# multicycle_controller

`config.mk`:
```
export PLATFORM = sky130hd
export DESIGN_NAME = multicycle_controller
export DESIGN_NICKNAME = d
export VERILOG_FILES = /design/src/rtl/mc_pkg.sv /design/src/rtl/mem_wait_timer.sv /design/src/rtl/multicycle_controller.sv
export SDC_FILE = /design/constraint.sdc
export NUM_CORES = 1
export LEC_CHECK = 0
export CAP_MARGIN = 0
export CORE_MARGIN = 10
export CORE_UTILIZATION = 46
export CTS_CLUSTER_SIZE = 24
export DETAILED_ROUTE_END_ITERATION = 8
export HOLD_SLACK_MARGIN = 0.05
export PLACE_DENSITY = 0.79
export RECOVER_POWER = 50
export SLEW_MARGIN = 20
export SYNTH_ARGS = -nofsm -noshare
export SYNTH_HDL_FRONTEND = slang
export SYNTH_SLANG_ARGS = --single-unit
```
`constraint.sdc`:
```
create_clock -name clk -period 2.1 [get_ports clk]
set_input_delay 0.42 -clock clk [delete_from_list [all_inputs] [get_ports clk]]
set_output_delay 0.42 -clock clk [all_outputs]
set_load 0.1 [all_outputs]
```
`src/rtl/mc_pkg.sv`:
```
// Shared encodings for the multi-cycle controller.
// Opcodes, ALU ops, datapath mux selects and the FSM state type.
package mc_pkg;

    localparam logic [5:0] OP_R    = 6'b000000;
    localparam logic [5:0] OP_ADDI = 6'b000001;
    localparam logic [5:0] OP_SLTI = 6'b000010;
    localparam logic [5:0] OP_LW   = 6'b000011;
    localparam logic [5:0] OP_SW   = 6'b000100;
    localparam logic [5:0] OP_BEQ  = 6'b000101;
    localparam logic [5:0] OP_J    = 6'b000110;
    localparam logic [5:0] OP_JR   = 6'b000111;
    localparam logic [5:0] OP_JAL  = 6'b001000;

    localparam logic [2:0] ALU_ADD   = 3'b000;
    localparam logic [2:0] ALU_SUB   = 3'b001;
    localparam logic [2:0] ALU_SLT   = 3'b011;
    localparam logic [2:0] ALU_RTYPE = 3'b101;

    localparam logic [1:0] RD_RT  = 2'd0;
    localparam logic [1:0] RD_RD  = 2'd1;
    localparam logic [1:0] RD_R31 = 2'd2;

    localparam logic [1:0] WD_ALUOUT = 2'd0;
    localparam logic [1:0] WD_MDR    = 2'd1;
    localparam logic [1:0] WD_PC     = 2'd2;

    localparam logic [1:0] SRCB_B      = 2'd0;
    localparam logic [1:0] SRCB_4      = 2'd1;
    localparam logic [1:0] SRCB_IMM    = 2'd2;
    localparam logic [1:0] SRCB_IMM_SH = 2'd3;

    localparam logic [1:0] PCS_ALU    = 2'd0;
    localparam logic [1:0] PCS_ALUOUT = 2'd1;
    localparam logic [1:0] PCS_JUMP   = 2'd2;
    localparam logic [1:0] PCS_REGA   = 2'd3;

    typedef enum logic [3:0] {
        S_FETCH, S_DECODE, S_EXEC_R, S_WB_ALU,
        S_EXEC_I, S_WB_I, S_MEM_ADDR, S_MEM_RD,
        S_MEM_WB, S_MEM_WR, S_BRANCH, S_JUMP,
        S_JAL, S_JR, S_HALT, S_FAULT
    } state_e;

    // States that wait on the shared memory port
    function automatic logic is_wait_state(state_e s);
        return (s == S_FETCH) || (s == S_MEM_RD) || (s == S_MEM_WR);
    endfunction

endpackage

```
`src/rtl/mem_wait_timer.sv`:
```
// Consecutive wait-cycle counter for the memory handshake.
// Ports: clk, rst_n, i_clear (zero the count), o_expired (limit hit this cycle).
module mem_wait_timer #(
    parameter int unsigned MEM_TIMEOUT = 16
) (
    input  logic clk,
    input  logic rst_n,
    input  logic i_clear,
    output logic o_expired
);

    localparam int unsigned CNT_W = (MEM_TIMEOUT > 0) ? $clog2(MEM_TIMEOUT + 1) : 1;
    localparam int unsigned LIM   = (MEM_TIMEOUT > 0) ? MEM_TIMEOUT - 1 : 0;

    logic [CNT_W-1:0] r_cnt;

    always_ff @(posedge clk or negedge rst_n) begin
        if (!rst_n) begin
            r_cnt <= '0;
        end else if (i_clear) begin
            r_cnt <= '0;
        end else begin
            r_cnt <= r_cnt + CNT_W'(1);
        end
    end

    // r_cnt holds the waits already seen, so the current wait is the
    // MEM_TIMEOUT-th one when r_cnt reaches MEM_TIMEOUT-1.
    assign o_expired = (MEM_TIMEOUT != 0) && !i_clear && (r_cnt == CNT_W'(LIM));

endmodule

```
`src/rtl/multicycle_controller.sv`:
```
// Multi-cycle FSM control unit for the single-bus datapath.
// Ports: clk, rst_n, opcode, mem_ready in; datapath enables/selects, retire, illegal, fault out.
module multicycle_controller
    import mc_pkg::*;
#(
    parameter int unsigned OPC_W       = 6,
    parameter int unsigned ALUOP_W     = 3,
    parameter int unsigned MEM_TIMEOUT = 16
) (
    input  logic               clk,
    input  logic               rst_n,
    input  logic [OPC_W-1:0]   opcode,
    input  logic               mem_ready,
    output logic               pc_write,
    output logic               pc_write_cond,
    output logic               iord,
    output logic               mem_read,
    output logic               mem_write,
    output logic               ir_write,
    output logic               reg_write,
    output logic [1:0]         reg_dst,
    output logic [1:0]         wd_sel,
    output logic               alu_src_a,
    output logic [1:0]         alu_src_b,
    output logic [ALUOP_W-1:0] alu_op,
    output logic [1:0]         pc_src,
    output logic               retire,
    output logic               illegal,
    output logic               fault
);

    state_e     r_state;
    state_e     w_next;
    logic       r_illegal;
    logic       r_fault;
    logic       w_done;
    logic       w_clear;
    logic       w_expired;
    logic [2:0] w_alu_op;

    // Handshake completion is masked while reset is held so no
    // enable can fire from a stray mem_ready during reset.
    assign w_done  = mem_ready & rst_n;
    assign w_clear = !is_wait_state(r_state) || w_done;

    mem_wait_timer #(
        .MEM_TIMEOUT(MEM_TIMEOUT)
    ) u_timer (
        .clk      (clk),
        .rst_n    (rst_n),
        .i_clear  (w_clear),
        .o_expired(w_expired)
    );

    always_ff @(posedge clk or negedge rst_n) begin
        if (!rst_n) begin
            r_state   <= S_FETCH;
            r_illegal <= 1'b0;
            r_fault   <= 1'b0;
        end else begin
            r_state   <= w_next;
            r_illegal <= r_illegal | (w_next == S_HALT);
            r_fault   <= r_fault | (w_next == S_FAULT);
        end
    end

    assign illegal = r_illegal;
    assign fault   = r_fault;
    assign alu_op  = ALUOP_W'(w_alu_op);

    always_comb begin
        w_next        = r_state;
        pc_write      = 1'b0;
        pc_write_cond = 1'b0;
        iord          = 1'b0;
        mem_read      = 1'b0;
        mem_write     = 1'b0;
        ir_write      = 1'b0;
        reg_write     = 1'b0;
        reg_dst       = RD_RT;
        wd_sel        = WD_ALUOUT;
        alu_src_a     = 1'b0;
        alu_src_b     = SRCB_B;
        w_alu_op      = ALU_ADD;
        pc_src        = PCS_ALU;
        retire        = 1'b0;
        unique case (r_state)
            S_FETCH: begin
                mem_read  = 1'b1;
                alu_src_b = SRCB_4;
                if (w_done) begin
                    ir_write = 1'b1;
                    pc_write = 1'b1;
                    w_next   = S_DECODE;
                end else if (w_expired) begin
                    w_next = S_FAULT;
                end
            end
            S_DECODE: begin
                // Branch target precomputed into ALUOut
                alu_src_b = SRCB_IMM_SH;
                case (opcode)
                    OPC_W'(OP_R):    w_next = S_EXEC_R;
                    OPC_W'(OP_ADDI),
                    OPC_W'(OP_SLTI): w_next = S_EXEC_I;
                    OPC_W'(OP_LW),
                    OPC_W'(OP_SW):   w_next = S_MEM_ADDR;
                    OPC_W'(OP_BEQ):  w_next = S_BRANCH;
                    OPC_W'(OP_J):    w_next = S_JUMP;
                    OPC_W'(OP_JR):   w_next = S_JR;
                    OPC_W'(OP_JAL):  w_next = S_JAL;
                    default:         w_next = S_HALT;
                endcase
            end
            S_EXEC_R: begin
                alu_src_a = 1'b1;
                w_alu_op  = ALU_RTYPE;
                w_next    = S_WB_ALU;
            end
            S_WB_ALU: begin
                reg_write = 1'b1;
                reg_dst   = RD_RD;
                retire    = 1'b1;
                w_next    = S_FETCH;
            end
            S_EXEC_I: begin
                alu_src_a = 1'b1;
                alu_src_b = SRCB_IMM;
                w_alu_op  = (opcode == OPC_W'(OP_SLTI)) ? ALU_SLT : ALU_ADD;
                w_next    = S_WB_I;
            end
            S_WB_I: begin
                reg_write = 1'b1;
                retire    = 1'b1;
                w_next    = S_FETCH;
            end
            S_MEM_ADDR: begin
                alu_src_a = 1'b1;
                alu_src_b = SRCB_IMM;
                w_next    = (opcode == OPC_W'(OP_LW)) ? S_MEM_RD : S_MEM_WR;
            end
            S_MEM_RD: begin
                iord     = 1'b1;
                mem_read = 1'b1;
                if (w_done) begin
                    w_next = S_MEM_WB;
                end else if (w_expired) begin
                    w_next = S_FAULT;
                end
            end
            S_MEM_WB: begin
                reg_write = 1'b1;
                wd_sel    = WD_MDR;
                retire    = 1'b1;
                w_next    = S_FETCH;
            end
            S_MEM_WR: begin
                iord      = 1'b1;
                mem_write = 1'b1;
                if (w_done) begin
                    retire = 1'b1;
                    w_next = S_FETCH;
                end else if (w_expired) begin
                    w_next = S_FAULT;
                end
            end
            S_BRANCH: begin
                alu_src_a     = 1'b1;
                w_alu_op      = ALU_SUB;
                pc_write_cond = 1'b1;
                pc_src        = PCS_ALUOUT;
                retire        = 1'b1;
                w_next        = S_FETCH;
            end
            S_JUMP: begin
                pc_write = 1'b1;
                pc_src   = PCS_JUMP;
                retire   = 1'b1;
                w_next   = S_FETCH;
            end
            S_JAL: begin
                // PC already holds PC+4, which becomes the link value
                pc_write  = 1'b1;
                pc_src    = PCS_JUMP;
                reg_write = 1'b1;
                reg_dst   = RD_R31;
                wd_sel    = WD_PC;
                retire    = 1'b1;
                w_next    = S_FETCH;
            end
            S_JR: begin
                pc_write = 1'b1;
                pc_src   = PCS_REGA;
                retire   = 1'b1;
                w_next   = S_FETCH;
            end
            S_HALT:  w_next = S_HALT;
            S_FAULT: w_next = S_FAULT;
        endcase
    end

endmodule
```
Figure 1. Clock wires, drivers and flops (multicycle_controller).
Scale: 8 px per µm.
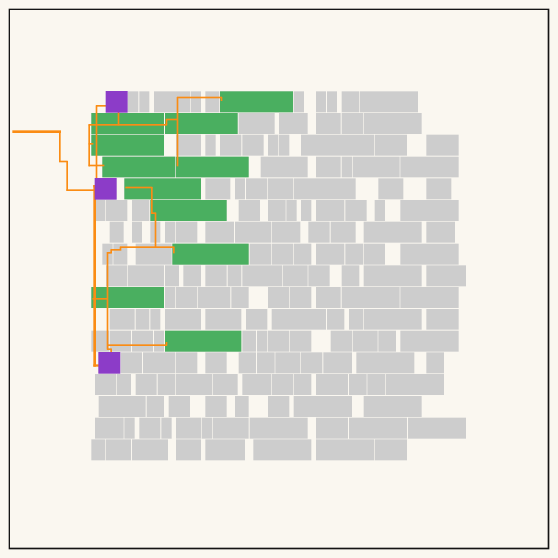
Orange shows clock wires, length 135 µm. Green shows flip-flops, count 11. Purple shows clock-net drivers, count 3.
There are 4 routed clock nets.
Layout Skew: 3.815 ps
Latency at later pin: 270 ps

==> deck_impl_summary.md <==
Key Metrics from the Run

Run status
  – Outcome: complete, no violations

Layout
  – Sequential portion of the cell area: 0.1489
  – Register with the most flip-flops: u_timer.r_cnt
  – Design area: 1882 µm²
  – Flops: 11

Logic synthesis
  – Async S/R FF share, synth: 1.000
  – Area leader share: 0.2683
  – Floorplan net count: 139
  – Mapped Area: 1026 µm²
  – Aoi share: 0.1951
  – Count leader, synth: nor2_1

Global route
  – Global routing usage on met2: 0.2962
  – Overall routing resource usage: 0.1569
  – GR met3 Demand/Resource: 0.02314

Critical path
  – Reg2reg end: fault
  – Cell mode on critical path: nand2_1

Timing
  – RSZ-0062 raised after global routing: yes
  – WHS: 448.8 ps

Clocking
  – TritonCTS clock tree: built

Place
  – Post-DP HPWL: 2620 µm

# mem_port_arbiter

Figure 2. M2 wires (mem_port_arbiter).
Scale: 3 px per µm. Cells faint in the background.
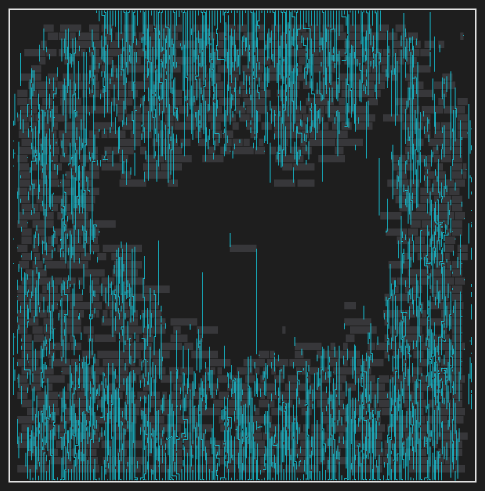
[src/rtl/mem_arb_pkg.sv]
// mem_arb_pkg: shared state encoding, owner codes and word widths
// for the unified-memory port arbiter (IF fetch vs. DM ld/sd).
package mem_arb_pkg;

    localparam int XLEN  = 64;
    localparam int ILEN  = 32;
    localparam int CNT_W = 4;

    localparam logic OWN_IF = 1'b0;
    localparam logic OWN_DM = 1'b1;

    typedef enum logic [1:0] {
        ST_IDLE   = 2'd0,
        ST_ACCESS = 2'd1,
        ST_DONE   = 2'd2
    } state_e;

    // Select the 32-bit instruction word out of a fetched doubleword.
    function automatic logic [ILEN-1:0] pick_word(
        input logic [XLEN-1:0] dw,
        input logic            hi
    );
        return hi ? dw[XLEN-1:ILEN] : dw[ILEN-1:0];
    endfunction

endpackage

[src/rtl/mem_arb_lat_counter.sv]
// mem_arb_lat_counter: access latency counter for the memory arbiter.
// Ports: clk, reset (sync, active-high), load_i (grant: cnt<=1),
//   inc_i (ACCESS: cnt++), tc_o (high while in ACCESS with cnt==LATENCY).
module mem_arb_lat_counter
    import mem_arb_pkg::*;
#(
    parameter int LATENCY = 2
) (
    input  logic clk,
    input  logic reset,
    input  logic load_i,
    input  logic inc_i,
    output logic tc_o
);

    localparam logic [CNT_W-1:0] LAT_C = CNT_W'(LATENCY);

    logic [CNT_W-1:0] cnt_q;
    logic [CNT_W-1:0] cnt_d;

    always_comb begin
        cnt_d = cnt_q;
        if (load_i) begin
            cnt_d = CNT_W'(1);
        end else if (inc_i) begin
            cnt_d = cnt_q + CNT_W'(1);
        end
    end

    always_ff @(posedge clk) begin
        if (reset) begin
            cnt_q <= '0;
        end else begin
            cnt_q <= cnt_d;
        end
    end

    assign tc_o = inc_i && (cnt_q == LAT_C);

endmodule

[src/rtl/mem_port_arbiter.sv]
// mem_port_arbiter: shares one fixed-latency memory port between IF (32b
// fetch) and DM (64b ld/sd) via an IDLE/ACCESS/DONE sequencer.
// Ports: clk, reset (sync, active-high); if_req/if_addr -> if_rdata,
//   if_done, if_stall; dm_req/dm_we/dm_addr/dm_wdata -> dm_rdata, dm_done,
//   dm_stall; mem_en/mem_we/mem_addr/mem_wdata <- mem_rdata; busy, owner.
// Build option: define ARB_FAIR_EN for alternating grants under contention;
//   otherwise DM has fixed priority.
module mem_port_arbiter
    import mem_arb_pkg::*;
#(
    parameter int ADDR_W  = 32,
    parameter int LATENCY = 2
) (
    input  logic              clk,
    input  logic              reset,
    input  logic              if_req,
    input  logic [ADDR_W-1:0] if_addr,
    output logic [ILEN-1:0]   if_rdata,
    output logic              if_done,
    output logic              if_stall,
    input  logic              dm_req,
    input  logic              dm_we,
    input  logic [ADDR_W-1:0] dm_addr,
    input  logic [XLEN-1:0]   dm_wdata,
    output logic [XLEN-1:0]   dm_rdata,
    output logic              dm_done,
    output logic              dm_stall,
    output logic              mem_en,
    output logic              mem_we,
    output logic [ADDR_W-1:0] mem_addr,
    output logic [XLEN-1:0]   mem_wdata,
    input  logic [XLEN-1:0]   mem_rdata,
    output logic              busy,
    output logic              owner
);

    state_e state_q, state_d;

    logic grant;
    logic grant_dm;
    logic both_pick_if;
    logic in_access;
    logic tc;

    // Bit 2 is kept: it selects the instruction half of a doubleword.
    logic [ADDR_W-1:2] addr_q, addr_d;
    logic              we_q, we_d;
    logic [XLEN-1:0]   wdata_q, wdata_d;
    logic              owner_q, owner_d;
    logic [ILEN-1:0]   if_rdata_q, if_rdata_d;
    logic [XLEN-1:0]   dm_rdata_q, dm_rdata_d;
    logic              if_done_q, if_done_d;
    logic              dm_done_q, dm_done_d;

    // Requesters guarantee alignment; the low bits carry no information.
    logic unused_addr_lsbs;
    assign unused_addr_lsbs = ^{if_addr[1:0], dm_addr[1:0]};

`ifdef ARB_FAIR_EN
    logic last_q, last_d;

    assign last_d       = grant ? grant_dm : last_q;
    assign both_pick_if = (last_q == OWN_DM);

    always_ff @(posedge clk) begin
        if (reset) begin
            last_q <= OWN_IF;
        end else begin
            last_q <= last_d;
        end
    end
`else
    assign both_pick_if = 1'b0;
`endif

    assign in_access = (state_q == ST_ACCESS);
    assign grant     = (state_q == ST_IDLE) && (if_req || dm_req);
    assign grant_dm  = dm_req && !(if_req && both_pick_if);

    mem_arb_lat_counter #(
        .LATENCY (LATENCY)
    ) u_cnt (
        .clk    (clk),
        .reset  (reset),
        .load_i (grant),
        .inc_i  (in_access),
        .tc_o   (tc)
    );

    always_comb begin
        state_d = state_q;
        unique case (state_q)
            ST_IDLE:   if (grant) state_d = ST_ACCESS;
            ST_ACCESS: if (tc) state_d = ST_DONE;
            ST_DONE:   state_d = ST_IDLE;
            default:   state_d = ST_IDLE;
        endcase
    end

    always_comb begin
        addr_d     = addr_q;
        we_d       = we_q;
        wdata_d    = wdata_q;
        owner_d    = owner_q;
        if_rdata_d = if_rdata_q;
        dm_rdata_d = dm_rdata_q;
        if_done_d  = 1'b0;
        dm_done_d  = 1'b0;

        if (grant) begin
            owner_d = grant_dm ? OWN_DM : OWN_IF;
            addr_d  = grant_dm ? dm_addr[ADDR_W-1:2]
                               : if_addr[ADDR_W-1:2];
            we_d    = grant_dm & dm_we;
            wdata_d = dm_wdata;
        end

        // Read data is valid at the edge that closes the last ACCESS cycle.
        if (in_access && tc) begin
            if (owner_q == OWN_DM) begin
                dm_done_d = 1'b1;
                if (!we_q) begin
                    dm_rdata_d = mem_rdata;
                end
            end else begin
                if_done_d  = 1'b1;
                if_rdata_d = pick_word(mem_rdata, addr_q[2]);
            end
        end
    end

    always_ff @(posedge clk) begin
        if (reset) begin
            state_q    <= ST_IDLE;
            addr_q     <= '0;
            we_q       <= 1'b0;
            wdata_q    <= '0;
            owner_q    <= OWN_IF;
            if_rdata_q <= '0;
            dm_rdata_q <= '0;
            if_done_q  <= 1'b0;
            dm_done_q  <= 1'b0;
        end else begin
            state_q    <= state_d;
            addr_q     <= addr_d;
            we_q       <= we_d;
            wdata_q    <= wdata_d;
            owner_q    <= owner_d;
            if_rdata_q <= if_rdata_d;
            dm_rdata_q <= dm_rdata_d;
            if_done_q  <= if_done_d;
            dm_done_q  <= dm_done_d;
        end
    end

    assign mem_en    = in_access;
    assign mem_we    = in_access & we_q;
    assign mem_addr  = {addr_q[ADDR_W-1:3], 3'b000};
    assign mem_wdata = wdata_q;

    assign if_rdata  = if_rdata_q;
    assign dm_rdata  = dm_rdata_q;
    assign if_done   = if_done_q;
    assign dm_done   = dm_done_q;
    assign if_stall  = if_req & ~if_done_q;
    assign dm_stall  = dm_req & ~dm_done_q;

    assign busy      = (state_q != ST_IDLE);
    assign owner     = owner_q;

endmodule

[config.mk]
export PLATFORM = sky130hd
export DESIGN_NAME = mem_port_arbiter
export DESIGN_NICKNAME = d
export VERILOG_FILES = /design/src/rtl/mem_arb_pkg.sv /design/src/rtl/mem_arb_lat_counter.sv /design/src/rtl/mem_port_arbiter.sv
export SDC_FILE = /design/constraint.sdc
export NUM_CORES = 1
export LEC_CHECK = 0
export ABC_AREA = 0
export CAP_MARGIN = 20
export CORE_AREA = 2 2 153 155
export DETAILED_ROUTE_END_ITERATION = 8
export DIE_AREA = 0 0 155 157
export PLACE_DENSITY = 0.85
export REMOVE_ABC_BUFFERS = 1
export SLEW_MARGIN = 20
export SYNTH_ARGS = -nofsm -noshare
export SYNTH_HDL_FRONTEND = slang
export SYNTH_SLANG_ARGS = --single-unit
export TNS_END_PERCENT = 1
[constraint.sdc]
create_clock -name clk -period 2.5 [get_ports clk]
set_input_delay 0.75 -clock clk [delete_from_list [all_inputs] [get_ports clk]]
set_output_delay 0.75 -clock clk [all_outputs]
set_load 0.01 [all_outputs]
==> deck_impl_summary.md <==
Key Metrics from the Run

Power
  – Sw Ratio: 0.2755
  – Pint: 5.460 mW
  – Sequential Power Share: 0.454
  – Clock power frac: 0.353

Logic synthesis
  – Top cells, area: dfxtp_1, mux2i_1, nand2b_1
  – Gate Count Post-Synth: 937
  – Synth cell count leaders: dfxtp_1, a21oi_1, nand2b_1
  – Comb area leader: AND-OR/OR-AND gates
  – Simple Share, Synth: 0.1475
  – # Cells Yosys: 937

Global route
  – Global-route layer with the greatest usage: met2
  – Pin count of the biggest net entering global routing: 98
  – Overflow after GRT: 0

Critical path
  – Worst path depth: 4
  – CP Launch Point: if_req

Layout
  – Top class by area: non-clock buffers
  – Buffering overhead: 0.3155
  – Combinational gate count: 612

Timing
  – Final WS setup: 65.59 ps
  – Cycle use final: 0.9738
  – Worst-margin pin slew: 1023 ps

Floorplan
  – Std-Cell Rows: 55

Clocking
  – Clock buffer depth: 2
  – CTS root buffer: clkbuf_16

Run status
  – Outcome: complete, no violations
About Figure 2:
1257 nets have wire on it. The longest straight run is 52.7 µm. The wires run mostly vertical.
vias after detailed routing: 7972
final WL: 27020 µm
global routing usage on met2: 0.3746


# div16_8_seq

Figure 3. M2 wires (div16_8_seq).
Scale: 6 px per µm. Cells faint in the background.
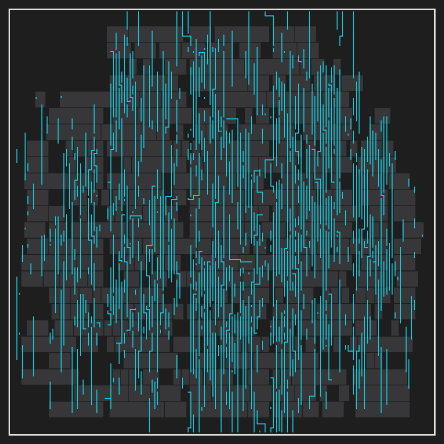
Figure 4. Placed cells, one color a class (div16_8_seq).
Scale: 6 px per µm. Fill, decap, tap and diode cells in gray.
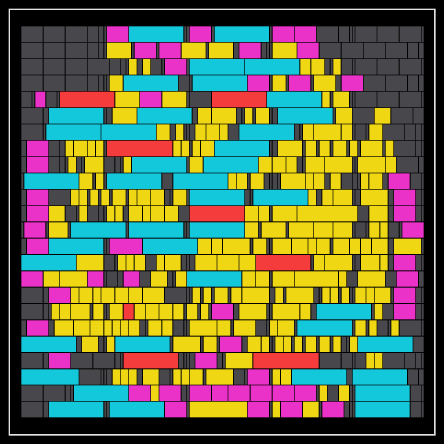
Figure 5. Clock wires, drivers and flops (div16_8_seq).
Scale: 6 px per µm.
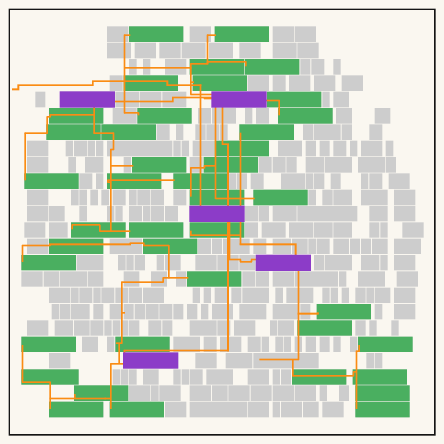
--- src/rtl/div_pkg.sv ---
// Shared types and sizing for the sequential 2*DW / DW restoring divider.
// DIV_TRUNC_EN selects the approximate variant that skips the low quotient bits.
package div_pkg;

    localparam int unsigned DW_DEF    = 8;
    localparam int unsigned TRUNC_DEF = 2;

`ifdef DIV_TRUNC_EN
    localparam bit TRUNC_EN = 1'b1;
`else
    localparam bit TRUNC_EN = 1'b0;
`endif

    typedef enum logic [1:0] {
        IDLE = 2'd0,
        CALC = 2'd1,
        DONE = 2'd2
    } state_e;

    // Number of CALC iterations for one division.
    function automatic int unsigned step_count(input int unsigned dw, input int unsigned trunc);
        return TRUNC_EN ? (dw - trunc) : dw;
    endfunction

endpackage

--- src/rtl/div_step.sv ---
// One restoring-division step: compare the shifted partial remainder against the divisor.
module div_step #(
    parameter int unsigned DW = 8
) (
    input  logic [DW:0]   t,
    input  logic [DW-1:0] b,
    output logic [DW-1:0] rem_next_c,
    output logic          qbit_c
);

    logic [DW:0] b_ext;

    always_comb begin
        b_ext      = {1'b0, b};
        rem_next_c = DW'(t);
        qbit_c     = 1'b0;
        // Partial remainder stays below b, so the difference always fits DW bits.
        if (t >= b_ext) begin
            rem_next_c = DW'(t - b_ext);
            qbit_c     = 1'b1;
        end
    end

endmodule

--- src/rtl/div16_8_seq.sv ---
// Iterative restoring divider O[2DW-1:0] / B[DW-1:0] -> Q, R, one quotient bit per cycle.
// Build macro DIV_TRUNC_EN: run DW-TRUNC steps, zero Q low bits and R.
module div16_8_seq
    import div_pkg::*;
#(
    parameter int unsigned DW    = DW_DEF,
    parameter int unsigned TRUNC = TRUNC_DEF
) (
    input  logic            clk,
    input  logic            rst_n,
    input  logic            in_valid,
    output logic            in_ready,
    input  logic [2*DW-1:0] O,
    input  logic [DW-1:0]   B,
    output logic            out_valid,
    input  logic            out_ready,
    output logic [DW-1:0]   Q,
    output logic [DW-1:0]   R,
    output logic            dz,
    output logic            ovf
);

    localparam int unsigned STEPS = step_count(DW, TRUNC);
    localparam int unsigned CW    = $clog2(DW);

    state_e        state_q, state_d;
    logic [CW-1:0] cnt_q, cnt_d;
    logic [DW-1:0] rem_q, rem_d;
    logic [DW-1:0] dvd_q, dvd_d;
    logic [DW-1:0] b_q, b_d;
    logic [DW-1:0] quo_q, quo_d;
    logic          dz_q, dz_d;
    logic          ovf_q, ovf_d;
    logic          in_ready_q, in_ready_d;
    logic          out_valid_q, out_valid_d;

    logic [DW:0]   t_c;
    logic [DW-1:0] rem_next_c;
    logic          qbit_c;
    logic [DW-1:0] quo_shift_c;

    assign t_c         = {rem_q, dvd_q[DW-1]};
    assign quo_shift_c = {quo_q[DW-2:0], qbit_c};

    div_step #(.DW(DW)) u_step (
        .t          (t_c),
        .b          (b_q),
        .rem_next_c (rem_next_c),
        .qbit_c     (qbit_c)
    );

    always_comb begin
        state_d     = state_q;
        cnt_d       = cnt_q;
        rem_d       = rem_q;
        dvd_d       = dvd_q;
        b_d         = b_q;
        quo_d       = quo_q;
        dz_d        = dz_q;
        ovf_d       = ovf_q;
        in_ready_d  = in_ready_q;
        out_valid_d = out_valid_q;

        case (state_q)
            IDLE: begin
                if (in_valid) begin
                    b_d        = B;
                    dvd_d      = O[DW-1:0];
                    rem_d      = O[2*DW-1:DW];
                    quo_d      = '0;
                    cnt_d      = CW'(STEPS - 1);
                    dz_d       = 1'b0;
                    ovf_d      = 1'b0;
                    in_ready_d = 1'b0;
                    // Divide-by-zero takes priority over overflow; both finish immediately.
                    if (B == '0) begin
                        dz_d        = 1'b1;
                        quo_d       = '1;
                        rem_d       = O[DW-1:0];
                        state_d     = DONE;
                        out_valid_d = 1'b1;
                    end else if (O[2*DW-1:DW] >= B) begin
                        ovf_d       = 1'b1;
                        quo_d       = '1;
                        rem_d       = '0;
                        state_d     = DONE;
                        out_valid_d = 1'b1;
                    end else begin
                        state_d = CALC;
                    end
                end
            end
            CALC: begin
                rem_d = rem_next_c;
                quo_d = quo_shift_c;
                dvd_d = {dvd_q[DW-2:0], 1'b0};
                cnt_d = cnt_q - CW'(1);
                if (cnt_q == '0) begin
                    state_d     = DONE;
                    out_valid_d = 1'b1;
`ifdef DIV_TRUNC_EN
                    quo_d = quo_shift_c << TRUNC;
                    rem_d = '0;
`endif
                end
            end
            DONE: begin
                if (out_ready) begin
                    state_d     = IDLE;
                    out_valid_d = 1'b0;
                    in_ready_d  = 1'b1;
                end
            end
            default: begin
                state_d     = IDLE;
                in_ready_d  = 1'b1;
                out_valid_d = 1'b0;
            end
        endcase
    end

    always_ff @(posedge clk or negedge rst_n) begin
        if (!rst_n) begin
            state_q     <= IDLE;
            cnt_q       <= '0;
            rem_q       <= '0;
            dvd_q       <= '0;
            b_q         <= '0;
            quo_q       <= '0;
            dz_q        <= 1'b0;
            ovf_q       <= 1'b0;
            in_ready_q  <= 1'b1;
            out_valid_q <= 1'b0;
        end else begin
            state_q     <= state_d;
            cnt_q       <= cnt_d;
            rem_q       <= rem_d;
            dvd_q       <= dvd_d;
            b_q         <= b_d;
            quo_q       <= quo_d;
            dz_q        <= dz_d;
            ovf_q       <= ovf_d;
            in_ready_q  <= in_ready_d;
            out_valid_q <= out_valid_d;
        end
    end

    assign in_ready  = in_ready_q;
    assign out_valid = out_valid_q;
    assign Q         = quo_q;
    assign R         = rem_q;
    assign dz        = dz_q;
    assign ovf       = ovf_q;

endmodule

--- config.mk ---
export PLATFORM = sky130hd
export DESIGN_NAME = div16_8_seq
export DESIGN_NICKNAME = d
export VERILOG_FILES = /design/src/rtl/div_pkg.sv /design/src/rtl/div_step.sv /design/src/rtl/div16_8_seq.sv
export SDC_FILE = /design/constraint.sdc
export NUM_CORES = 1
export LEC_CHECK = 0
export CAP_MARGIN = 20
export CORE_MARGIN = 1.5
export CORE_UTILIZATION = 56
export CTS_BUF_LIST = sky130_fd_sc_hd__clkbuf_16
export CTS_CLUSTER_DIAMETER = 200
export DETAILED_ROUTE_END_ITERATION = 6
export PLACE_DENSITY = 0.94
export SLEW_MARGIN = 0
export SYNTH_ARGS = -nofsm -noshare
export SYNTH_HDL_FRONTEND = slang
export SYNTH_HIERARCHICAL = 1
export SYNTH_SLANG_ARGS = --single-unit
--- constraint.sdc ---
create_clock -name clk -period 3.8 [get_ports clk]
set_input_delay 0.57 -clock clk [delete_from_list [all_inputs] [get_ports clk]]
set_output_delay 0.57 -clock clk [all_outputs]
set_load 0.01 [all_outputs]
==> deck_impl_summary.md <==
Key Metrics from the Run

Critical path
  – CP top delay family: AND-OR/OR-AND gates
  – Worst path depth: 8
  – Worst reg2reg path startpoint: R[2]
  – CP max-delay cell: or4b_1
  – Crit Path Category: primary input to flop

Logic synthesis
  – Aoi share: 0.2546
  – Area leader, netlist: dfrtp_1
  – Count leader, synth: dfrtp_1
  – XORs/XNORs by Area: 0.01366

Power
  – VDD IR max: 0.5511 mV
  – Design Power: 3.271 mW
  – P_comb: 1.89 mW
  – Sequential Power Share: 0.256

Layout
  – Number of fill cells: 312
  – Fraction of area in multi-input gates: 0.4234

Routing
  – Initial DRC Count: 215
  – Uppermost layer routed: met4
  – WL met2: 3297 µm

Place
  – Placed insts: 366
  – DP Area: 3054 µm²
  – Final RePlAce weighted congestion: 0.8579

Timing
  – Final WS setup: 935.9 ps
  – Cycle use final: 0.7537

Run status
  – Outcome: complete, no violations

Job
  – Max-cap violations: 0

Global route
  – Overflow after GRT: 0
About Figure 3:
The wires run mostly vertical. The layer holds 49% of the routed length. The layer carries 3300 µm of wire. The longest straight run is 39.8 µm. 330 nets have wire on it.
global routing usage on met2: 0.4748
final WL: 6752 µm
vias after detailed routing: 2403

About Figure 4:
Cyan shows sequential cells, cells 41. Magenta shows remaining buffers and delay cells, cells 51. Yellow shows remaining logic cells, cells 223. Red shows clock drivers and dummy loads, cells 8.

About Figure 5:
Purple shows clock-net drivers, count 5. Orange shows clock wires, length 528 µm. Green shows flip-flops, count 41.
There are 6 routed clock nets. Position of the flops: widely spread.
Clk. pwr: 0.547 mW
Clock power frac: 0.167


# pheap_stage

Figure 6. Wires at chosen ports, followed through buffers (pheap_stage).
Scale: 3 px per µm.
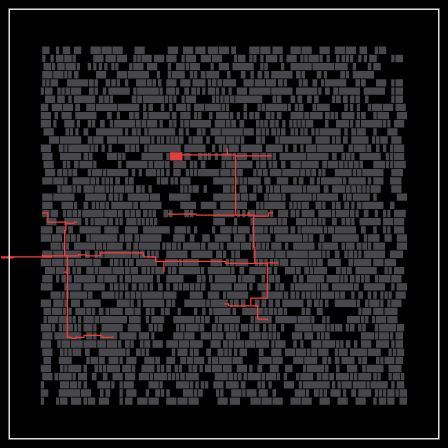
===== config.mk =====
export PLATFORM = sky130hd
export DESIGN_NAME = pheap_stage
export DESIGN_NICKNAME = d
export VERILOG_FILES = /design/src/rtl/pheap_stage_pkg.sv /design/src/rtl/pheap_select.sv /design/src/rtl/pheap_stage.sv
export SDC_FILE = /design/constraint.sdc
export NUM_CORES = 1
export LEC_CHECK = 0
export ABC_AREA = 1
export CORE_MARGIN = 10
export CORE_UTILIZATION = 48
export DETAILED_ROUTE_END_ITERATION = 10
export GPL_TIMING_DRIVEN = 0
export HOLD_SLACK_MARGIN = 0.1
export MAX_ROUTING_LAYER = met4
export PLACE_DENSITY_LB_ADDON = 0.05
export SETUP_SLACK_MARGIN = 0.5
export SYNTH_ARGS = -nofsm -noshare
export SYNTH_HDL_FRONTEND = slang
export SYNTH_SLANG_ARGS = --single-unit

===== constraint.sdc =====
create_clock -name clk -period 8.2 [get_ports clk]
set_input_delay 1.64 -clock clk [delete_from_list [all_inputs] [get_ports clk]]
set_output_delay 1.64 -clock clk [all_outputs]
set_load 0.02 [all_outputs]

===== src/rtl/pheap_stage_pkg.sv =====
// Shared types for the pipelined heap: level entries, token opcodes and stage states.
package pheap_stage_pkg;

  localparam int unsigned LEVELS = 4;

  typedef logic [LEVELS-1:0] pos_t;

  typedef enum logic {
    OP_INSERT = 1'b0,
    OP_POP    = 1'b1
  } op_t;

  // cap counts the free slots in the subtree rooted at this node
  typedef struct packed {
    logic [31:0] value;
    pos_t        cap;
    logic        occ;
  } entry_t;

  typedef enum logic [1:0] {
    StIdle,
    StExec,
    StOut,
    StWaitUp
  } state_t;

  function automatic entry_t mk_entry(logic [31:0] value, pos_t cap, logic occ);
    entry_t e;
    e.value = value;
    e.cap   = cap;
    e.occ   = occ;
    return e;
  endfunction

endpackage


===== src/rtl/pheap_select.sv =====
// Sibling chooser: inserts go toward the roomier subtree, pops take the smaller occupied child.
module pheap_select
  import pheap_stage_pkg::*;
(
  input  op_t    op,
  input  entry_t a,
  input  entry_t b,
  output logic   pick_b,
  output entry_t chosen
);

  always_comb begin
    pick_b = 1'b0;
    if (op == OP_INSERT) begin
      pick_b = b.cap > a.cap;
    end else if (a.occ && b.occ) begin
      pick_b = b.value < a.value;
    end else begin
      pick_b = b.occ && !a.occ;
    end
    chosen = pick_b ? b : a;
  end

endmodule


===== src/rtl/pheap_stage.sv =====
// One level of the pipelined heap: reads a sibling pair, updates this level or the
// parent hole, and hands the displaced/refill token to the next level down.
module pheap_stage
  import pheap_stage_pkg::*;
#(
  parameter int unsigned LEVELS = pheap_stage_pkg::LEVELS,
  parameter int unsigned LEVEL  = 1
) (
  input  logic        clk,
  input  logic        rst,
  input  logic        in_valid,
  output logic        in_ready,
  input  op_t         in_op,
  input  logic [31:0] in_value,
  input  pos_t        in_pos,
  input  pos_t        in_cap,
  output logic        out_valid,
  input  logic        out_ready,
  output op_t         out_op,
  output logic [31:0] out_value,
  output pos_t        out_pos,
  output pos_t        out_cap,
  output logic        rd_en,
  output pos_t        rd_addr_a,
  output pos_t        rd_addr_b,
  input  entry_t      rd_data_a,
  input  entry_t      rd_data_b,
  output logic        wr_en,
  output pos_t        wr_addr,
  output entry_t      wr_data,
  output logic        up_wen,
  output pos_t        up_addr,
  output entry_t      up_data,
  input  logic        dn_wen,
  output logic        res_valid,
  output logic [31:0] res_value,
  output logic        err_full,
  output logic        err_empty
);

  localparam bit IsRoot = (LEVEL == 0);
  localparam bit IsLast = (LEVEL == LEVELS - 1);

  state_t      state_q, state_d;
  op_t         op_q;
  logic [31:0] value_q;
  pos_t        pos_q, cap_q;
  op_t         out_op_q, out_op_d;
  logic [31:0] out_value_q, out_value_d;
  pos_t        out_pos_q, out_pos_d, out_cap_q, out_cap_d;

  pos_t   addr_in, tok_base, n_addr;
  entry_t sib_b, chosen;
  logic   pick_b, fwd, keep_res;

  // The root level holds a single node; its phantom sibling is always empty.
  assign addr_in  = IsRoot ? '0 : {in_pos[LEVELS-2:0], 1'b0};
  assign tok_base = IsRoot ? '0 : {pos_q[LEVELS-2:0], 1'b0};
  assign sib_b    = IsRoot ? '0 : rd_data_b;
  assign n_addr   = {tok_base[LEVELS-1:1], pick_b};
  assign keep_res = !(value_q < chosen.value);

  assign rd_addr_a = rst ? '0 : addr_in;
  assign rd_addr_b = rst ? '0 : {addr_in[LEVELS-1:1], 1'b1};

  pheap_select u_select (
    .op     (op_q),
    .a      (rd_data_a),
    .b      (sib_b),
    .pick_b (pick_b),
    .chosen (chosen)
  );

  always_comb begin
    state_d     = state_q;
    out_op_d    = out_op_q;
    out_value_d = out_value_q;
    out_pos_d   = out_pos_q;
    out_cap_d   = out_cap_q;
    in_ready    = 1'b0;
    rd_en       = 1'b0;
    wr_en       = 1'b0;
    wr_addr     = '0;
    wr_data     = '0;
    up_wen      = 1'b0;
    up_addr     = '0;
    up_data     = '0;
    res_valid   = 1'b0;
    res_value   = '0;
    err_full    = 1'b0;
    err_empty   = 1'b0;
    fwd         = 1'b0;
    if (!rst) begin
      unique case (state_q)
        StIdle: begin
          in_ready = 1'b1;
          rd_en    = in_valid;
          if (in_valid) state_d = StExec;
        end
        StExec: begin
          state_d = StIdle;
          if (op_q == OP_INSERT) begin
            if (chosen.cap == '0) begin
              err_full = 1'b1;
            end else begin
              wr_en   = 1'b1;
              wr_addr = n_addr;
              if (!chosen.occ) begin
                wr_data = mk_entry(value_q, chosen.cap - 1'b1, 1'b1);
              end else begin
                // Ties leave the resident in place and push the newcomer down.
                wr_data     = mk_entry(keep_res ? chosen.value : value_q,
                                       chosen.cap - 1'b1, 1'b1);
                fwd         = 1'b1;
                out_op_d    = OP_INSERT;
                out_value_d = keep_res ? value_q : chosen.value;
                out_pos_d   = n_addr;
                out_cap_d   = '0;
              end
            end
          end else if (IsRoot) begin
            if (!rd_data_a.occ) begin
              err_empty = 1'b1;
            end else begin
              res_valid   = 1'b1;
              res_value   = rd_data_a.value;
              fwd         = 1'b1;
              out_op_d    = OP_POP;
              out_value_d = '0;
              out_pos_d   = '0;
              out_cap_d   = rd_data_a.cap;
            end
          end else if (rd_data_a.occ || sib_b.occ) begin
            up_wen  = 1'b1;
            up_addr = pos_q;
            up_data = mk_entry(chosen.value, cap_q + 1'b1, 1'b1);
            if (IsLast) begin
              wr_en   = 1'b1;
              wr_addr = n_addr;
              wr_data = mk_entry('0, chosen.cap + 1'b1, 1'b0);
            end else begin
              fwd         = 1'b1;
              out_op_d    = OP_POP;
              out_value_d = chosen.value;
              out_pos_d   = n_addr;
              out_cap_d   = chosen.cap;
            end
          end else begin
            up_wen  = 1'b1;
            up_addr = pos_q;
            up_data = mk_entry('0, cap_q + 1'b1, 1'b0);
          end
          if (fwd && !IsLast) state_d = StOut;
        end
        StOut: begin
          if (out_ready) state_d = (out_op_q == OP_POP) ? StWaitUp : StIdle;
        end
        StWaitUp: begin
          // Hold off the next read until the child has refilled our hole.
          if (dn_wen) state_d = StIdle;
        end
        default: state_d = StIdle;
      endcase
    end
  end

  assign out_valid = (state_q == StOut) && !IsLast && !rst;
  assign out_op    = out_valid ? out_op_q : OP_INSERT;
  assign out_value = out_valid ? out_value_q : '0;
  assign out_pos   = out_valid ? out_pos_q : '0;
  assign out_cap   = out_valid ? out_cap_q : '0;

  always_ff @(posedge clk) begin
    if (rst) begin
      state_q     <= StIdle;
      op_q        <= OP_INSERT;
      value_q     <= '0;
      pos_q       <= '0;
      cap_q       <= '0;
      out_op_q    <= OP_INSERT;
      out_value_q <= '0;
      out_pos_q   <= '0;
      out_cap_q   <= '0;
    end else begin
      state_q     <= state_d;
      out_op_q    <= out_op_d;
      out_value_q <= out_value_d;
      out_pos_q   <= out_pos_d;
      out_cap_q   <= out_cap_d;
      if (rd_en) begin
        op_q    <= in_op;
        value_q <= in_value;
        pos_q   <= in_pos;
        cap_q   <= in_cap;
      end
    end
  end

  logic unused_bits;
  assign unused_bits = ^{pos_q, cap_q, rd_data_b, dn_wen, in_pos[LEVELS-1]};

endmodule


==> deck_impl_summary.md <==
Key Metrics from the Run

Layout
  – Antenna Diode Count: 1
  – Fraction of area in multi-input gates: 0.4180
  – Multi-input gate area: 4757 µm²

Critical path
  – Setup slack, reg-to-reg: 4690 ps
  – Reg2reg end: out_value_q[28]
  – Crit path launch type: primary input
  – CP Capture Type: primary output
  – Crit path max fanout: 10

Logic synthesis
  – Synthesized flop and latch total: 84
  – Yosys warns: 0
  – Gate Count Post-Synth: 1157

Global route
  – First-pass GRT wire length: 43670 µm
  – Initial antenna violation count: 1

Floorplan
  – Well-Tap Cells: 184

Timing
  – Fin. max-slew vios: 0
  – Final WS setup: 605.0 ps
  – RSZ-0062 raised after global routing: yes

Worst hold path
  – Hold path cells: 2
  – Hold Startpoint: out_pos_q[2]

Power
  – Comb power frac: 0.448

Routing
  – Uppermost layer routed: met4
  – Final WL: 30670 µm

Run status
  – Outcome: complete, no violations

Clocking
  – Clock buffer depth: 2
Notes on Figure 6 above:
Red shows wr_en, bits 1, direction output, edge left, end cells 1, buffers 2, wire 320 µm.
I/O Buffers: 255
I/O Pins: 291


# iob_dma_sched

Figure 7. Clock wires, drivers and flops (iob_dma_sched).
Scale: 2 px per µm.
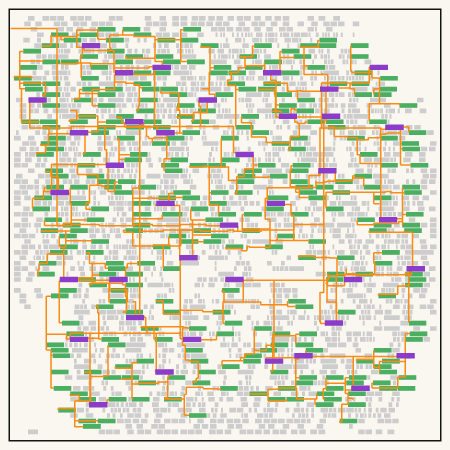
Figure 8. Placed cells, one color a class (iob_dma_sched).
Scale: 1.5 px per µm. Fill, decap, tap and diode cells in gray.
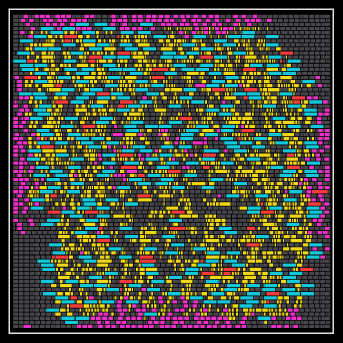
Figure 9. Clock routing (iob_dma_sched).
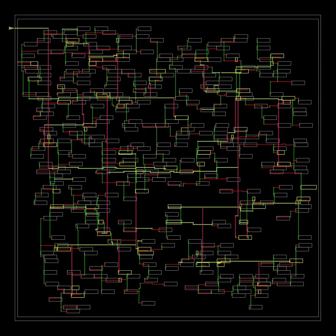
[src/rtl/iob_dma_sched.sv]
// rtl/iob_dma_sched.sv - multi-channel round-robin DMA burst scheduler
//
// Takes one descriptor (byte address, length in words, direction) per channel.
// It splits each transfer into bursts of at most 2^BURST_W words and issues them
// to a single burst engine, one burst in flight at a time. Channels are served
// round-robin.
//
// Optional feature: define IOB_DMA_SCHED_BOUNDARY_EN to keep every burst inside
// one 4 KiB page. When it is undefined, bursts are bounded only by the remaining
// length and the maximum burst size.
//
// Ports:
//   clk_i, arst_n_i, cke_i, rst_i       clock, async reset (low), clock enable, soft reset
//   cfg_valid_i/cfg_ready_o             per-channel descriptor handshake
//   cfg_addr_i/cfg_len_i/cfg_dir_i      packed per-channel descriptor fields
//   cmd_valid_o/cmd_ready_i             burst command handshake to the engine
//   cmd_addr_o/cmd_len_o/cmd_dir_o      burst fields, stable while cmd_valid_o is high
//   cmd_ch_o                            granted channel, doubles as stream mux select
//   cmpl_valid_i/cmpl_err_i             engine completion of the outstanding burst
//   ch_busy_o/ch_done_o/ch_err_o        per-channel status (done is a one-cycle pulse)
module iob_dma_sched #(
    parameter int N_CH       = 4,
    parameter int ADDR_W     = 32,
    parameter int LEN_W      = 32,
    parameter int BURST_W    = 8,
    parameter int DATA_BYTES = 4,
    parameter int CH_W       = $clog2(N_CH) + ($clog2(N_CH) == 0)
) (
    input  logic                     clk_i,
    input  logic                     arst_n_i,
    input  logic                     cke_i,
    input  logic                     rst_i,
    input  logic [N_CH-1:0]          cfg_valid_i,
    output logic [N_CH-1:0]          cfg_ready_o,
    input  logic [N_CH*ADDR_W-1:0]   cfg_addr_i,
    input  logic [N_CH*LEN_W-1:0]    cfg_len_i,
    input  logic [N_CH-1:0]          cfg_dir_i,
    output logic                     cmd_valid_o,
    input  logic                     cmd_ready_i,
    output logic [ADDR_W-1:0]        cmd_addr_o,
    output logic [BURST_W:0]         cmd_len_o,
    output logic                     cmd_dir_o,
    output logic [CH_W-1:0]          cmd_ch_o,
    input  logic                     cmpl_valid_i,
    input  logic                     cmpl_err_i,
    output logic [N_CH-1:0]          ch_busy_o,
    output logic [N_CH-1:0]          ch_done_o,
    output logic [N_CH-1:0]          ch_err_o
);
    localparam int OFF_W = $clog2(DATA_BYTES);
    // Compare width holds the remaining length, the max burst and a page's word count.
    localparam int CW_A = (LEN_W > BURST_W + 1) ? LEN_W : BURST_W + 1;
    localparam int CW   = (CW_A > 14) ? CW_A : 14;
    localparam logic [CW-1:0] MAX_BURST = CW'(1) << BURST_W;

    typedef enum logic [1:0] {S_IDLE, S_ISSUE, S_WAIT} state_t;

    state_t              state_q, state_d;
    logic [N_CH-1:0]     busy_q, err_q, done_q, dir_q;
    logic [ADDR_W-1:0]   addr_q [N_CH];
    logic [LEN_W-1:0]    rem_q  [N_CH];
    logic [CH_W-1:0]     last_q;

    // Round-robin pick: the lowest busy index above last_q wins; otherwise wrap
    // to the lowest busy index at or below last_q.
    logic                any_busy, hi_found, lo_found;
    logic [CH_W-1:0]     pick, hi_idx, lo_idx;

    always_comb begin
        hi_found = 1'b0;
        lo_found = 1'b0;
        hi_idx   = '0;
        lo_idx   = '0;
        for (int j = N_CH - 1; j >= 0; j--) begin
            if (busy_q[j]) begin
                if (j > int'(last_q)) begin
                    hi_found = 1'b1;
                    hi_idx   = CH_W'(j);
                end else begin
                    lo_found = 1'b1;
                    lo_idx   = CH_W'(j);
                end
            end
        end
        any_busy = hi_found | lo_found;
        pick     = hi_found ? hi_idx : lo_idx;
    end

    // Length of the next burst for the picked channel.
    logic [CW-1:0] rem_w, blen_w;
`ifdef IOB_DMA_SCHED_BOUNDARY_EN
    logic [CW-1:0] page_w;
`endif

    always_comb begin
        rem_w  = CW'(rem_q[pick]);
        blen_w = (rem_w < MAX_BURST) ? rem_w : MAX_BURST;
`ifdef IOB_DMA_SCHED_BOUNDARY_EN
        page_w = (CW'(4096) - CW'(addr_q[pick][11:0])) >> OFF_W;
        if (page_w < blen_w) begin
            blen_w = page_w;
        end
`endif
    end

    always_comb begin
        state_d = state_q;
        case (state_q)
            S_IDLE:  if (any_busy)     state_d = S_ISSUE;
            S_ISSUE: if (cmd_ready_i)  state_d = S_WAIT;
            S_WAIT:  if (cmpl_valid_i) state_d = S_IDLE;
            default:                   state_d = S_IDLE;
        endcase
    end

    always_ff @(posedge clk_i or negedge arst_n_i) begin
        if (!arst_n_i) begin
            state_q <= S_IDLE;
        end else if (rst_i) begin
            state_q <= S_IDLE;
        end else if (cke_i) begin
            state_q <= state_d;
        end
    end

    // Completion only counts in WAIT; a stray completion elsewhere is ignored.
    logic               cmpl_fire;
    logic [LEN_W-1:0]   rem_after;
    logic [ADDR_W-1:0]  addr_after;

    assign cmpl_fire  = (state_q == S_WAIT) && cmpl_valid_i;
    assign rem_after  = rem_q[cmd_ch_o] - LEN_W'(cmd_len_o);
    assign addr_after = addr_q[cmd_ch_o] + (ADDR_W'(cmd_len_o) << OFF_W);

    always_ff @(posedge clk_i or negedge arst_n_i) begin
        if (!arst_n_i) begin
            busy_q     <= '0;
            err_q      <= '0;
            done_q     <= '0;
            dir_q      <= '0;
            last_q     <= CH_W'(N_CH - 1);
            cmd_addr_o <= '0;
            cmd_len_o  <= '0;
            cmd_dir_o  <= 1'b0;
            cmd_ch_o   <= '0;
            for (int c = 0; c < N_CH; c++) begin
                addr_q[c] <= '0;
                rem_q[c]  <= '0;
            end
        end else if (rst_i) begin
            busy_q     <= '0;
            err_q      <= '0;
            done_q     <= '0;
            dir_q      <= '0;
            last_q     <= CH_W'(N_CH - 1);
            cmd_addr_o <= '0;
            cmd_len_o  <= '0;
            cmd_dir_o  <= 1'b0;
            cmd_ch_o   <= '0;
            for (int c = 0; c < N_CH; c++) begin
                addr_q[c] <= '0;
                rem_q[c]  <= '0;
            end
        end else if (cke_i) begin
            done_q <= '0;

            // The granted channel is always busy, so descriptor loads never
            // collide with the completion update below.
            for (int c = 0; c < N_CH; c++) begin
                if (cfg_valid_i[c] && !busy_q[c]) begin
                    addr_q[c] <= cfg_addr_i[c*ADDR_W +: ADDR_W] & ~ADDR_W'(DATA_BYTES - 1);
                    rem_q[c]  <= cfg_len_i[c*LEN_W +: LEN_W];
                    dir_q[c]  <= cfg_dir_i[c];
                    err_q[c]  <= 1'b0;
                    if (cfg_len_i[c*LEN_W +: LEN_W] != '0) begin
                        busy_q[c] <= 1'b1;
                    end else begin
                        done_q[c] <= 1'b1;
                    end
                end
            end

            if (state_q == S_IDLE && any_busy) begin
                cmd_addr_o <= addr_q[pick];
                cmd_len_o  <= (BURST_W + 1)'(blen_w);
                cmd_dir_o  <= dir_q[pick];
                cmd_ch_o   <= pick;
                last_q     <= pick;
            end

            if (cmpl_fire) begin
                if (cmpl_err_i) begin
                    err_q[cmd_ch_o]  <= 1'b1;
                    busy_q[cmd_ch_o] <= 1'b0;
                    done_q[cmd_ch_o] <= 1'b1;
                end else begin
                    addr_q[cmd_ch_o] <= addr_after;
                    rem_q[cmd_ch_o]  <= rem_after;
                    if (rem_after == '0) begin
                        busy_q[cmd_ch_o] <= 1'b0;
                        done_q[cmd_ch_o] <= 1'b1;
                    end
                end
            end
        end
    end

    assign cmd_valid_o = (state_q == S_ISSUE);
    assign cfg_ready_o = ~busy_q;
    assign ch_busy_o   = busy_q;
    assign ch_done_o   = done_q;
    assign ch_err_o    = err_q;

endmodule

[config.mk]
export PLATFORM = sky130hd
export DESIGN_NAME = iob_dma_sched
export DESIGN_NICKNAME = d
export VERILOG_FILES = /design/src/rtl/iob_dma_sched.sv
export SDC_FILE = /design/constraint.sdc
export NUM_CORES = 1
export LEC_CHECK = 0
export ABC_CLOCK_PERIOD_IN_PS = 6300
export CAP_MARGIN = 15
export CORE_MARGIN = 1.5
export CORE_UTILIZATION = 45
export CTS_CLUSTER_SIZE = 40
export DETAILED_ROUTE_END_ITERATION = 8
export MAX_ROUTING_LAYER = met4
export PLACE_DENSITY = 0.71
export SETUP_SLACK_MARGIN = 0.3
export SYNTH_ARGS = -nofsm -noshare
export SYNTH_HDL_FRONTEND = slang
export SYNTH_SLANG_ARGS = --single-unit
[constraint.sdc]
create_clock -name clk_i -period 6.3 [get_ports clk_i]
set_input_delay 1.89 -clock clk_i [delete_from_list [all_inputs] [get_ports clk_i]]
set_output_delay 1.89 -clock clk_i [all_outputs]
set_load 0.02 [all_outputs]
==> deck_impl_summary.md <==
Key Metrics from the Run

Worst hold path
  – Worst Hold Path EP: cmd_addr_o[8]
  – Hold/Removal Path Class: flop to flop

Power
  – Dominant power group: the clock network
  – Clock power frac: 0.370

Critical path
  – Reg2reg end: ch_done_o[2]
  – Worst-path cell chain: mux4_2 -> inv_1 -> ha_1 -> fa_1 -> nand2b_1 -> a211o_1 -> a211oi_2 -> nor4_1 -> nor4_1 -> nand4_1 -> nor4_4 -> nand4_1 -> a311oi_1

Logic synthesis
  – Mapped Area: 20230 µm²
  – Comb area leader: AND-OR/OR-AND gates
  – Yosys warns: 0
  – Synthesized flop and latch total: 320

Timing
  – Worst-margin pin slew: 1261 ps

Floorplan
  – DIE WIDTH: 215.0 µm

Clocking
  – CTS Hold Buffers Added: 0
  – Clock buffer depth: 3

Layout
  – FF/Latch Area: 8018 µm²
  – Layout cell share with drive strength beyond 1: 0.1165

Routing
  – Final WL: 91800 µm
  – WL met2: 39420 µm

Run status
  – Outcome: complete, no violations
## Picture notes: Figure 7
Green shows flip-flops, count 320. Purple shows clock-net drivers, count 38. Orange shows clock wires, length 4880 µm.
There are 39 routed clock nets. Position of the flops: widely spread.

## Picture notes: Figure 8
Magenta shows remaining buffers and delay cells, cells 376. Red shows clock drivers and dummy loads, cells 69. Cyan shows sequential cells, cells 320. Yellow shows remaining logic cells, cells 1758.

## Picture notes: Figure 9
number of clock-tree buffers in the layout: 53
Clk. pwr: 2.43 mW
clk sinks: 320
Flops: 320
number of CTS-inserted buffers: 38


# mem_arbiter

==> src/rtl/mem_arbiter_pkg.sv <==
// mem_arbiter_pkg: shared requester ids, widths and read-tracking tag type
package mem_arbiter_pkg;
  localparam int ID_W = 2;
  localparam logic [ID_W-1:0] ID_CPU = 2'd0;
  localparam logic [ID_W-1:0] ID_ERX = 2'd1;
  localparam logic [ID_W-1:0] ID_ETX = 2'd2;
  localparam int DEF_ADDR_W = 15;
  localparam int DEF_DATA_W = 16;
  typedef struct packed {
    logic            valid;
    logic [ID_W-1:0] id;
  } rd_tag_t;
  function automatic logic [ID_W-1:0] win_id(input logic [2:0] w);
    return w[1] ? ID_ERX : w[2] ? ID_ETX : ID_CPU;
  endfunction
endpackage

==> src/rtl/mem_arbiter_rr_pick3.sv <==
// rr_pick3: combinational 3-way round-robin picker, search starts after ptr
module rr_pick3
  import mem_arbiter_pkg::*;
(
  input  logic [2:0]      elig,
  input  logic [ID_W-1:0] ptr,
  output logic [2:0]      win,
  output logic            valid
);
  logic [2:0] ord;
  logic [2:0] pick;
  // rotate the mask into priority order, take the first set bit, rotate back
  always_comb begin
    ord   = ptr == ID_CPU ? {elig[0], elig[2], elig[1]} :
            ptr == ID_ERX ? {elig[1], elig[0], elig[2]} : elig;
    pick  = ord[0] ? 3'b001 : ord[1] ? 3'b010 : ord[2] ? 3'b100 : 3'b000;
    win   = ptr == ID_CPU ? {pick[1], pick[0], pick[2]} :
            ptr == ID_ERX ? {pick[0], pick[2], pick[1]} : pick;
    valid = |elig;
  end
endmodule

==> src/rtl/mem_arbiter.sv <==
// mem_arbiter: round-robin share of one memory port between cpu, erx and etx
module mem_arbiter
  import mem_arbiter_pkg::*;
#(
  parameter int ADDR_W = DEF_ADDR_W,
  parameter int DATA_W = DEF_DATA_W,
  parameter int RD_LAT = 1
) (
  input  logic              CLK,
  input  logic              reset,
  input  logic              cpu_req,
  input  logic              cpu_we,
  input  logic [ADDR_W-1:0] cpu_addr,
  input  logic [DATA_W-1:0] cpu_wdata,
  output logic              cpu_gnt,
  output logic              cpu_rvalid,
  output logic [DATA_W-1:0] cpu_rdata,
  input  logic              erx_req,
  input  logic              erx_we,
  input  logic [ADDR_W-1:0] erx_addr,
  input  logic [DATA_W-1:0] erx_wdata,
  output logic              erx_gnt,
  output logic              erx_rvalid,
  output logic [DATA_W-1:0] erx_rdata,
  input  logic              etx_req,
  input  logic              etx_we,
  input  logic [ADDR_W-1:0] etx_addr,
  input  logic [DATA_W-1:0] etx_wdata,
  output logic              etx_gnt,
  output logic              etx_rvalid,
  output logic [DATA_W-1:0] etx_rdata,
  output logic              mem_en,
  output logic              mem_we,
  output logic [ADDR_W-1:0] mem_addr,
  output logic [DATA_W-1:0] mem_wdata,
  input  logic [DATA_W-1:0] mem_rdata
);
  logic [2:0]        elig, win, gnt_d, gnt_q, rvalid_d, rvalid_q;
  logic              pick_valid, sel_we, en_d, en_q, we_d, we_q;
  logic [ID_W-1:0]   ptr_d, ptr_q;
  logic [ADDR_W-1:0] sel_addr, addr_d, addr_q;
  logic [DATA_W-1:0] sel_wdata, wdata_d, wdata_q;
  rd_tag_t           pipe_d [RD_LAT];
  rd_tag_t           pipe_q [RD_LAT];

  // a requester granted last cycle sits out this one so it can drop or renew its request
  assign elig = {etx_req & ~gnt_q[2], erx_req & ~gnt_q[1], cpu_req & ~gnt_q[0]};

  rr_pick3 u_pick (.elig(elig), .ptr(ptr_q), .win(win), .valid(pick_valid));

  // winner's access becomes the next memory command; idle cycles keep the old command fields
  always_comb begin
    sel_we    = win[2] ? etx_we    : win[1] ? erx_we    : cpu_we;
    sel_addr  = win[2] ? etx_addr  : win[1] ? erx_addr  : cpu_addr;
    sel_wdata = win[2] ? etx_wdata : win[1] ? erx_wdata : cpu_wdata;
    gnt_d     = win;
    en_d      = pick_valid;
    ptr_d     = pick_valid ? win_id(win) : ptr_q;
    we_d      = pick_valid ? sel_we    : we_q;
    addr_d    = pick_valid ? sel_addr  : addr_q;
    wdata_d   = pick_valid ? sel_wdata : wdata_q;
    pipe_d[0] = {pick_valid & ~sel_we, win_id(win)};
    for (int i = 1; i < RD_LAT; i++) pipe_d[i] = pipe_q[i-1];
    rvalid_d  = pipe_q[RD_LAT-1].valid ? 3'b001 << pipe_q[RD_LAT-1].id : 3'b000;
  end

  // command, pointer and read-tracking registers; reset drops any in-flight read
  always_ff @(posedge CLK) begin
    if (reset) begin
      gnt_q    <= '0;
      rvalid_q <= '0;
      en_q     <= 1'b0;
      we_q     <= 1'b0;
      addr_q   <= '0;
      wdata_q  <= '0;
      ptr_q    <= ID_ETX;
      for (int i = 0; i < RD_LAT; i++) pipe_q[i] <= '0;
    end else begin
      gnt_q    <= gnt_d;
      rvalid_q <= rvalid_d;
      en_q     <= en_d;
      we_q     <= we_d;
      addr_q   <= addr_d;
      wdata_q  <= wdata_d;
      ptr_q    <= ptr_d;
      pipe_q   <= pipe_d;
    end
  end

  assign {etx_gnt, erx_gnt, cpu_gnt}          = gnt_q;
  assign {etx_rvalid, erx_rvalid, cpu_rvalid} = rvalid_q;
  assign mem_en    = en_q;
  assign mem_we    = we_q;
  assign mem_addr  = addr_q;
  assign mem_wdata = wdata_q;
  assign cpu_rdata = mem_rdata;
  assign erx_rdata = mem_rdata;
  assign etx_rdata = mem_rdata;
endmodule

==> config.mk <==
export PLATFORM = sky130hd
export DESIGN_NAME = mem_arbiter
export DESIGN_NICKNAME = d
export VERILOG_FILES = /design/src/rtl/mem_arbiter_pkg.sv /design/src/rtl/mem_arbiter_rr_pick3.sv /design/src/rtl/mem_arbiter.sv
export SDC_FILE = /design/constraint.sdc
export NUM_CORES = 1
export LEC_CHECK = 0
export ABC_AREA = 1
export CAP_MARGIN = 20
export CORE_AREA = 10 10 102 104
export CTS_CLUSTER_SIZE = 24
export DETAILED_ROUTE_END_ITERATION = 12
export DIE_AREA = 0 0 112 114
export GPL_TIMING_DRIVEN = 0
export PLACE_DENSITY = 0.79
export SETUP_SLACK_MARGIN = 0.3
export SLEW_MARGIN = 20
export SYNTH_ARGS = -nofsm -noshare
export SYNTH_HDL_FRONTEND = slang
export SYNTH_SLANG_ARGS = --single-unit
==> constraint.sdc <==
create_clock -name CLK -period 2.65 [get_ports CLK]
set_clock_uncertainty 0.2 [all_clocks]
set_input_delay 0.3975 -clock CLK [delete_from_list [all_inputs] [get_ports CLK]]
set_output_delay 0.3975 -clock CLK [all_outputs]
set_load 0.02 [all_outputs]
Figure 10. M2 wires (mem_arbiter).
Scale: 4 px per µm. Cells faint in the background.
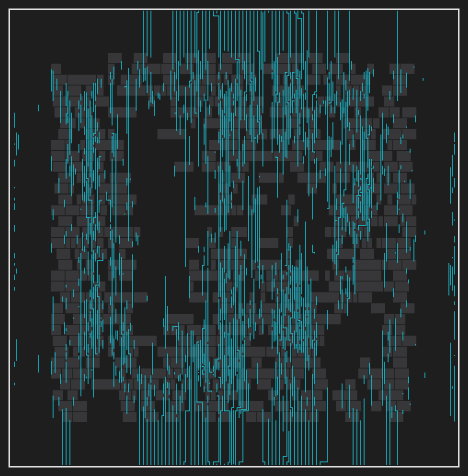
The layer carries 5780 µm of wire. The layer holds 51% of the routed length. The longest straight run is 44.9 µm. The wires run mostly vertical.
vias after detailed routing: 3450
final WL: 11430 µm
global routing usage on met2: 0.2999

Figure 11. Wires at chosen ports, followed through buffers (mem_arbiter).
Scale: 3 px per µm.
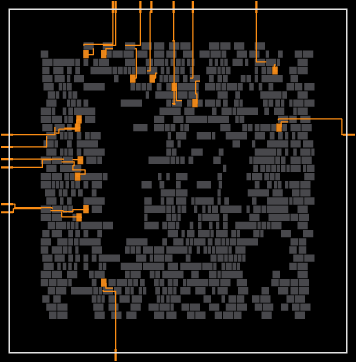
Orange shows etx_addr, bits 15, direction input, edge 7 top, 6 left, 1 bottom, 1 right, end cells 15, buffers 15, wire 405 µm.

Figure 12. Clock wires, drivers and flops (mem_arbiter).
Scale: 4 px per µm.
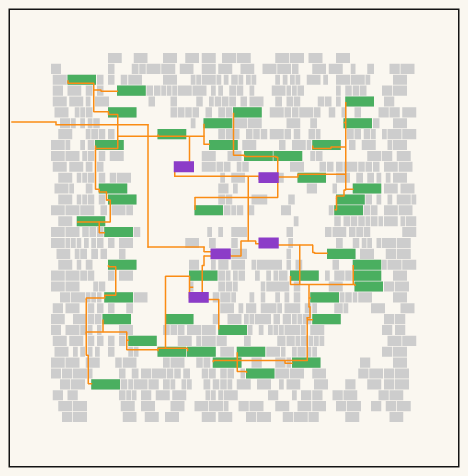
Orange shows clock wires, length 609 µm. Green shows flip-flops, count 43. Purple shows clock-net drivers, count 5.
There are 6 routed clock nets.
Clock power frac: 0.089
Clk. pwr: 0.394 mW
Latency at later pin: 280 ps

==> deck_impl_summary.md <==
Key Metrics from the Run

Logic synthesis
  – # Cells Yosys: 440
  – Flip-flops with a built-in enable: 0
  – Simple Share, Synth: 0.2416
  – Async S/R FF share, synth: 0
  – Gate Count Post-Synth: 440
  – Yosys warns: 0
  – Floorplan net count: 557
  – Adder Share, Synth: 0
  – Top cells, area: dfxtp_1, buf_4, nand3_1
  – XORs/XNORs by Area: 0

Timing
  – Fin. max-slew vios: 0
  – Hold Fails Final Rpt: 0
  – Slew margin rel.: 0.6167
  – Max Clk Rate: 453.0 MHz
  – Final WS setup: 442.5 ps

Power
  – Pint: 2.380 mW
  – Sw Ratio: 0.4622
  – P_comb: 2.97 mW
  – Sw power: 2.046 mW

Critical path
  – Crit-path max cell delay: 480 ps
  – CP Launch Point: cpu_req
  – CP Capture Type: flop

Floorplan
  – Die area: 12770 µm²
  – Std-Cell Rows: 34
  – Well-Tap Cells: 108

Clocking
  – Number of CTS-inserted buffers: 5

Layout
  – Most frequent cells in the layout: clkdlybuf4s50_1, inv_1, nand3_1
  – Nets: 751
  – Flops: 43
  – Multi-input gate area: 1215 µm²
  – Post-Layout Cell Count: 741
  – Antenna Diode Count: 0
  – Number of fill cells: 809

Routing
  – Initial DRC Count: 162
  – Antenna violation net count after detailed routing: 0
  – Drt drc: 0

Run status
  – Outcome: complete, no violations

Worst hold path
  – Hold/Removal Path Class: flop to flop
  – Hold path cells: 1

Job
  – Max-cap violations: 0

# fa_fault_campaign_ctrl_flat

`config.mk`:
```
export PLATFORM = sky130hd
export DESIGN_NAME = fa_fault_campaign_ctrl_flat
export DESIGN_NICKNAME = d
export VERILOG_FILES = /design/src/rtl/fa_res_if.sv /design/src/rtl/fa_fault_campaign_ctrl.sv /design/src/flat_wrapper.sv
export SDC_FILE = /design/constraint.sdc
export NUM_CORES = 1
export LEC_CHECK = 0
export CORE_AREA = 2 2 53 55
export DETAILED_ROUTE_END_ITERATION = 16
export DIE_AREA = 0 0 55 57
export PLACE_DENSITY = 0.76
export SYNTH_ARGS = -nofsm -noshare
export SYNTH_HDL_FRONTEND = slang
export SYNTH_SLANG_ARGS = --single-unit
```
`constraint.sdc`:
```
create_clock -name clk -period 2.4 [get_ports clk]
set_clock_uncertainty 0.2 [all_clocks]
set_input_delay 0.48 -clock clk [delete_from_list [all_inputs] [get_ports clk]]
set_output_delay 0.48 -clock clk [all_outputs]
set_load 0.02 [all_outputs]
```
`src/rtl/fa_res_if.sv`:
```
// Detection-record channel between the fault campaign sequencer and its host.
// Valid/ready handshake; the payload is held stable while valid is high.
interface fa_res_if #(
  parameter int SW = 1
);
  logic          res_valid;
  logic          res_ready;
  logic [SW-1:0] res_site;
  logic          res_stuck;
  logic          res_detected;
  logic [2:0]    res_vector;

  modport master (
    output res_valid,
    output res_site,
    output res_stuck,
    output res_detected,
    output res_vector,
    input  res_ready
  );

  modport slave (
    input  res_valid,
    input  res_site,
    input  res_stuck,
    input  res_detected,
    input  res_vector,
    output res_ready
  );
endinterface

```
`src/rtl/fa_fault_campaign_ctrl.sv`:
```
// Stuck-at fault campaign sequencer for the good/faulty full-adder pair.
// Self-check pass, then every (site, stuck) fault over all 8 input vectors.
module fa_fault_campaign_ctrl #(
  parameter int NUM_SITES = 4,
  parameter int SETTLE    = 2,
  parameter int DROP      = 1,
  localparam int SW = (NUM_SITES > 1) ? $clog2(NUM_SITES) : 1,
  localparam int CW = $clog2(2 * NUM_SITES + 1)
) (
  input  logic          clk,
  input  logic          rst_n,
  input  logic          start,
  output logic          busy,
  output logic          done,
  output logic          A,
  output logic          B,
  output logic          Cin,
  output logic          fault_enable,
  output logic          stuck_val,
  output logic [SW-1:0] fault_site,
  input  logic          fault_sum,
  input  logic          fault_cout,
  fa_res_if.master      res,
  output logic [CW-1:0] detected_count,
  output logic          self_check_err
);

  localparam int CNTW = $clog2(SETTLE + 2);

  typedef enum logic [2:0] {
    IDLE,
    APPLY,
    SAMPLE,
    REPORT,
    DONE
  } state_e;

  state_e          state_q, state_d;
  logic [2:0]      vec_q, vec_d;
  logic [CNTW-1:0] cnt_q, cnt_d;
  logic            fen_q, fen_d;
  logic            stuck_q, stuck_d;
  logic [SW-1:0]   site_q, site_d;
  logic            det_q, det_d;
  logic [2:0]      rvec_q, rvec_d;
  logic [CW-1:0]   dcnt_q, dcnt_d;
  logic            scerr_q, scerr_d;

  logic hit;
  logic drop_en;
  logic fin;
  logic last_f;

  assign hit     = fault_sum | fault_cout;
  assign drop_en = (DROP != 0);
  assign fin     = (vec_q == 3'd7)
                 || (drop_en && fen_q && (det_q || hit));
  assign last_f  = stuck_q
                 && (site_q == SW'(NUM_SITES - 1));

  always_ff @(posedge clk or negedge rst_n) begin
    if (!rst_n) begin
      state_q <= IDLE;
      vec_q   <= '0;
      cnt_q   <= '0;
      fen_q   <= 1'b0;
      stuck_q <= 1'b0;
      site_q  <= '0;
      det_q   <= 1'b0;
      rvec_q  <= '0;
      dcnt_q  <= '0;
      scerr_q <= 1'b0;
    end else begin
      state_q <= state_d;
      vec_q   <= vec_d;
      cnt_q   <= cnt_d;
      fen_q   <= fen_d;
      stuck_q <= stuck_d;
      site_q  <= site_d;
      det_q   <= det_d;
      rvec_q  <= rvec_d;
      dcnt_q  <= dcnt_d;
      scerr_q <= scerr_d;
    end
  end

  always_comb begin
    state_d = state_q;
    vec_d   = vec_q;
    cnt_d   = cnt_q;
    fen_d   = fen_q;
    stuck_d = stuck_q;
    site_d  = site_q;
    det_d   = det_q;
    rvec_d  = rvec_q;
    dcnt_d  = dcnt_q;
    scerr_d = scerr_q;
    unique case (state_q)
      IDLE: begin
        if (start) begin
          state_d = APPLY;
          vec_d   = '0;
          cnt_d   = CNTW'(SETTLE);
          fen_d   = 1'b0;
          stuck_d = 1'b0;
          site_d  = '0;
          det_d   = 1'b0;
          rvec_d  = '0;
          dcnt_d  = '0;
          scerr_d = 1'b0;
        end
      end
      APPLY: begin
        if (cnt_q <= CNTW'(1)) begin
          state_d = SAMPLE;
        end else begin
          cnt_d = cnt_q - CNTW'(1);
        end
      end
      SAMPLE: begin
        if (!fen_q) begin
          if (hit) scerr_d = 1'b1;
        end else if (hit && !det_q) begin
          det_d  = 1'b1;
          rvec_d = vec_q;
        end
        if (!fin) begin
          state_d = APPLY;
          vec_d   = vec_q + 3'd1;
          cnt_d   = CNTW'(SETTLE);
        end else if (fen_q) begin
          state_d = REPORT;
        end else begin
          // self-check finished: load the first fault
          state_d = APPLY;
          fen_d   = 1'b1;
          stuck_d = 1'b0;
          site_d  = '0;
          vec_d   = '0;
          det_d   = 1'b0;
          rvec_d  = '0;
          cnt_d   = CNTW'(SETTLE);
        end
      end
      REPORT: begin
        if (res.res_ready) begin
          if (det_q) dcnt_d = dcnt_q + CW'(1);
          if (last_f) begin
            state_d = DONE;
            fen_d   = 1'b0;
          end else begin
            // one extra hold cycle absorbs the fault-switch transition
            state_d = APPLY;
            stuck_d = ~stuck_q;
            site_d  = stuck_q ? site_q + SW'(1) : site_q;
            vec_d   = '0;
            det_d   = 1'b0;
            rvec_d  = '0;
            cnt_d   = CNTW'(SETTLE + 1);
          end
        end
      end
      DONE: begin
        state_d = IDLE;
      end
      default: begin
        state_d = IDLE;
      end
    endcase
  end

  assign busy = (state_q == APPLY)
              || (state_q == SAMPLE)
              || (state_q == REPORT);
  assign done = (state_q == DONE);

  assign A   = vec_q[2];
  assign B   = vec_q[1];
  assign Cin = vec_q[0];

  assign fault_enable = fen_q;
  assign stuck_val    = stuck_q;
  assign fault_site   = site_q;

  assign res.res_valid    = (state_q == REPORT);
  assign res.res_site     = site_q;
  assign res.res_stuck    = stuck_q;
  assign res.res_detected = det_q;
  assign res.res_vector   = rvec_q;

  assign detected_count = dcnt_q;
  assign self_check_err = scerr_q;

endmodule

```
`src/flat_wrapper.sv`:
```
// flat-port wrapper written by rule: the top's interface ports become plain ports
module fa_fault_campaign_ctrl_flat 
#(
  parameter int NUM_SITES = 4,
  parameter int SETTLE    = 2,
  parameter int DROP      = 1,
  localparam int SW = (NUM_SITES > 1) ? $clog2(NUM_SITES) : 1,
  localparam int CW = $clog2(2 * NUM_SITES + 1)
)
  (clk, rst_n, start, busy, done, A, B, Cin, fault_enable, stuck_val, fault_site, fault_sum, fault_cout, detected_count, self_check_err, res_res_valid, res_res_site, res_res_stuck, res_res_detected, res_res_vector, res_res_ready);
  fa_res_if #(.SW((2))) res_i ();
  input  logic clk;
  input  logic rst_n;
  input  logic start;
  output logic busy;
  output logic done;
  output logic A;
  output logic B;
  output logic Cin;
  output logic fault_enable;
  output logic stuck_val;
  output logic [SW-1:0] fault_site;
  input  logic fault_sum;
  input  logic fault_cout;
  output logic [CW-1:0] detected_count;
  output logic self_check_err;
  output wire logic [$bits(res_i.res_valid)-1:0] res_res_valid;
  output wire logic [$bits(res_i.res_site)-1:0] res_res_site;
  output wire logic [$bits(res_i.res_stuck)-1:0] res_res_stuck;
  output wire logic [$bits(res_i.res_detected)-1:0] res_res_detected;
  output wire logic [$bits(res_i.res_vector)-1:0] res_res_vector;
  input wire logic [$bits(res_i.res_ready)-1:0] res_res_ready;
  assign res_res_valid = res_i.res_valid;
  assign res_res_site = res_i.res_site;
  assign res_res_stuck = res_i.res_stuck;
  assign res_res_detected = res_i.res_detected;
  assign res_res_vector = res_i.res_vector;
  assign res_i.res_ready = res_res_ready;
  fa_fault_campaign_ctrl #(.NUM_SITES(NUM_SITES), .SETTLE(SETTLE), .DROP(DROP)) u_core (.clk(clk), .rst_n(rst_n), .start(start), .busy(busy), .done(done), .A(A), .B(B), .Cin(Cin), .fault_enable(fault_enable), .stuck_val(stuck_val), .fault_site(fault_site), .fault_sum(fault_sum), .fault_cout(fault_cout), .res(res_i), .detected_count(detected_count), .self_check_err(self_check_err));
endmodule
```
Figure 13. Placed cells, one color a class (fa_fault_campaign_ctrl_flat).
Scale: 6 px per µm. Fill, decap, tap and diode cells in gray.
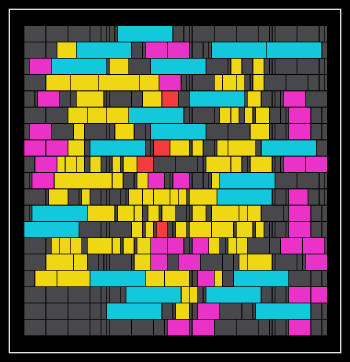
Magenta shows remaining buffers and delay cells, cells 35. Red shows clock drivers and dummy loads, cells 4. Cyan shows sequential cells, cells 21. Yellow shows remaining logic cells, cells 90.
Core Util, Final: 0.5986
Std-Cell Rows: 19

==> deck_impl_summary.md <==
Key Metrics from the Run

Global route
  – Pin count of the biggest net entering global routing: 22
  – GR met3 Demand/Resource: 0.02356

Logic synthesis
  – Synthesized flop and latch total: 21
  – # Cells Yosys: 117
  – Area leader share: 0.4312
  – Area leader, netlist: dfrtp_1
  – Simple Share, Synth: 0.2197

Power
  – Pwr dens: 1029 nW/µm²
  – Pleak: 0.6978 nW

Place
  – Post-DP HPWL: 1973 µm
  – Placed insts: 177

Timing
  – Max Clk Rate: 443.2 MHz
  – Worst-margin pin slew: 351.2 ps

Clocking
  – Post-CTS Setup Bufs: 0
  – Latency at later pin: 300 ps
  – Number of CTS-inserted buffers: 3

Layout
  – Post-Layout Cell Count: 181

Critical path
  – Worst-path cell chain: nor2_1 -> and2_1 -> clkdlybuf4s50_1

Run status
  – Outcome: complete, no violations
Figure 14. Clock wires, drivers and flops (fa_fault_campaign_ctrl_flat).
Scale: 8 px per µm.
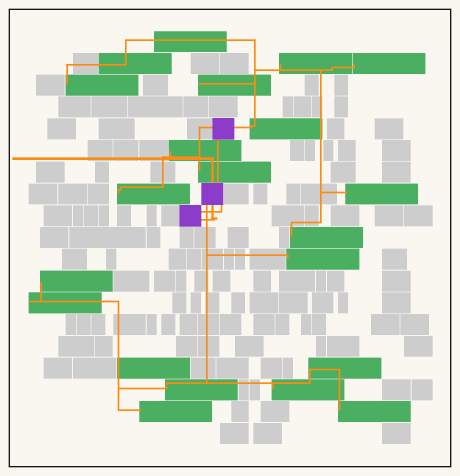
Orange shows clock wires, length 267 µm. Green shows flip-flops, count 21. Purple shows clock-net drivers, count 3.
There are 4 routed clock nets.


# st_seq

**src/rtl/st_seq_pkg.sv**
```systemverilog
// Shared constants, state encoding and helpers for the MIX store sequencer.
package st_seq_pkg;

   localparam int unsigned OPC_W    = 6;
   localparam int unsigned FIELD_W  = 6;
   localparam int unsigned WORD_W   = 31;
   localparam int unsigned SEL_W    = 4;
   localparam int unsigned BYTE_W   = 6;
   localparam int unsigned SIGN_BIT = 30;

   // Store opcodes (C field)
   localparam logic [OPC_W-1:0] OP_STA = 6'd24;
   localparam logic [OPC_W-1:0] OP_ST1 = 6'd25;
   localparam logic [OPC_W-1:0] OP_ST2 = 6'd26;
   localparam logic [OPC_W-1:0] OP_ST3 = 6'd27;
   localparam logic [OPC_W-1:0] OP_ST4 = 6'd28;
   localparam logic [OPC_W-1:0] OP_ST5 = 6'd29;
   localparam logic [OPC_W-1:0] OP_ST6 = 6'd30;
   localparam logic [OPC_W-1:0] OP_STX = 6'd31;
   localparam logic [OPC_W-1:0] OP_STJ = 6'd32;
   localparam logic [OPC_W-1:0] OP_STZ = 6'd33;

   // Register file read selects
   localparam logic [SEL_W-1:0] SEL_A  = 4'd0;
   localparam logic [SEL_W-1:0] SEL_I1 = 4'd1;
   localparam logic [SEL_W-1:0] SEL_X  = 4'd7;
   localparam logic [SEL_W-1:0] SEL_J  = 4'd8;

   // (0:5) covers the whole word, so no read-modify-write is needed
   localparam logic [FIELD_W-1:0] F_FULL = 6'd5;

   typedef enum logic [2:0] {
      S_IDLE,
      S_CHECK,
      S_REGRD,
      S_MEMRD,
      S_MERGE,
      S_MWAIT,
      S_MEMWR,
      S_DONE
   } state_e;

   // F = 8*L + R is usable when L <= R <= 5
   function automatic logic valid_field(input logic [FIELD_W-1:0] f);
      return (f[5:3] <= f[2:0]) && (f[2:0] <= 3'd5);
   endfunction

   // Source register for a (range-checked) store opcode; STZ reads nothing useful
   function automatic logic [SEL_W-1:0] sel_of(input logic [OPC_W-1:0] op);
      logic [SEL_W-1:0] sel;
      sel = SEL_A;
      case (op)
         OP_STA:                   sel = SEL_A;
         OP_ST1, OP_ST2, OP_ST3,
         OP_ST4, OP_ST5, OP_ST6:   sel = SEL_I1 + SEL_W'(op - OP_ST1);
         OP_STX:                   sel = SEL_X;
         OP_STJ:                   sel = SEL_J;
         default:                  sel = SEL_A;
      endcase
      return sel;
   endfunction

endpackage

```
**src/rtl/st_src_fmt.sv**
```systemverilog
// Combinational formatting of the value to be stored (STZ zero, STJ address part only).
module st_src_fmt
   import st_seq_pkg::*;
(
   input  logic [OPC_W-1:0]  opcode_i,
   input  logic [WORD_W-1:0] reg_data_i,
   output logic [WORD_W-1:0] value_c_o
);

   // Select the stored word according to the opcode
   always_comb begin
      value_c_o = reg_data_i;
      if (opcode_i == OP_STZ) begin
         value_c_o = '0;
      end else if (opcode_i == OP_STJ) begin
         // rJ holds a two-byte positive address: sign +, bytes 1-3 cleared
         value_c_o = '0;
         value_c_o[2*BYTE_W-1:0] = reg_data_i[2*BYTE_W-1:0];
         value_c_o[SIGN_BIT] = 1'b0;
      end
   end

endmodule

```
**src/rtl/st_seq.sv**
```systemverilog
// MIX store sequencer: validates a store, reads the source register and performs
// read-modify-write through the external field-merge unit.
module st_seq
   import st_seq_pkg::*;
#(
   parameter int unsigned ADDR_W    = 12,
   parameter int unsigned MEM_WORDS = 4000
) (
   input  logic                clk,
   input  logic                reset,
   input  logic                start,
   input  logic [OPC_W-1:0]    opcode,
   input  logic [FIELD_W-1:0]  field,
   input  logic [ADDR_W-1:0]   addressin,
   output logic                stop,
   output logic                fault,
   output logic                busy,
   output logic [SEL_W-1:0]    reg_sel,
   input  logic [WORD_W-1:0]   reg_data,
   output logic [ADDR_W-1:0]   mem_addr,
   output logic                mem_rd,
   output logic                mem_wr,
   output logic [WORD_W-1:0]   mem_wdata,
   input  logic [WORD_W-1:0]   mem_rdata,
   input  logic                mem_ack,
   output logic                merge_start,
   output logic [FIELD_W-1:0]  merge_field,
   output logic [WORD_W-1:0]   merge_in,
   output logic [WORD_W-1:0]   merge_data,
   input  logic                merge_stop,
   input  logic [WORD_W-1:0]   merge_out
);

   state_e              state_q;
   logic [OPC_W-1:0]    opcode_q;
   logic [FIELD_W-1:0]  field_q;
   logic [ADDR_W-1:0]   addr_q;
   logic                stop_q;
   logic                fault_q;
   logic                busy_q;
   logic [SEL_W-1:0]    reg_sel_q;
   logic [ADDR_W-1:0]   mem_addr_q;
   logic                mem_rd_q;
   logic                mem_wr_q;
   logic [WORD_W-1:0]   mem_wdata_q;
   logic                merge_start_q;
   logic [FIELD_W-1:0]  merge_field_q;
   logic [WORD_W-1:0]   merge_in_q;
   logic [WORD_W-1:0]   merge_data_q;

   logic [WORD_W-1:0]   new_val_c;
   logic                bad_req_c;

   st_src_fmt u_src_fmt (
      .opcode_i   (opcode_q),
      .reg_data_i (reg_data),
      .value_c_o  (new_val_c)
   );

   // Any of these conditions aborts the store before touching memory
   always_comb begin
      bad_req_c = 1'b0;
      if ((opcode_q < OP_STA) || (opcode_q > OP_STZ)) bad_req_c = 1'b1;
      if (!valid_field(field_q))                       bad_req_c = 1'b1;
      if (32'(addr_q) >= MEM_WORDS)                    bad_req_c = 1'b1;
   end

   // Sequencer state and all registered outputs
   always_ff @(posedge clk or posedge reset) begin
      if (reset) begin
         state_q       <= S_IDLE;
         opcode_q      <= '0;
         field_q       <= '0;
         addr_q        <= '0;
         stop_q        <= 1'b0;
         fault_q       <= 1'b0;
         busy_q        <= 1'b0;
         reg_sel_q     <= '0;
         mem_addr_q    <= '0;
         mem_rd_q      <= 1'b0;
         mem_wr_q      <= 1'b0;
         mem_wdata_q   <= '0;
         merge_start_q <= 1'b0;
         merge_field_q <= '0;
         merge_in_q    <= '0;
         merge_data_q  <= '0;
      end else begin
         case (state_q)
            S_IDLE: begin
               if (start && !busy_q) begin
                  opcode_q <= opcode;
                  field_q  <= field;
                  addr_q   <= addressin;
                  busy_q   <= 1'b1;
                  state_q  <= S_CHECK;
               end
            end
            S_CHECK: begin
               if (bad_req_c) begin
                  stop_q  <= 1'b1;
                  fault_q <= 1'b1;
                  state_q <= S_DONE;
               end else begin
                  reg_sel_q  <= sel_of(opcode_q);
                  mem_addr_q <= addr_q;
                  state_q    <= S_REGRD;
               end
            end
            S_REGRD: begin
               if (field_q == F_FULL) begin
                  mem_wdata_q <= new_val_c;
                  mem_wr_q    <= 1'b1;
                  state_q     <= S_MEMWR;
               end else begin
                  merge_in_q    <= new_val_c;
                  merge_field_q <= field_q;
                  mem_rd_q      <= 1'b1;
                  state_q       <= S_MEMRD;
               end
            end
            S_MEMRD: begin
               if (mem_ack) begin
                  merge_data_q  <= mem_rdata;
                  mem_rd_q      <= 1'b0;
                  merge_start_q <= 1'b1;
                  state_q       <= S_MERGE;
               end
            end
            S_MERGE: begin
               merge_start_q <= 1'b0;
               state_q       <= S_MWAIT;
            end
            S_MWAIT: begin
               if (merge_stop) begin
                  mem_wdata_q <= merge_out;
                  mem_wr_q    <= 1'b1;
                  state_q     <= S_MEMWR;
               end
            end
            S_MEMWR: begin
               if (mem_ack) begin
                  mem_wr_q <= 1'b0;
                  stop_q   <= 1'b1;
                  fault_q  <= 1'b0;
                  state_q  <= S_DONE;
               end
            end
            S_DONE: begin
               stop_q  <= 1'b0;
               fault_q <= 1'b0;
               busy_q  <= 1'b0;
               state_q <= S_IDLE;
            end
            default: begin
               state_q <= S_IDLE;
            end
         endcase
      end
   end

   assign stop        = stop_q;
   assign fault       = fault_q;
   assign busy        = busy_q;
   assign reg_sel     = reg_sel_q;
   assign mem_addr    = mem_addr_q;
   assign mem_rd      = mem_rd_q;
   assign mem_wr      = mem_wr_q;
   assign mem_wdata   = mem_wdata_q;
   assign merge_start = merge_start_q;
   assign merge_field = merge_field_q;
   assign merge_in    = merge_in_q;
   assign merge_data  = merge_data_q;

endmodule
```
**config.mk**
```make
export PLATFORM = sky130hd
export DESIGN_NAME = st_seq
export DESIGN_NICKNAME = d
export VERILOG_FILES = /design/src/rtl/st_seq_pkg.sv /design/src/rtl/st_src_fmt.sv /design/src/rtl/st_seq.sv
export SDC_FILE = /design/constraint.sdc
export NUM_CORES = 1
export LEC_CHECK = 0
export ABC_CLOCK_PERIOD_IN_PS = 10600
export CAP_MARGIN = 20
export CORE_ASPECT_RATIO = 0.7
export CORE_MARGIN = 2
export CORE_UTILIZATION = 45
export DETAILED_ROUTE_END_ITERATION = 8
export PLACE_DENSITY = 0.82
export SETUP_SLACK_MARGIN = 0.5
export SLEW_MARGIN = 25
export SYNTH_ARGS = -nofsm -noshare
export SYNTH_HDL_FRONTEND = slang
export SYNTH_SLANG_ARGS = --single-unit
```
**constraint.sdc**
```tcl
create_clock -name clk -period 10.6 [get_ports clk]
set_input_delay 1.06 -clock clk [delete_from_list [all_inputs] [get_ports clk]]
set_output_delay 1.06 -clock clk [all_outputs]
set_load 0.005 [all_outputs]
```
Figure 15. Placed cells, one color a class (st_seq).
Scale: 2 px per µm. Fill, decap, tap and diode cells in gray.
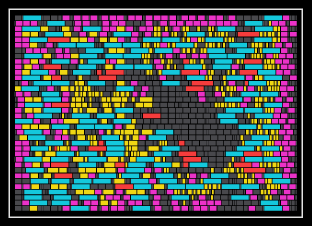
Yellow shows remaining logic cells, cells 382. Cyan shows sequential cells, cells 148. Magenta shows remaining buffers and delay cells, cells 249. Red shows clock drivers and dummy loads, cells 32.
Std-Cell Rows: 36
design area: 9473 µm²
CORE AREA: 13830 µm²

Figure 16. Wires at chosen ports, followed through buffers (st_seq).
Scale: 2 px per µm.
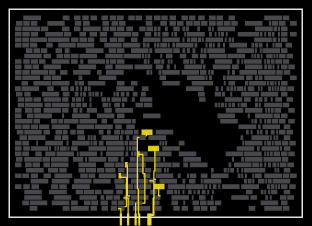
Yellow shows field, bits 6, direction input, edge bottom, end cells 6, buffers 6, wire 189 µm.
I/O Buffers: 242
I/O Pins: 243

==> deck_impl_summary.md <==
Key Metrics from the Run

Global route
  – Global-route layer with the greatest usage: met2
  – GR Layer Usage met1: 0.2936

Worst hold path
  – Worst Hold Path EP: merge_in[11]
  – Hold/Removal Path Class: flop to flop

Timing
  – Cycle use final: 0.2417
  – WHS: 483.4 ps
  – Max Clk Rate: 390.4 MHz

Power
  – Clock power frac: 0.227
  – Sequential power: 1.05 mW

Run status
  – Outcome: complete, no violations

Critical path
  – Worst reg2reg path startpoint: state_q[0]
  – Critical Path End: merge_data[20]
  – R2R cell count: 4

Clocking
  – Post-CTS Setup Bufs: 0
  – Number of CTS-inserted buffers: 17
  – Latency at later pin: 420 ps
  – CTS Hold Buffers Added: 0

Logic synthesis
  – Synthesized flop and latch total: 148
  – Floorplan net count: 693
  – Count leader, synth: dfrtp_1
  – Area leader, netlist: dfrtp_1
  – Flip-flops with a built-in enable: 0

Layout
  – Layout area overhead: 49.60%
  – Nets: 923

# sevseg_scan_driver

==> src/rtl/sevseg_scan_driver.sv <==
// Time-multiplexed common-anode 7-segment scan driver with frame-synchronous double buffering.
// Define SEVSEG_LZB_EN to build in leading-zero blanking.
module sevseg_scan_driver #(
    parameter int N_DIGITS    = 4,
    parameter int REFRESH_DIV = 100000,
    parameter int HEX_MODE    = 1
) (
    input  logic                  i_clk,
    input  logic                  i_rst,
    input  logic [4*N_DIGITS-1:0] i_data,
    input  logic [N_DIGITS-1:0]   i_dp,
    input  logic                  i_load,
    input  logic                  i_enable,
    output logic [6:0]            o_seg,
    output logic                  o_dp,
    output logic [N_DIGITS-1:0]   o_an,
    output logic                  o_frame_tick
);
    localparam int CNT_W = $clog2(REFRESH_DIV);
    localparam int IDX_W = (N_DIGITS > 1) ? $clog2(N_DIGITS) : 1;
    localparam logic [CNT_W-1:0] CNT_LAST = CNT_W'(REFRESH_DIV - 1);
    localparam logic [IDX_W-1:0] IDX_LAST = IDX_W'(N_DIGITS - 1);

    logic [CNT_W-1:0]      cnt_q, cnt_d;
    logic [IDX_W-1:0]      idx_q, idx_d;
    logic [4*N_DIGITS-1:0] dispData_q, dispData_d, pendData_q, pendData_d;
    logic [N_DIGITS-1:0]   dispDp_q, dispDp_d, pendDp_q, pendDp_d;
    logic                  pendValid_q, pendValid_d;
    logic [6:0]            seg_q, seg_d;
    logic                  dp_q, dp_d;
    logic [N_DIGITS-1:0]   an_q, an_d;
    logic                  tick_q, tick_d;
    logic                  slotWrap, frameWrap;
    logic [3:0]            selNib;
    logic                  selDp, selBlank;
    logic [N_DIGITS-1:0]   lzBlank;

    function automatic logic [6:0] decode(input logic [3:0] nib);
        logic [6:0] s;
        case (nib)
            4'h0: s = 7'b1000000;
            4'h1: s = 7'b1111001;
            4'h2: s = 7'b0100100;
            4'h3: s = 7'b0110000;
            4'h4: s = 7'b0011001;
            4'h5: s = 7'b0010010;
            4'h6: s = 7'b0000010;
            4'h7: s = 7'b1111000;
            4'h8: s = 7'b0000000;
            4'h9: s = 7'b0010000;
            4'hA: s = 7'b0001000;
            4'hB: s = 7'b0000011;
            4'hC: s = 7'b1000110;
            4'hD: s = 7'b0100001;
            4'hE: s = 7'b0000110;
            default: s = 7'b0001110;
        endcase
        if (HEX_MODE == 0 && nib > 4'd9) begin
            s = 7'h7F;
        end
        return s;
    endfunction

    // Scan timing: disabled holds everything at digit 0 so re-enable starts a fresh slot.
    always_comb begin
        slotWrap  = i_enable && (cnt_q == CNT_LAST);
        frameWrap = slotWrap && (idx_q == IDX_LAST);
        if (!i_enable) begin
            cnt_d = '0;
            idx_d = '0;
        end else if (slotWrap) begin
            cnt_d = '0;
            idx_d = frameWrap ? '0 : idx_q + IDX_W'(1);
        end else begin
            cnt_d = cnt_q + CNT_W'(1);
            idx_d = idx_q;
        end
    end

    // A load landing on the frame wrap bypasses the pending buffer so it shows immediately.
    always_comb begin
        dispData_d  = dispData_q;
        dispDp_d    = dispDp_q;
        pendData_d  = pendData_q;
        pendDp_d    = pendDp_q;
        pendValid_d = pendValid_q;
        if (i_load && frameWrap) begin
            dispData_d  = i_data;
            dispDp_d    = i_dp;
            pendValid_d = 1'b0;
        end else if (i_load) begin
            pendData_d  = i_data;
            pendDp_d    = i_dp;
            pendValid_d = 1'b1;
        end else if (frameWrap && pendValid_q) begin
            dispData_d  = pendData_q;
            dispDp_d    = pendDp_q;
            pendValid_d = 1'b0;
        end
    end

`ifdef SEVSEG_LZB_EN
    logic lzRun;

    always_comb begin
        lzRun   = 1'b1;
        lzBlank = '0;
        for (int k = N_DIGITS - 1; k > 0; k--) begin
            lzRun      = lzRun && (dispData_d[4*k +: 4] == 4'd0) && !dispDp_d[k];
            lzBlank[k] = lzRun;
        end
    end
`else
    assign lzBlank = '0;
`endif

    // Pins follow the next-state index so a new slot appears on the same edge it begins.
    always_comb begin
        selNib   = '0;
        selDp    = 1'b0;
        selBlank = 1'b0;
        an_d     = '1;
        for (int k = 0; k < N_DIGITS; k++) begin
            if (idx_d == IDX_W'(k)) begin
                selNib   = dispData_d[4*k +: 4];
                selDp    = dispDp_d[k];
                selBlank = lzBlank[k];
            end
        end
        tick_d = frameWrap;
        if (!i_enable) begin
            seg_d = 7'h7F;
            dp_d  = 1'b1;
        end else begin
            seg_d = selBlank ? 7'h7F : decode(selNib);
            dp_d  = ~selDp;
            for (int k = 0; k < N_DIGITS; k++) begin
                an_d[k] = (idx_d != IDX_W'(k));
            end
        end
    end

    always_ff @(posedge i_clk or posedge i_rst) begin
        if (i_rst) begin
            cnt_q       <= '0;
            idx_q       <= '0;
            dispData_q  <= '0;
            dispDp_q    <= '0;
            pendData_q  <= '0;
            pendDp_q    <= '0;
            pendValid_q <= 1'b0;
            seg_q       <= 7'h7F;
            dp_q        <= 1'b1;
            an_q        <= '1;
            tick_q      <= 1'b0;
        end else begin
            cnt_q       <= cnt_d;
            idx_q       <= idx_d;
            dispData_q  <= dispData_d;
            dispDp_q    <= dispDp_d;
            pendData_q  <= pendData_d;
            pendDp_q    <= pendDp_d;
            pendValid_q <= pendValid_d;
            seg_q       <= seg_d;
            dp_q        <= dp_d;
            an_q        <= an_d;
            tick_q      <= tick_d;
        end
    end

    assign o_seg        = seg_q;
    assign o_dp         = dp_q;
    assign o_an         = an_q;
    assign o_frame_tick = tick_q;

endmodule

==> config.mk <==
export PLATFORM = sky130hd
export DESIGN_NAME = sevseg_scan_driver
export DESIGN_NICKNAME = d
export VERILOG_FILES = /design/src/rtl/sevseg_scan_driver.sv
export SDC_FILE = /design/constraint.sdc
export NUM_CORES = 1
export LEC_CHECK = 0
export CORE_MARGIN = 2
export CORE_UTILIZATION = 57
export DETAILED_ROUTE_END_ITERATION = 6
export PLACE_DENSITY_LB_ADDON = 0.05
export SYNTH_ARGS = -nofsm -noshare
export SYNTH_HDL_FRONTEND = slang
export SYNTH_SLANG_ARGS = --single-unit
==> constraint.sdc <==
create_clock -name i_clk -period 3.7 [get_ports i_clk]
set_input_delay 0.555 -clock i_clk [delete_from_list [all_inputs] [get_ports i_clk]]
set_output_delay 0.555 -clock i_clk [all_outputs]
set_load 0.005 [all_outputs]
Figure 17. Wires at chosen ports, followed through buffers (sevseg_scan_driver).
Scale: 4 px per µm.
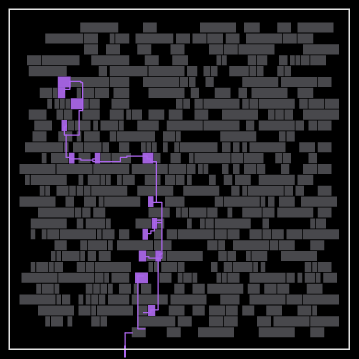
Purple shows i_enable, bits 1, direction input, edge bottom, end cells 14, buffers 2, wire 141 µm.
I/O Buffers: 36
I/O Pins: 37

Figure 18. Clock wires, drivers and flops (sevseg_scan_driver).
Scale: 6 px per µm.
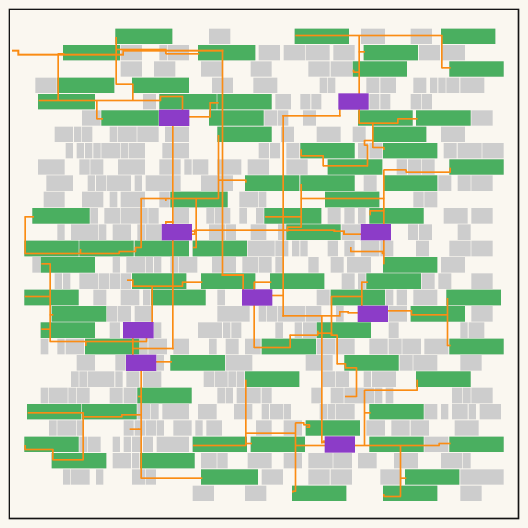
Orange shows clock wires, length 887 µm. Purple shows clock-net drivers, count 9. Green shows flip-flops, count 73.
Position of the flops: widely spread.

Figure 19. Placed cells, one color a class (sevseg_scan_driver).
Scale: 4 px per µm. Fill, decap, tap and diode cells in gray.
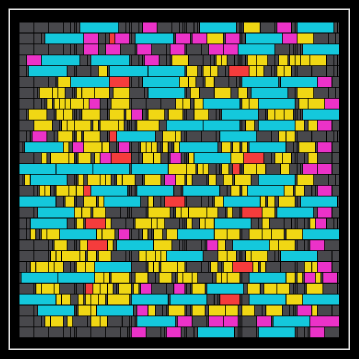
Yellow shows remaining logic cells, cells 264. Magenta shows remaining buffers and delay cells, cells 51. Cyan shows sequential cells, cells 73. Red shows clock drivers and dummy loads, cells 15.
sequential portion of the cell area: 0.4257
Std-Cell Rows: 29
CORE AREA: 6314 µm²
design area: 4327 µm²

==> deck_impl_summary.md <==
Key Metrics from the Run

Run status
  – Outcome: complete, no violations

Place
  – Post-DP HPWL: 5747 µm
  – Setup Slack @ Placement: 13.53 ps

Power
  – P_comb: 0.119 mW
  – Pint: 1.149 mW
  – Pleak: 1.900 nW

Critical path
  – Crit Path Category: primary input to flop
  – CP Capture Type: flop

Timing
  – Crit path time final: 3400 ps
  – Worst-margin pin slew: 1118 ps
  – Fin. max-slew vios: 0
  – Max Clk Rate: 294.1 MHz
  – Hold Fails Final Rpt: 0

Job
  – Tool warnings: 31
  – Max-cap violations: 0

Logic synthesis
  – Mapped Area: 3706 µm²
  – Mux cell area share: 0.08845
  – Async S/R FF share, synth: 1.000

Floorplan
  – DIE WIDTH: 84.64 µm

Clocking
  – Clk sinks: 73

Global route
  – Vias in the first global route: 2862

Routing
  – Vias after detailed routing: 2864

# demux5_1to2_buf_flat

===== config.mk =====
export PLATFORM = sky130hd
export DESIGN_NAME = demux5_1to2_buf_flat
export DESIGN_NICKNAME = d
export VERILOG_FILES = /design/src/rtl/demux5_1to2_buf_pkg.sv /design/src/rtl/demux5_1to2_buf_if.sv /design/src/rtl/demux5_fifo.sv /design/src/rtl/demux5_1to2_buf.sv /design/src/flat_wrapper.sv
export SDC_FILE = /design/constraint.sdc
export NUM_CORES = 1
export LEC_CHECK = 0
export ABC_AREA = 1
export CAP_MARGIN = 25
export CORE_MARGIN = 1.5
export CORE_UTILIZATION = 57
export CTS_CLUSTER_DIAMETER = 50
export CTS_CLUSTER_SIZE = 24
export DETAILED_ROUTE_END_ITERATION = 16
export PLACE_DENSITY = 0.83
export SYNTH_ARGS = -nofsm -noshare
export SYNTH_HDL_FRONTEND = slang
export SYNTH_HIERARCHICAL = 1
export SYNTH_SLANG_ARGS = --single-unit

===== constraint.sdc =====
create_clock -name clk_i -period 3.2 [get_ports clk_i]
set_input_delay 0.8 -clock clk_i [delete_from_list [all_inputs] [get_ports clk_i]]
set_output_delay 0.8 -clock clk_i [all_outputs]
set_load 0.05 [all_outputs]

===== src/rtl/demux5_1to2_buf_pkg.sv =====
// Shared constants for the 5-bit 1:2 buffered demux: default widths and the
// select encoding that picks output A or B.
package demux5_1to2_buf_pkg;

    localparam int DATA_W_DEF = 5;
    localparam int DEPTH_DEF  = 2;

    localparam logic SEL_A = 1'b0;
    localparam logic SEL_B = 1'b1;

endpackage


===== src/rtl/demux5_1to2_buf_if.sv =====
// Stream bundle for the demux: one valid/ready input with a select bit and
// two independent buffered valid/ready outputs with occupancy counts.
interface demux5_1to2_buf_if #(
    parameter int DATA_W = 5,
    parameter int DEPTH  = 2
);
    localparam int CNT_W = $clog2(DEPTH) + 1;

    logic [DATA_W-1:0] in_data;
    logic              in_sel;
    logic              in_valid;
    logic              in_ready;

    logic [DATA_W-1:0] outa_data;
    logic              outa_valid;
    logic              outa_ready;
    logic [CNT_W-1:0]  outa_count;

    logic [DATA_W-1:0] outb_data;
    logic              outb_valid;
    logic              outb_ready;
    logic [CNT_W-1:0]  outb_count;

    // Producer and both consumers, seen from outside the demux.
    modport master (
        output in_data, in_sel, in_valid, outa_ready, outb_ready,
        input  in_ready, outa_data, outa_valid, outa_count,
               outb_data, outb_valid, outb_count
    );

    modport slave (
        input  in_data, in_sel, in_valid, outa_ready, outb_ready,
        output in_ready, outa_data, outa_valid, outa_count,
               outb_data, outb_valid, outb_count
    );

endinterface


===== src/rtl/demux5_fifo.sv =====
// Small synchronous FIFO used for each demux output. Storage has no reset;
// pointers, count and the last-read value are async-reset.
module demux5_fifo #(
    parameter int DATA_W = 5,
    parameter int DEPTH  = 2,
    localparam int PTR_W = $clog2(DEPTH),
    localparam int CNT_W = PTR_W + 1
) (
    input  logic              clk_i,
    input  logic              rst_n_i,
    input  logic              flush_i,
    input  logic              push_i,
    input  logic [DATA_W-1:0] data_i,
    input  logic              pop_i,
    output logic              full_o,
    output logic              empty_o,
    output logic [CNT_W-1:0]  count_o,
    output logic [DATA_W-1:0] head_o
);

    logic [DATA_W-1:0] mem_q [DEPTH];
    logic [PTR_W-1:0]  wr_ptr_q, wr_ptr_d;
    logic [PTR_W-1:0]  rd_ptr_q, rd_ptr_d;
    logic [CNT_W-1:0]  count_q, count_d;
    logic [DATA_W-1:0] last_q, last_d;
    logic              push_ok;
    logic              pop_ok;

    assign full_o  = (count_q == CNT_W'(DEPTH));
    assign empty_o = (count_q == '0);
    assign count_o = count_q;

    // Pop requests while empty and pushes while full are dropped here.
    assign push_ok = push_i && !full_o && !flush_i;
    assign pop_ok  = pop_i && !empty_o && !flush_i;

    always_comb begin
        wr_ptr_d = wr_ptr_q;
        rd_ptr_d = rd_ptr_q;
        count_d  = count_q;
        last_d   = last_q;
        if (flush_i) begin
            wr_ptr_d = '0;
            rd_ptr_d = '0;
            count_d  = '0;
        end else begin
            if (push_ok) wr_ptr_d = wr_ptr_q + 1'b1;
            if (pop_ok) begin
                rd_ptr_d = rd_ptr_q + 1'b1;
                last_d   = mem_q[rd_ptr_q];
            end
            case ({push_ok, pop_ok})
                2'b10:   count_d = count_q + 1'b1;
                2'b01:   count_d = count_q - 1'b1;
                default: count_d = count_q;
            endcase
        end
    end

    always_ff @(posedge clk_i or negedge rst_n_i) begin
        if (!rst_n_i) begin
            wr_ptr_q <= '0;
            rd_ptr_q <= '0;
            count_q  <= '0;
            last_q   <= '0;
        end else begin
            wr_ptr_q <= wr_ptr_d;
            rd_ptr_q <= rd_ptr_d;
            count_q  <= count_d;
            last_q   <= last_d;
        end
    end

    always_ff @(posedge clk_i) begin
        if (push_ok) mem_q[wr_ptr_q] <= data_i;
    end

    // Empty FIFO shows the last word read out, so the output never exposes an unwritten slot.
    assign head_o = empty_o ? last_q : mem_q[rd_ptr_q];

endmodule


===== src/rtl/demux5_1to2_buf.sv =====
// 1:2 demux with a FIFO per output: each input word is steered by its select
// bit, and a stalled consumer only backpressures words headed its way.
module demux5_1to2_buf
    import demux5_1to2_buf_pkg::*;
#(
    parameter int DATA_W = DATA_W_DEF,
    parameter int DEPTH  = DEPTH_DEF
) (
    input  logic clk_i,
    input  logic rst_n_i,
    input  logic flush_i,
    demux5_1to2_buf_if.slave bus
);

    logic full_a, empty_a;
    logic full_b, empty_b;
    logic push_a, push_b;
    logic in_ready;

    // Ready follows the select combinationally; a full FIFO refuses even if it pops this cycle.
    assign in_ready = !flush_i && !((bus.in_sel == SEL_B) ? full_b : full_a);
    assign push_a   = bus.in_valid && in_ready && (bus.in_sel == SEL_A);
    assign push_b   = bus.in_valid && in_ready && (bus.in_sel == SEL_B);

    assign bus.in_ready   = in_ready;
    assign bus.outa_valid = !empty_a;
    assign bus.outb_valid = !empty_b;

    demux5_fifo #(.DATA_W(DATA_W), .DEPTH(DEPTH)) u_fifo_a (
        .clk_i   (clk_i),
        .rst_n_i (rst_n_i),
        .flush_i (flush_i),
        .push_i  (push_a),
        .data_i  (bus.in_data),
        .pop_i   (bus.outa_ready),
        .full_o  (full_a),
        .empty_o (empty_a),
        .count_o (bus.outa_count),
        .head_o  (bus.outa_data)
    );

    demux5_fifo #(.DATA_W(DATA_W), .DEPTH(DEPTH)) u_fifo_b (
        .clk_i   (clk_i),
        .rst_n_i (rst_n_i),
        .flush_i (flush_i),
        .push_i  (push_b),
        .data_i  (bus.in_data),
        .pop_i   (bus.outb_ready),
        .full_o  (full_b),
        .empty_o (empty_b),
        .count_o (bus.outb_count),
        .head_o  (bus.outb_data)
    );

endmodule


===== src/flat_wrapper.sv =====
// flat-port wrapper written by rule: the top's interface ports become plain ports
module demux5_1to2_buf_flat import demux5_1to2_buf_pkg::*;
#(
    parameter int DATA_W = DATA_W_DEF,
    parameter int DEPTH  = DEPTH_DEF
)
  (clk_i, rst_n_i, flush_i, bus_in_data, bus_in_sel, bus_in_valid, bus_outa_ready, bus_outb_ready, bus_in_ready, bus_outa_data, bus_outa_valid, bus_outa_count, bus_outb_data, bus_outb_valid, bus_outb_count);
  demux5_1to2_buf_if #(.DATA_W(DATA_W), .DEPTH(DEPTH)) bus_i ();
  input  logic clk_i;
  input  logic rst_n_i;
  input  logic flush_i;
  input wire logic [$bits(bus_i.in_data)-1:0] bus_in_data;
  input wire logic [$bits(bus_i.in_sel)-1:0] bus_in_sel;
  input wire logic [$bits(bus_i.in_valid)-1:0] bus_in_valid;
  input wire logic [$bits(bus_i.outa_ready)-1:0] bus_outa_ready;
  input wire logic [$bits(bus_i.outb_ready)-1:0] bus_outb_ready;
  output wire logic [$bits(bus_i.in_ready)-1:0] bus_in_ready;
  output wire logic [$bits(bus_i.outa_data)-1:0] bus_outa_data;
  output wire logic [$bits(bus_i.outa_valid)-1:0] bus_outa_valid;
  output wire logic [$bits(bus_i.outa_count)-1:0] bus_outa_count;
  output wire logic [$bits(bus_i.outb_data)-1:0] bus_outb_data;
  output wire logic [$bits(bus_i.outb_valid)-1:0] bus_outb_valid;
  output wire logic [$bits(bus_i.outb_count)-1:0] bus_outb_count;
  assign bus_i.in_data = bus_in_data;
  assign bus_i.in_sel = bus_in_sel;
  assign bus_i.in_valid = bus_in_valid;
  assign bus_i.outa_ready = bus_outa_ready;
  assign bus_i.outb_ready = bus_outb_ready;
  assign bus_in_ready = bus_i.in_ready;
  assign bus_outa_data = bus_i.outa_data;
  assign bus_outa_valid = bus_i.outa_valid;
  assign bus_outa_count = bus_i.outa_count;
  assign bus_outb_data = bus_i.outb_data;
  assign bus_outb_valid = bus_i.outb_valid;
  assign bus_outb_count = bus_i.outb_count;
  demux5_1to2_buf #(.DATA_W(DATA_W), .DEPTH(DEPTH)) u_core (.clk_i(clk_i), .rst_n_i(rst_n_i), .flush_i(flush_i), .bus(bus_i));
endmodule

Figure 20. Clock wires, drivers and flops (demux5_1to2_buf_flat).
Scale: 8 px per µm.
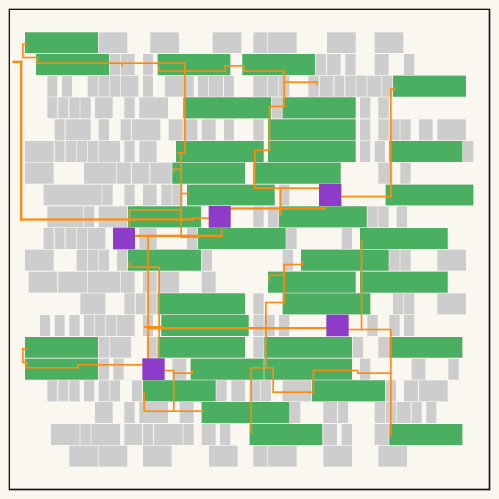
Purple shows clock-net drivers, count 5. Orange shows clock wires, length 391 µm. Green shows flip-flops, count 38.
Position of the flops: widely spread. There are 6 routed clock nets.

==> deck_impl_summary.md <==
Key Metrics from the Run

Layout
  – FF/Latch Area: 1051 µm²
  – Non-CTS buffers: 30
  – Layout cell share with drive strength beyond 1: 0.1265
  – Antenna Diode Count: 0
  – Largest regs: u_core/u_fifo_a/mem_q (10), u_core/u_fifo_b/mem_q (10)
  – Buffering overhead: 0.1375
  – Multi-input gate area: 623.1 µm²
  – Logic inverters: 36

Global route
  – Overflow after GRT: 0
  – GR met3 Demand/Resource: 0.06926
  – First-pass GRT wire length: 5616 µm

Routing
  – Antenna violation net count after detailed routing: 0
  – WL per Instance: 11.37 µm

Logic synthesis
  – Sequential area share after synthesis: 0.5707
  – Simple Share, Synth: 0.2582
  – Adder Share, Synth: 0
  – Count leader, synth: nand2_1

Power
  – Design Power: 2.159 mW
  – Clock power frac: 0.105

Job
  – Tool warnings: 26

Floorplan
  – CORE AREA: 3053 µm²
  – I/O Pins: 29

Clocking
  – TritonCTS clock tree: built
  – Latency at later pin: 330 ps
  – CTS Hold Buffers Added: 0
  – Number of CTS-inserted buffers: 5
  – Post-cts resize count: 0

Worst hold path
  – Hold path cells: 2

Timing
  – Fin. max-slew vios: 0
  – Max Clk Rate: 341.0 MHz

Critical path
  – CP Launch Point: u_core/u_fifo_b/count_o[0]
  – Crit path max fanout: 11
  – Reg2reg end: u_core/u_fifo_a/mem_q[0][2]
  – Worst reg2reg path startpoint: u_core/u_fifo_b/count_o[0]
  – CP max-delay cell: clkdlybuf4s50_1

Run status
  – Outcome: complete, no violations
Figure 21. M2 wires (demux5_1to2_buf_flat).
Scale: 8 px per µm. Cells faint in the background.
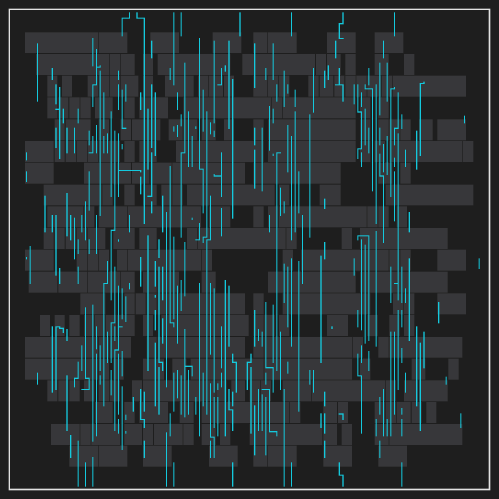
The wires run mostly vertical. The layer carries 1610 µm of wire.
vias after detailed routing: 1396
final WL: 3287 µm
global routing usage on met2: 0.3478


# fir_channel_scheduler

$ cat config.mk
export PLATFORM = sky130hd
export DESIGN_NAME = fir_channel_scheduler
export DESIGN_NICKNAME = d
export VERILOG_FILES = /design/src/rtl/fir_channel_scheduler.sv
export SDC_FILE = /design/constraint.sdc
export NUM_CORES = 1
export LEC_CHECK = 0
export ABC_AREA = 1
export CAP_MARGIN = 20
export CORE_ASPECT_RATIO = 2
export CORE_MARGIN = 4
export CORE_UTILIZATION = 35
export DETAILED_ROUTE_END_ITERATION = 6
export GPL_TIMING_DRIVEN = 0
export PLACE_DENSITY = 0.79
export SLEW_MARGIN = 20
export SYNTH_ARGS = -nofsm -noshare
export SYNTH_HDL_FRONTEND = slang
export SYNTH_SLANG_ARGS = --single-unit
$ cat constraint.sdc
create_clock -name clk -period 1.6 [get_ports clk]
set_input_delay 0.16 -clock clk [delete_from_list [all_inputs] [get_ports clk]]
set_output_delay 0.16 -clock clk [all_outputs]
set_load 0.005 [all_outputs]
$ cat src/rtl/fir_channel_scheduler.sv
// fir_channel_scheduler: round-robin arbiter that shares one FIR core between
// four sample channels. A winning channel's sample is latched and handed to
// the core, and the core's result is presented downstream with the channel
// index attached.
// Optional build macro FIR_SCHED_TIMEOUT_EN: when defined, a WAIT that lasts
// TIMEOUT cycles with no core_done is aborted and an error result is emitted.
// When it is not defined, WAIT never times out and out_err is tied low.
//
// state | meaning
// IDLE  | no transaction; arbitrate among req_valid
// ISSUE | sample latched; pulse core_start
// WAIT  | waiting for core_done (or timeout)
// OUT   | result presented; hold until out_ready
module fir_channel_scheduler #(
    parameter int NUM_CH  = 4,
    parameter int DW      = 32,
    parameter int TIMEOUT = 63
) (
    input  logic                 clk,
    input  logic                 rst,
    input  logic [NUM_CH-1:0]    req_valid,
    input  logic [NUM_CH*DW-1:0] req_data,
    output logic [NUM_CH-1:0]    req_ready,
    output logic                 core_start,
    output logic [DW-1:0]        core_x,
    input  logic                 core_done,
    input  logic [DW-1:0]        core_y,
    output logic                 out_valid,
    input  logic                 out_ready,
    output logic [DW-1:0]        out_data,
    output logic [1:0]           out_chan,
    output logic                 out_err,
    output logic                 busy
);

    localparam logic [1:0] S_IDLE  = 2'd0;
    localparam logic [1:0] S_ISSUE = 2'd1;
    localparam logic [1:0] S_WAIT  = 2'd2;
    localparam logic [1:0] S_OUT   = 2'd3;

    localparam int TW = (TIMEOUT < 2) ? 1 : $clog2(TIMEOUT + 1);

    logic [1:0]    state;
    logic [1:0]    last_grant;
    logic [1:0]    gnt_idx;
    logic [1:0]    next_idx;
    logic [1:0]    cand;
    logic          any_req;
    logic          grant;
    logic [TW-1:0] wait_cnt;
`ifdef FIR_SCHED_TIMEOUT_EN
    logic          err_q;
`endif

    // Round-robin pick: scan offsets 4..1 from last_grant so the smallest
    // offset with a valid request is the one that sticks.
    always_comb begin
        any_req  = 1'b0;
        next_idx = last_grant;
        cand     = last_grant;
        for (int i = NUM_CH; i >= 1; i--) begin
            cand = last_grant + 2'(i);
            if (req_valid[cand]) begin
                any_req  = 1'b1;
                next_idx = cand;
            end
        end
    end

    // Handshake and status outputs are decoded from state; reset masks them
    // so nothing leaks out during the reset cycle itself.
    always_comb begin
        grant      = (state == S_IDLE) && any_req && !rst;
        req_ready  = grant ? (NUM_CH'(1) << next_idx) : '0;
        core_start = (state == S_ISSUE) && !rst;
        out_valid  = (state == S_OUT) && !rst;
        busy       = (state != S_IDLE) && !rst;
        out_chan   = gnt_idx;
    end

`ifdef FIR_SCHED_TIMEOUT_EN
    assign out_err = err_q;
`else
    assign out_err = 1'b0;
`endif

    // Main sequencer: grant, start the core, collect its result, hand it off.
    // The WAIT down-counter is always kept; only the timeout build acts on it.
    always_ff @(posedge clk) begin
        if (rst) begin
            state      <= S_IDLE;
            last_grant <= 2'd3;
            gnt_idx    <= 2'd0;
            core_x     <= '0;
            out_data   <= '0;
            wait_cnt   <= '0;
`ifdef FIR_SCHED_TIMEOUT_EN
            err_q      <= 1'b0;
`endif
        end else begin
            case (state)
                S_IDLE: begin
                    if (any_req) begin
                        last_grant <= next_idx;
                        gnt_idx    <= next_idx;
                        core_x     <= req_data[int'(next_idx)*DW +: DW];
                        state      <= S_ISSUE;
                    end
                end
                S_ISSUE: begin
                    wait_cnt <= TW'(TIMEOUT - 1);
`ifdef FIR_SCHED_TIMEOUT_EN
                    err_q    <= 1'b0;
`endif
                    state    <= S_WAIT;
                end
                S_WAIT: begin
                    if (core_done) begin
                        out_data <= core_y;
                        state    <= S_OUT;
                    end
`ifdef FIR_SCHED_TIMEOUT_EN
                    else if (wait_cnt == '0) begin
                        out_data <= '0;
                        err_q    <= 1'b1;
                        state    <= S_OUT;
                    end
`endif
                    else begin
                        wait_cnt <= wait_cnt - 1'b1;
                    end
                end
                default: begin
                    if (out_ready) begin
                        state <= S_IDLE;
                    end
                end
            endcase
        end
    end

endmodule

Figure 22. Wires at chosen ports, followed through buffers (fir_channel_scheduler).
Scale: 3 px per µm.
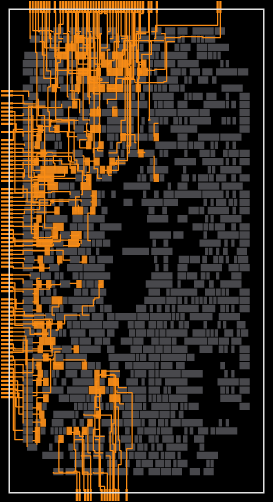
Orange shows req_data, bits 128, direction input, edge 70 left, 45 top, 13 bottom, end cells 128, buffers 128, wire 3520 µm.
I/O Buffers: 240
I/O Pins: 242

Figure 23. M2 wires (fir_channel_scheduler).
Scale: 4 px per µm. Cells faint in the background.
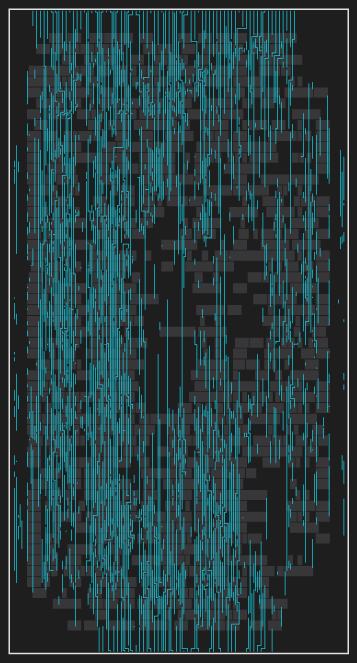
829 nets have wire on it. The wires run mostly vertical. The layer holds 54% of the routed length. The longest straight run is 80.9 µm.
vias after detailed routing: 5260
final WL: 18270 µm
global routing usage on met2: 0.4799

==> deck_impl_summary.md <==
Key Metrics from the Run

Run status
  – Outcome: finished, violations left
  – Failing checks: setup timing

Timing
  – Final WS setup: -540.1 ps
  – Hold Fails Final Rpt: 0
  – Cycle use final: 1.338
  – Final setup viols: 41

Logic synthesis
  – Async S/R FF share, synth: 0
  – XORs/XNORs by Area: 0
  – Cell Type Count: 25

Critical path
  – Worst reg2reg path startpoint: last_grant[0]
  – CP Data Arrival Time: 1980 ps
  – Worst-path cell chain: inv_2 -> buf_12 -> nand2_2 -> nand2_2 -> nand2_4 -> nand2_2 -> nand2_2 -> nand3_2 -> nand2_2 -> buf_8 -> buf_12 -> nor3_4 -> buf_2
  – Setup slack, reg-to-reg: -380 ps
  – CP top delay family: simple AND/OR/NAND/NOR gates

Clocking
  – Clk sinks: 70

Routing
  – Antenna violation net count after detailed routing: 0
  – DR pass1 iterations: 5

Layout
  – FF/Latch Area: 1409 µm²
  – Logic inverters: 16
  – Number of clock-tree buffers in the layout: 9

Floorplan
  – Std-Cell Rows: 55

Power
  – Pint: 9.571 mW

Global route
  – GR Layer Usage met1: 0.2323

# objects_mux_layered

## src/rtl/objects_mux_layered.sv

```systemverilog
// Layered VGA object mux: per-pixel priority select over NUM_OBJ layers plus background,
// with colour-key transparency, runtime layer enables and per-frame player collision report.
module objects_mux_layered #(
    parameter int               NUM_OBJ     = 12,
    parameter int               RGB_W       = 8,
    parameter logic [RGB_W-1:0] TRANSPARENT = 8'hFF,
    parameter int               IDX_W       = $clog2(NUM_OBJ)
) (
    input  logic                            clk,
    input  logic                            reset,
    input  logic                            startOfFrame,
    input  logic [NUM_OBJ-1:0]              layerEnable,
    input  logic [NUM_OBJ-1:0]              drawingRequest,
    input  logic [NUM_OBJ-1:0][RGB_W-1:0]   objRGB,
    input  logic [RGB_W-1:0]                backGroundRGB,
    output logic [RGB_W-1:0]                RGBOut,
    output logic                            winnerValid,
    output logic [IDX_W-1:0]                winnerIdx,
    output logic [NUM_OBJ-1:0]              collisionPulse,
    output logic [NUM_OBJ-1:0]              frameCollisions
);

    logic [NUM_OBJ-1:0]            eff;
    logic [NUM_OBJ-1:0]            hit;
    logic [NUM_OBJ-1:0]            eff_q;
    logic [NUM_OBJ-1:0]            hit_q;
    logic [NUM_OBJ-1:0][RGB_W-1:0] rgb_q;
    logic [RGB_W-1:0]              bg_q;
    logic                          sof_q;
    logic [NUM_OBJ-1:0]            seen;

    logic [RGB_W-1:0]              win_rgb;
    logic                          win_valid;
    logic [IDX_W-1:0]              win_idx;

    // A layer only counts when requested, enabled and not showing the colour key.
    always_comb begin
        for (int i = 0; i < NUM_OBJ; i++) begin
            eff[i] = drawingRequest[i] & layerEnable[i] & (objRGB[i] != TRANSPARENT);
        end
        hit    = eff & {NUM_OBJ{eff[0]}};
        hit[0] = 1'b0;
    end

    // Stage 1: capture the qualified request vector and pixel data.
    always_ff @(posedge clk) begin
        if (reset) begin
            // NOTE: the data registers are cleared too, so the first post-reset pixel is a defined background.
            eff_q <= '0;
            hit_q <= '0;
            rgb_q <= '0;
            bg_q  <= '0;
            sof_q <= 1'b0;
        end else begin
            // NOTE: sequential state uses non-blocking assignments so every register samples pre-edge values.
            eff_q <= eff;
            hit_q <= hit;
            rgb_q <= objRGB;
            bg_q  <= backGroundRGB;
            sof_q <= startOfFrame;
        end
    end

    // Descending scan: the last assignment wins, so the lowest set index takes priority.
    always_comb begin
        // NOTE: defaults first so every path assigns every output and no latch is inferred.
        win_rgb   = bg_q;
        win_valid = 1'b0;
        win_idx   = '0;
        for (int i = NUM_OBJ - 1; i >= 0; i--) begin
            if (eff_q[i]) begin
                win_rgb   = rgb_q[i];
                win_valid = 1'b1;
                win_idx   = IDX_W'(i);
            end
        end
    end

    // Stage 2: registered outputs and per-frame sticky collision tracking.
    always_ff @(posedge clk) begin
        if (reset) begin
            RGBOut          <= '0;
            winnerValid     <= 1'b0;
            winnerIdx       <= '0;
            collisionPulse  <= '0;
            frameCollisions <= '0;
            seen            <= '0;
        end else begin
            RGBOut      <= win_rgb;
            winnerValid <= win_valid;
            winnerIdx   <= win_idx;
            if (sof_q) begin
                // The first pixel of the new frame already belongs to the new frame.
                frameCollisions <= seen;
                seen            <= hit_q;
                collisionPulse  <= hit_q;
            end else begin
                seen            <= seen | hit_q;
                collisionPulse  <= hit_q & ~seen;
            end
        end
    end

endmodule

```

## config.mk

```make
export PLATFORM = sky130hd
export DESIGN_NAME = objects_mux_layered
export DESIGN_NICKNAME = d
export VERILOG_FILES = /design/src/rtl/objects_mux_layered.sv
export SDC_FILE = /design/constraint.sdc
export NUM_CORES = 1
export LEC_CHECK = 0
export CORE_MARGIN = 2
export CORE_UTILIZATION = 49
export CTS_BUF_LIST = sky130_fd_sc_hd__clkbuf_4 sky130_fd_sc_hd__clkbuf_8
export DETAILED_ROUTE_END_ITERATION = 16
export PLACE_DENSITY_LB_ADDON = 0.15
export SLEW_MARGIN = 20
export SYNTH_ARGS = -nofsm -noshare
export SYNTH_HDL_FRONTEND = slang
export SYNTH_SLANG_ARGS = --single-unit
```

## constraint.sdc

```tcl
create_clock -name clk -period 1.85 [get_ports clk]
set_clock_uncertainty 0.1 [all_clocks]
set_input_delay 0.185 -clock clk [delete_from_list [all_inputs] [get_ports clk]]
set_output_delay 0.185 -clock clk [all_outputs]
set_load 0.01 [all_outputs]
```

==> deck_impl_summary.md <==
Key Metrics from the Run

Layout
  – Max FFs per register: 96
  – Antenna Diode Count: 0
  – Non-CTS buffers: 189
  – Register with the most flip-flops: rgb_q
  – Top class by area: flip-flops and latches

Timing
  – RSZ-0062 raised after global routing: no
  – Final setup viols: 0
  – Cycle use final: 0.9825

Power
  – Clock power frac: 0.350
  – P_comb: 0.893 mW
  – Sequential Power Share: 0.532
  – VDD IR max: 0.6401 mV
  – Dominant power group: sequential cells

Routing
  – Antenna violation net count after detailed routing: 0
  – Uppermost layer routed: met4
  – Final WL: 16460 µm
  – WL per Instance: 17.60 µm
  – Vias after detailed routing: 4914

Floorplan
  – Well-Tap Cells: 147

Critical path
  – Crit-path max cell delay: 390 ps
  – Worst path depth: 5
  – Worst EP required: 2080 ps
  – CP Launch Point: eff_q[9]
  – R2R cell count: 5

Clocking
  – H-tree depth: 4

Worst hold path
  – Hold path cells: 2

Run status
  – Outcome: complete, no violations

Logic synthesis
  – Synthesized flop and latch total: 174
  – Synth cell count leaders: dfxtp_1, nor2b_1, nor2_1
  – Mux cell area share: 0.02662
  – # Cells Yosys: 598
  – Area leader, netlist: dfxtp_1

Global route
  – Overall routing resource usage: 0.2518
Figure 24. Wires at chosen ports, followed through buffers (objects_mux_layered).
Scale: 3 px per µm.
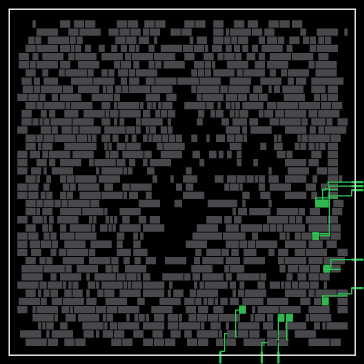
Green shows backGroundRGB, bits 8, direction input, edge 5 right, 3 bottom, end cells 8, buffers 8, wire 151 µm.
I/O Pins: 168
I/O Buffers: 165

Figure 25. Placed cells, one color a class (objects_mux_layered).
Scale: 3 px per µm. Fill, decap, tap and diode cells in gray.
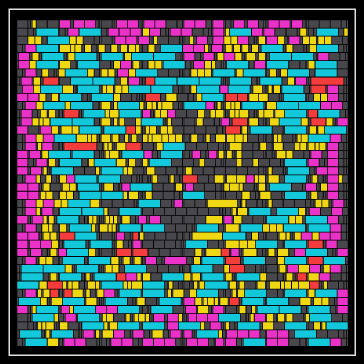
Magenta shows remaining buffers and delay cells, cells 189. Yellow shows remaining logic cells, cells 393. Red shows clock drivers and dummy loads, cells 32. Cyan shows sequential cells, cells 174.
Core Util, Final: 0.6958
CORE AREA: 12010 µm²
design area: 8358 µm²
sequential portion of the cell area: 0.4174
Std-Cell Rows: 40



==> notes/layouts.md <==
Pictures saved along the way, in no particular order.

Placed cells, one color a class.
image #1
Scale: 3 px per µm. Fill, decap, tap and diode cells in gray.
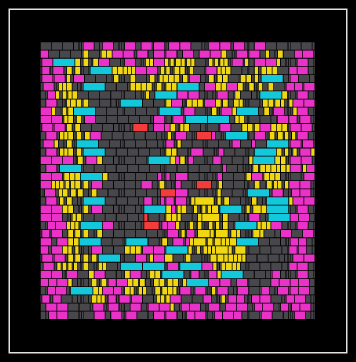
image #2
Scale: 3 px per µm. Fill, decap, tap and diode cells in gray.
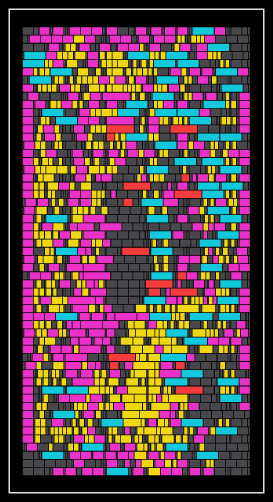
image #3
Scale: 3 px per µm. Fill, decap, tap and diode cells in gray.
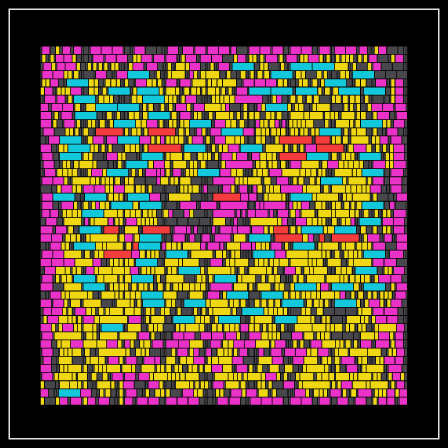
image #4
Scale: 2 px per µm. Fill, decap, tap and diode cells in gray.
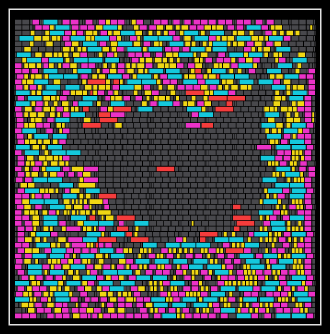
image #5
Scale: 6 px per µm. Fill, decap, tap and diode cells in gray.
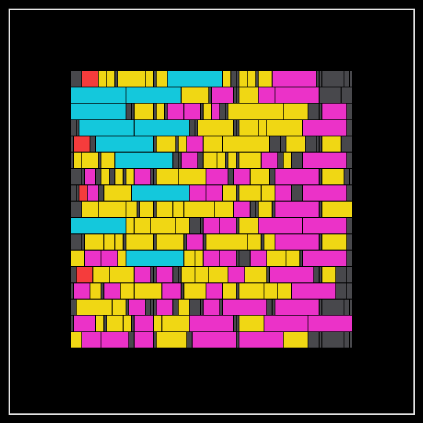
image #6
Scale: 6 px per µm. Fill, decap, tap and diode cells in gray.
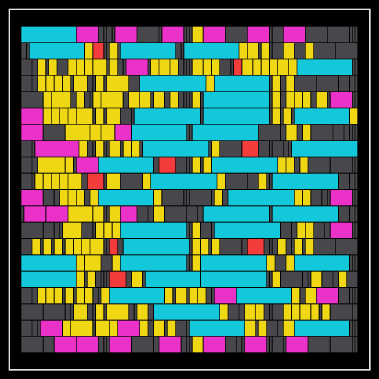
image #3: pheap_stage
image #6: demux5_1to2_buf_flat
image #1: mem_arbiter
image #5: multicycle_controller
image #4: mem_port_arbiter
image #2: fir_channel_scheduler
Of these, fewest sequential cells: image #5
Of these, fewest cells: image #5


## Gallery

Wires at chosen ports, followed through buffers.
Plate I
Scale: 1.5 px per µm.
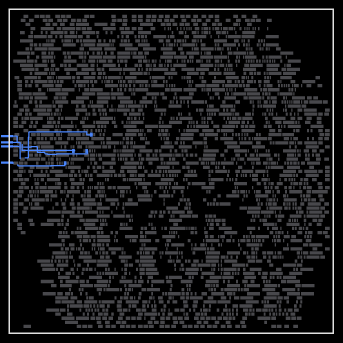
Plate II
Scale: 6 px per µm.
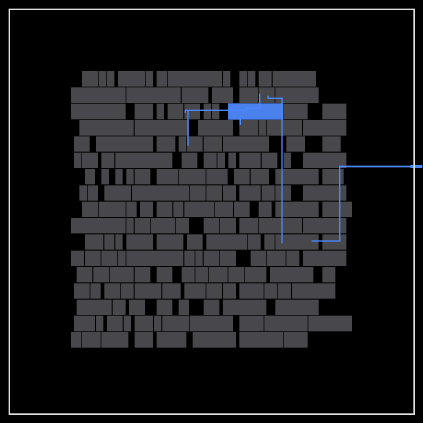
Plate III
Scale: 6 px per µm.
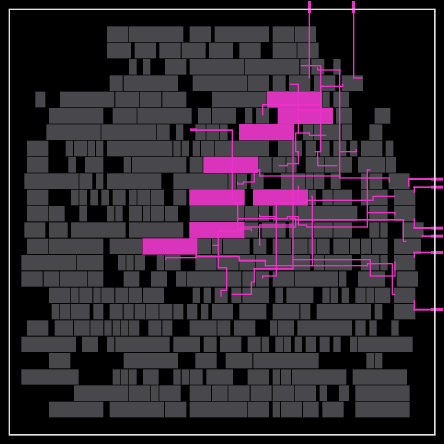
Plate IV
Scale: 6 px per µm.
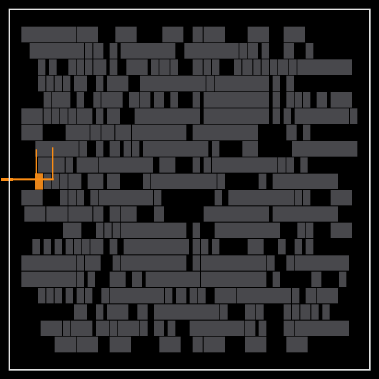
Plate V
Scale: 2 px per µm.
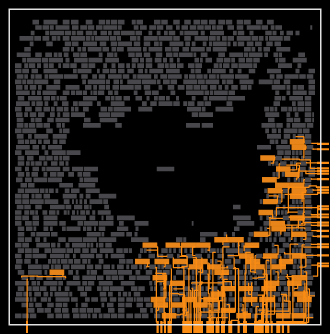
Plate VI
Scale: 6 px per µm.
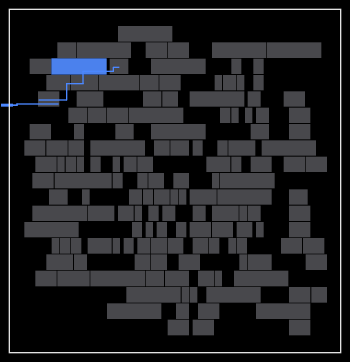
- mem_port_arbiter = Plate V
- div16_8_seq = Plate III
- fa_fault_campaign_ctrl_flat = Plate VI
- iob_dma_sched = Plate I
- multicycle_controller = Plate II
- demux5_1to2_buf_flat = Plate IV

Key to Plate II:
Blue shows mem_write, bits 1, direction output, edge right, end cells 1, buffers 2, wire 78.1 µm.

Power is estimated from default activity; no workload was simulated.
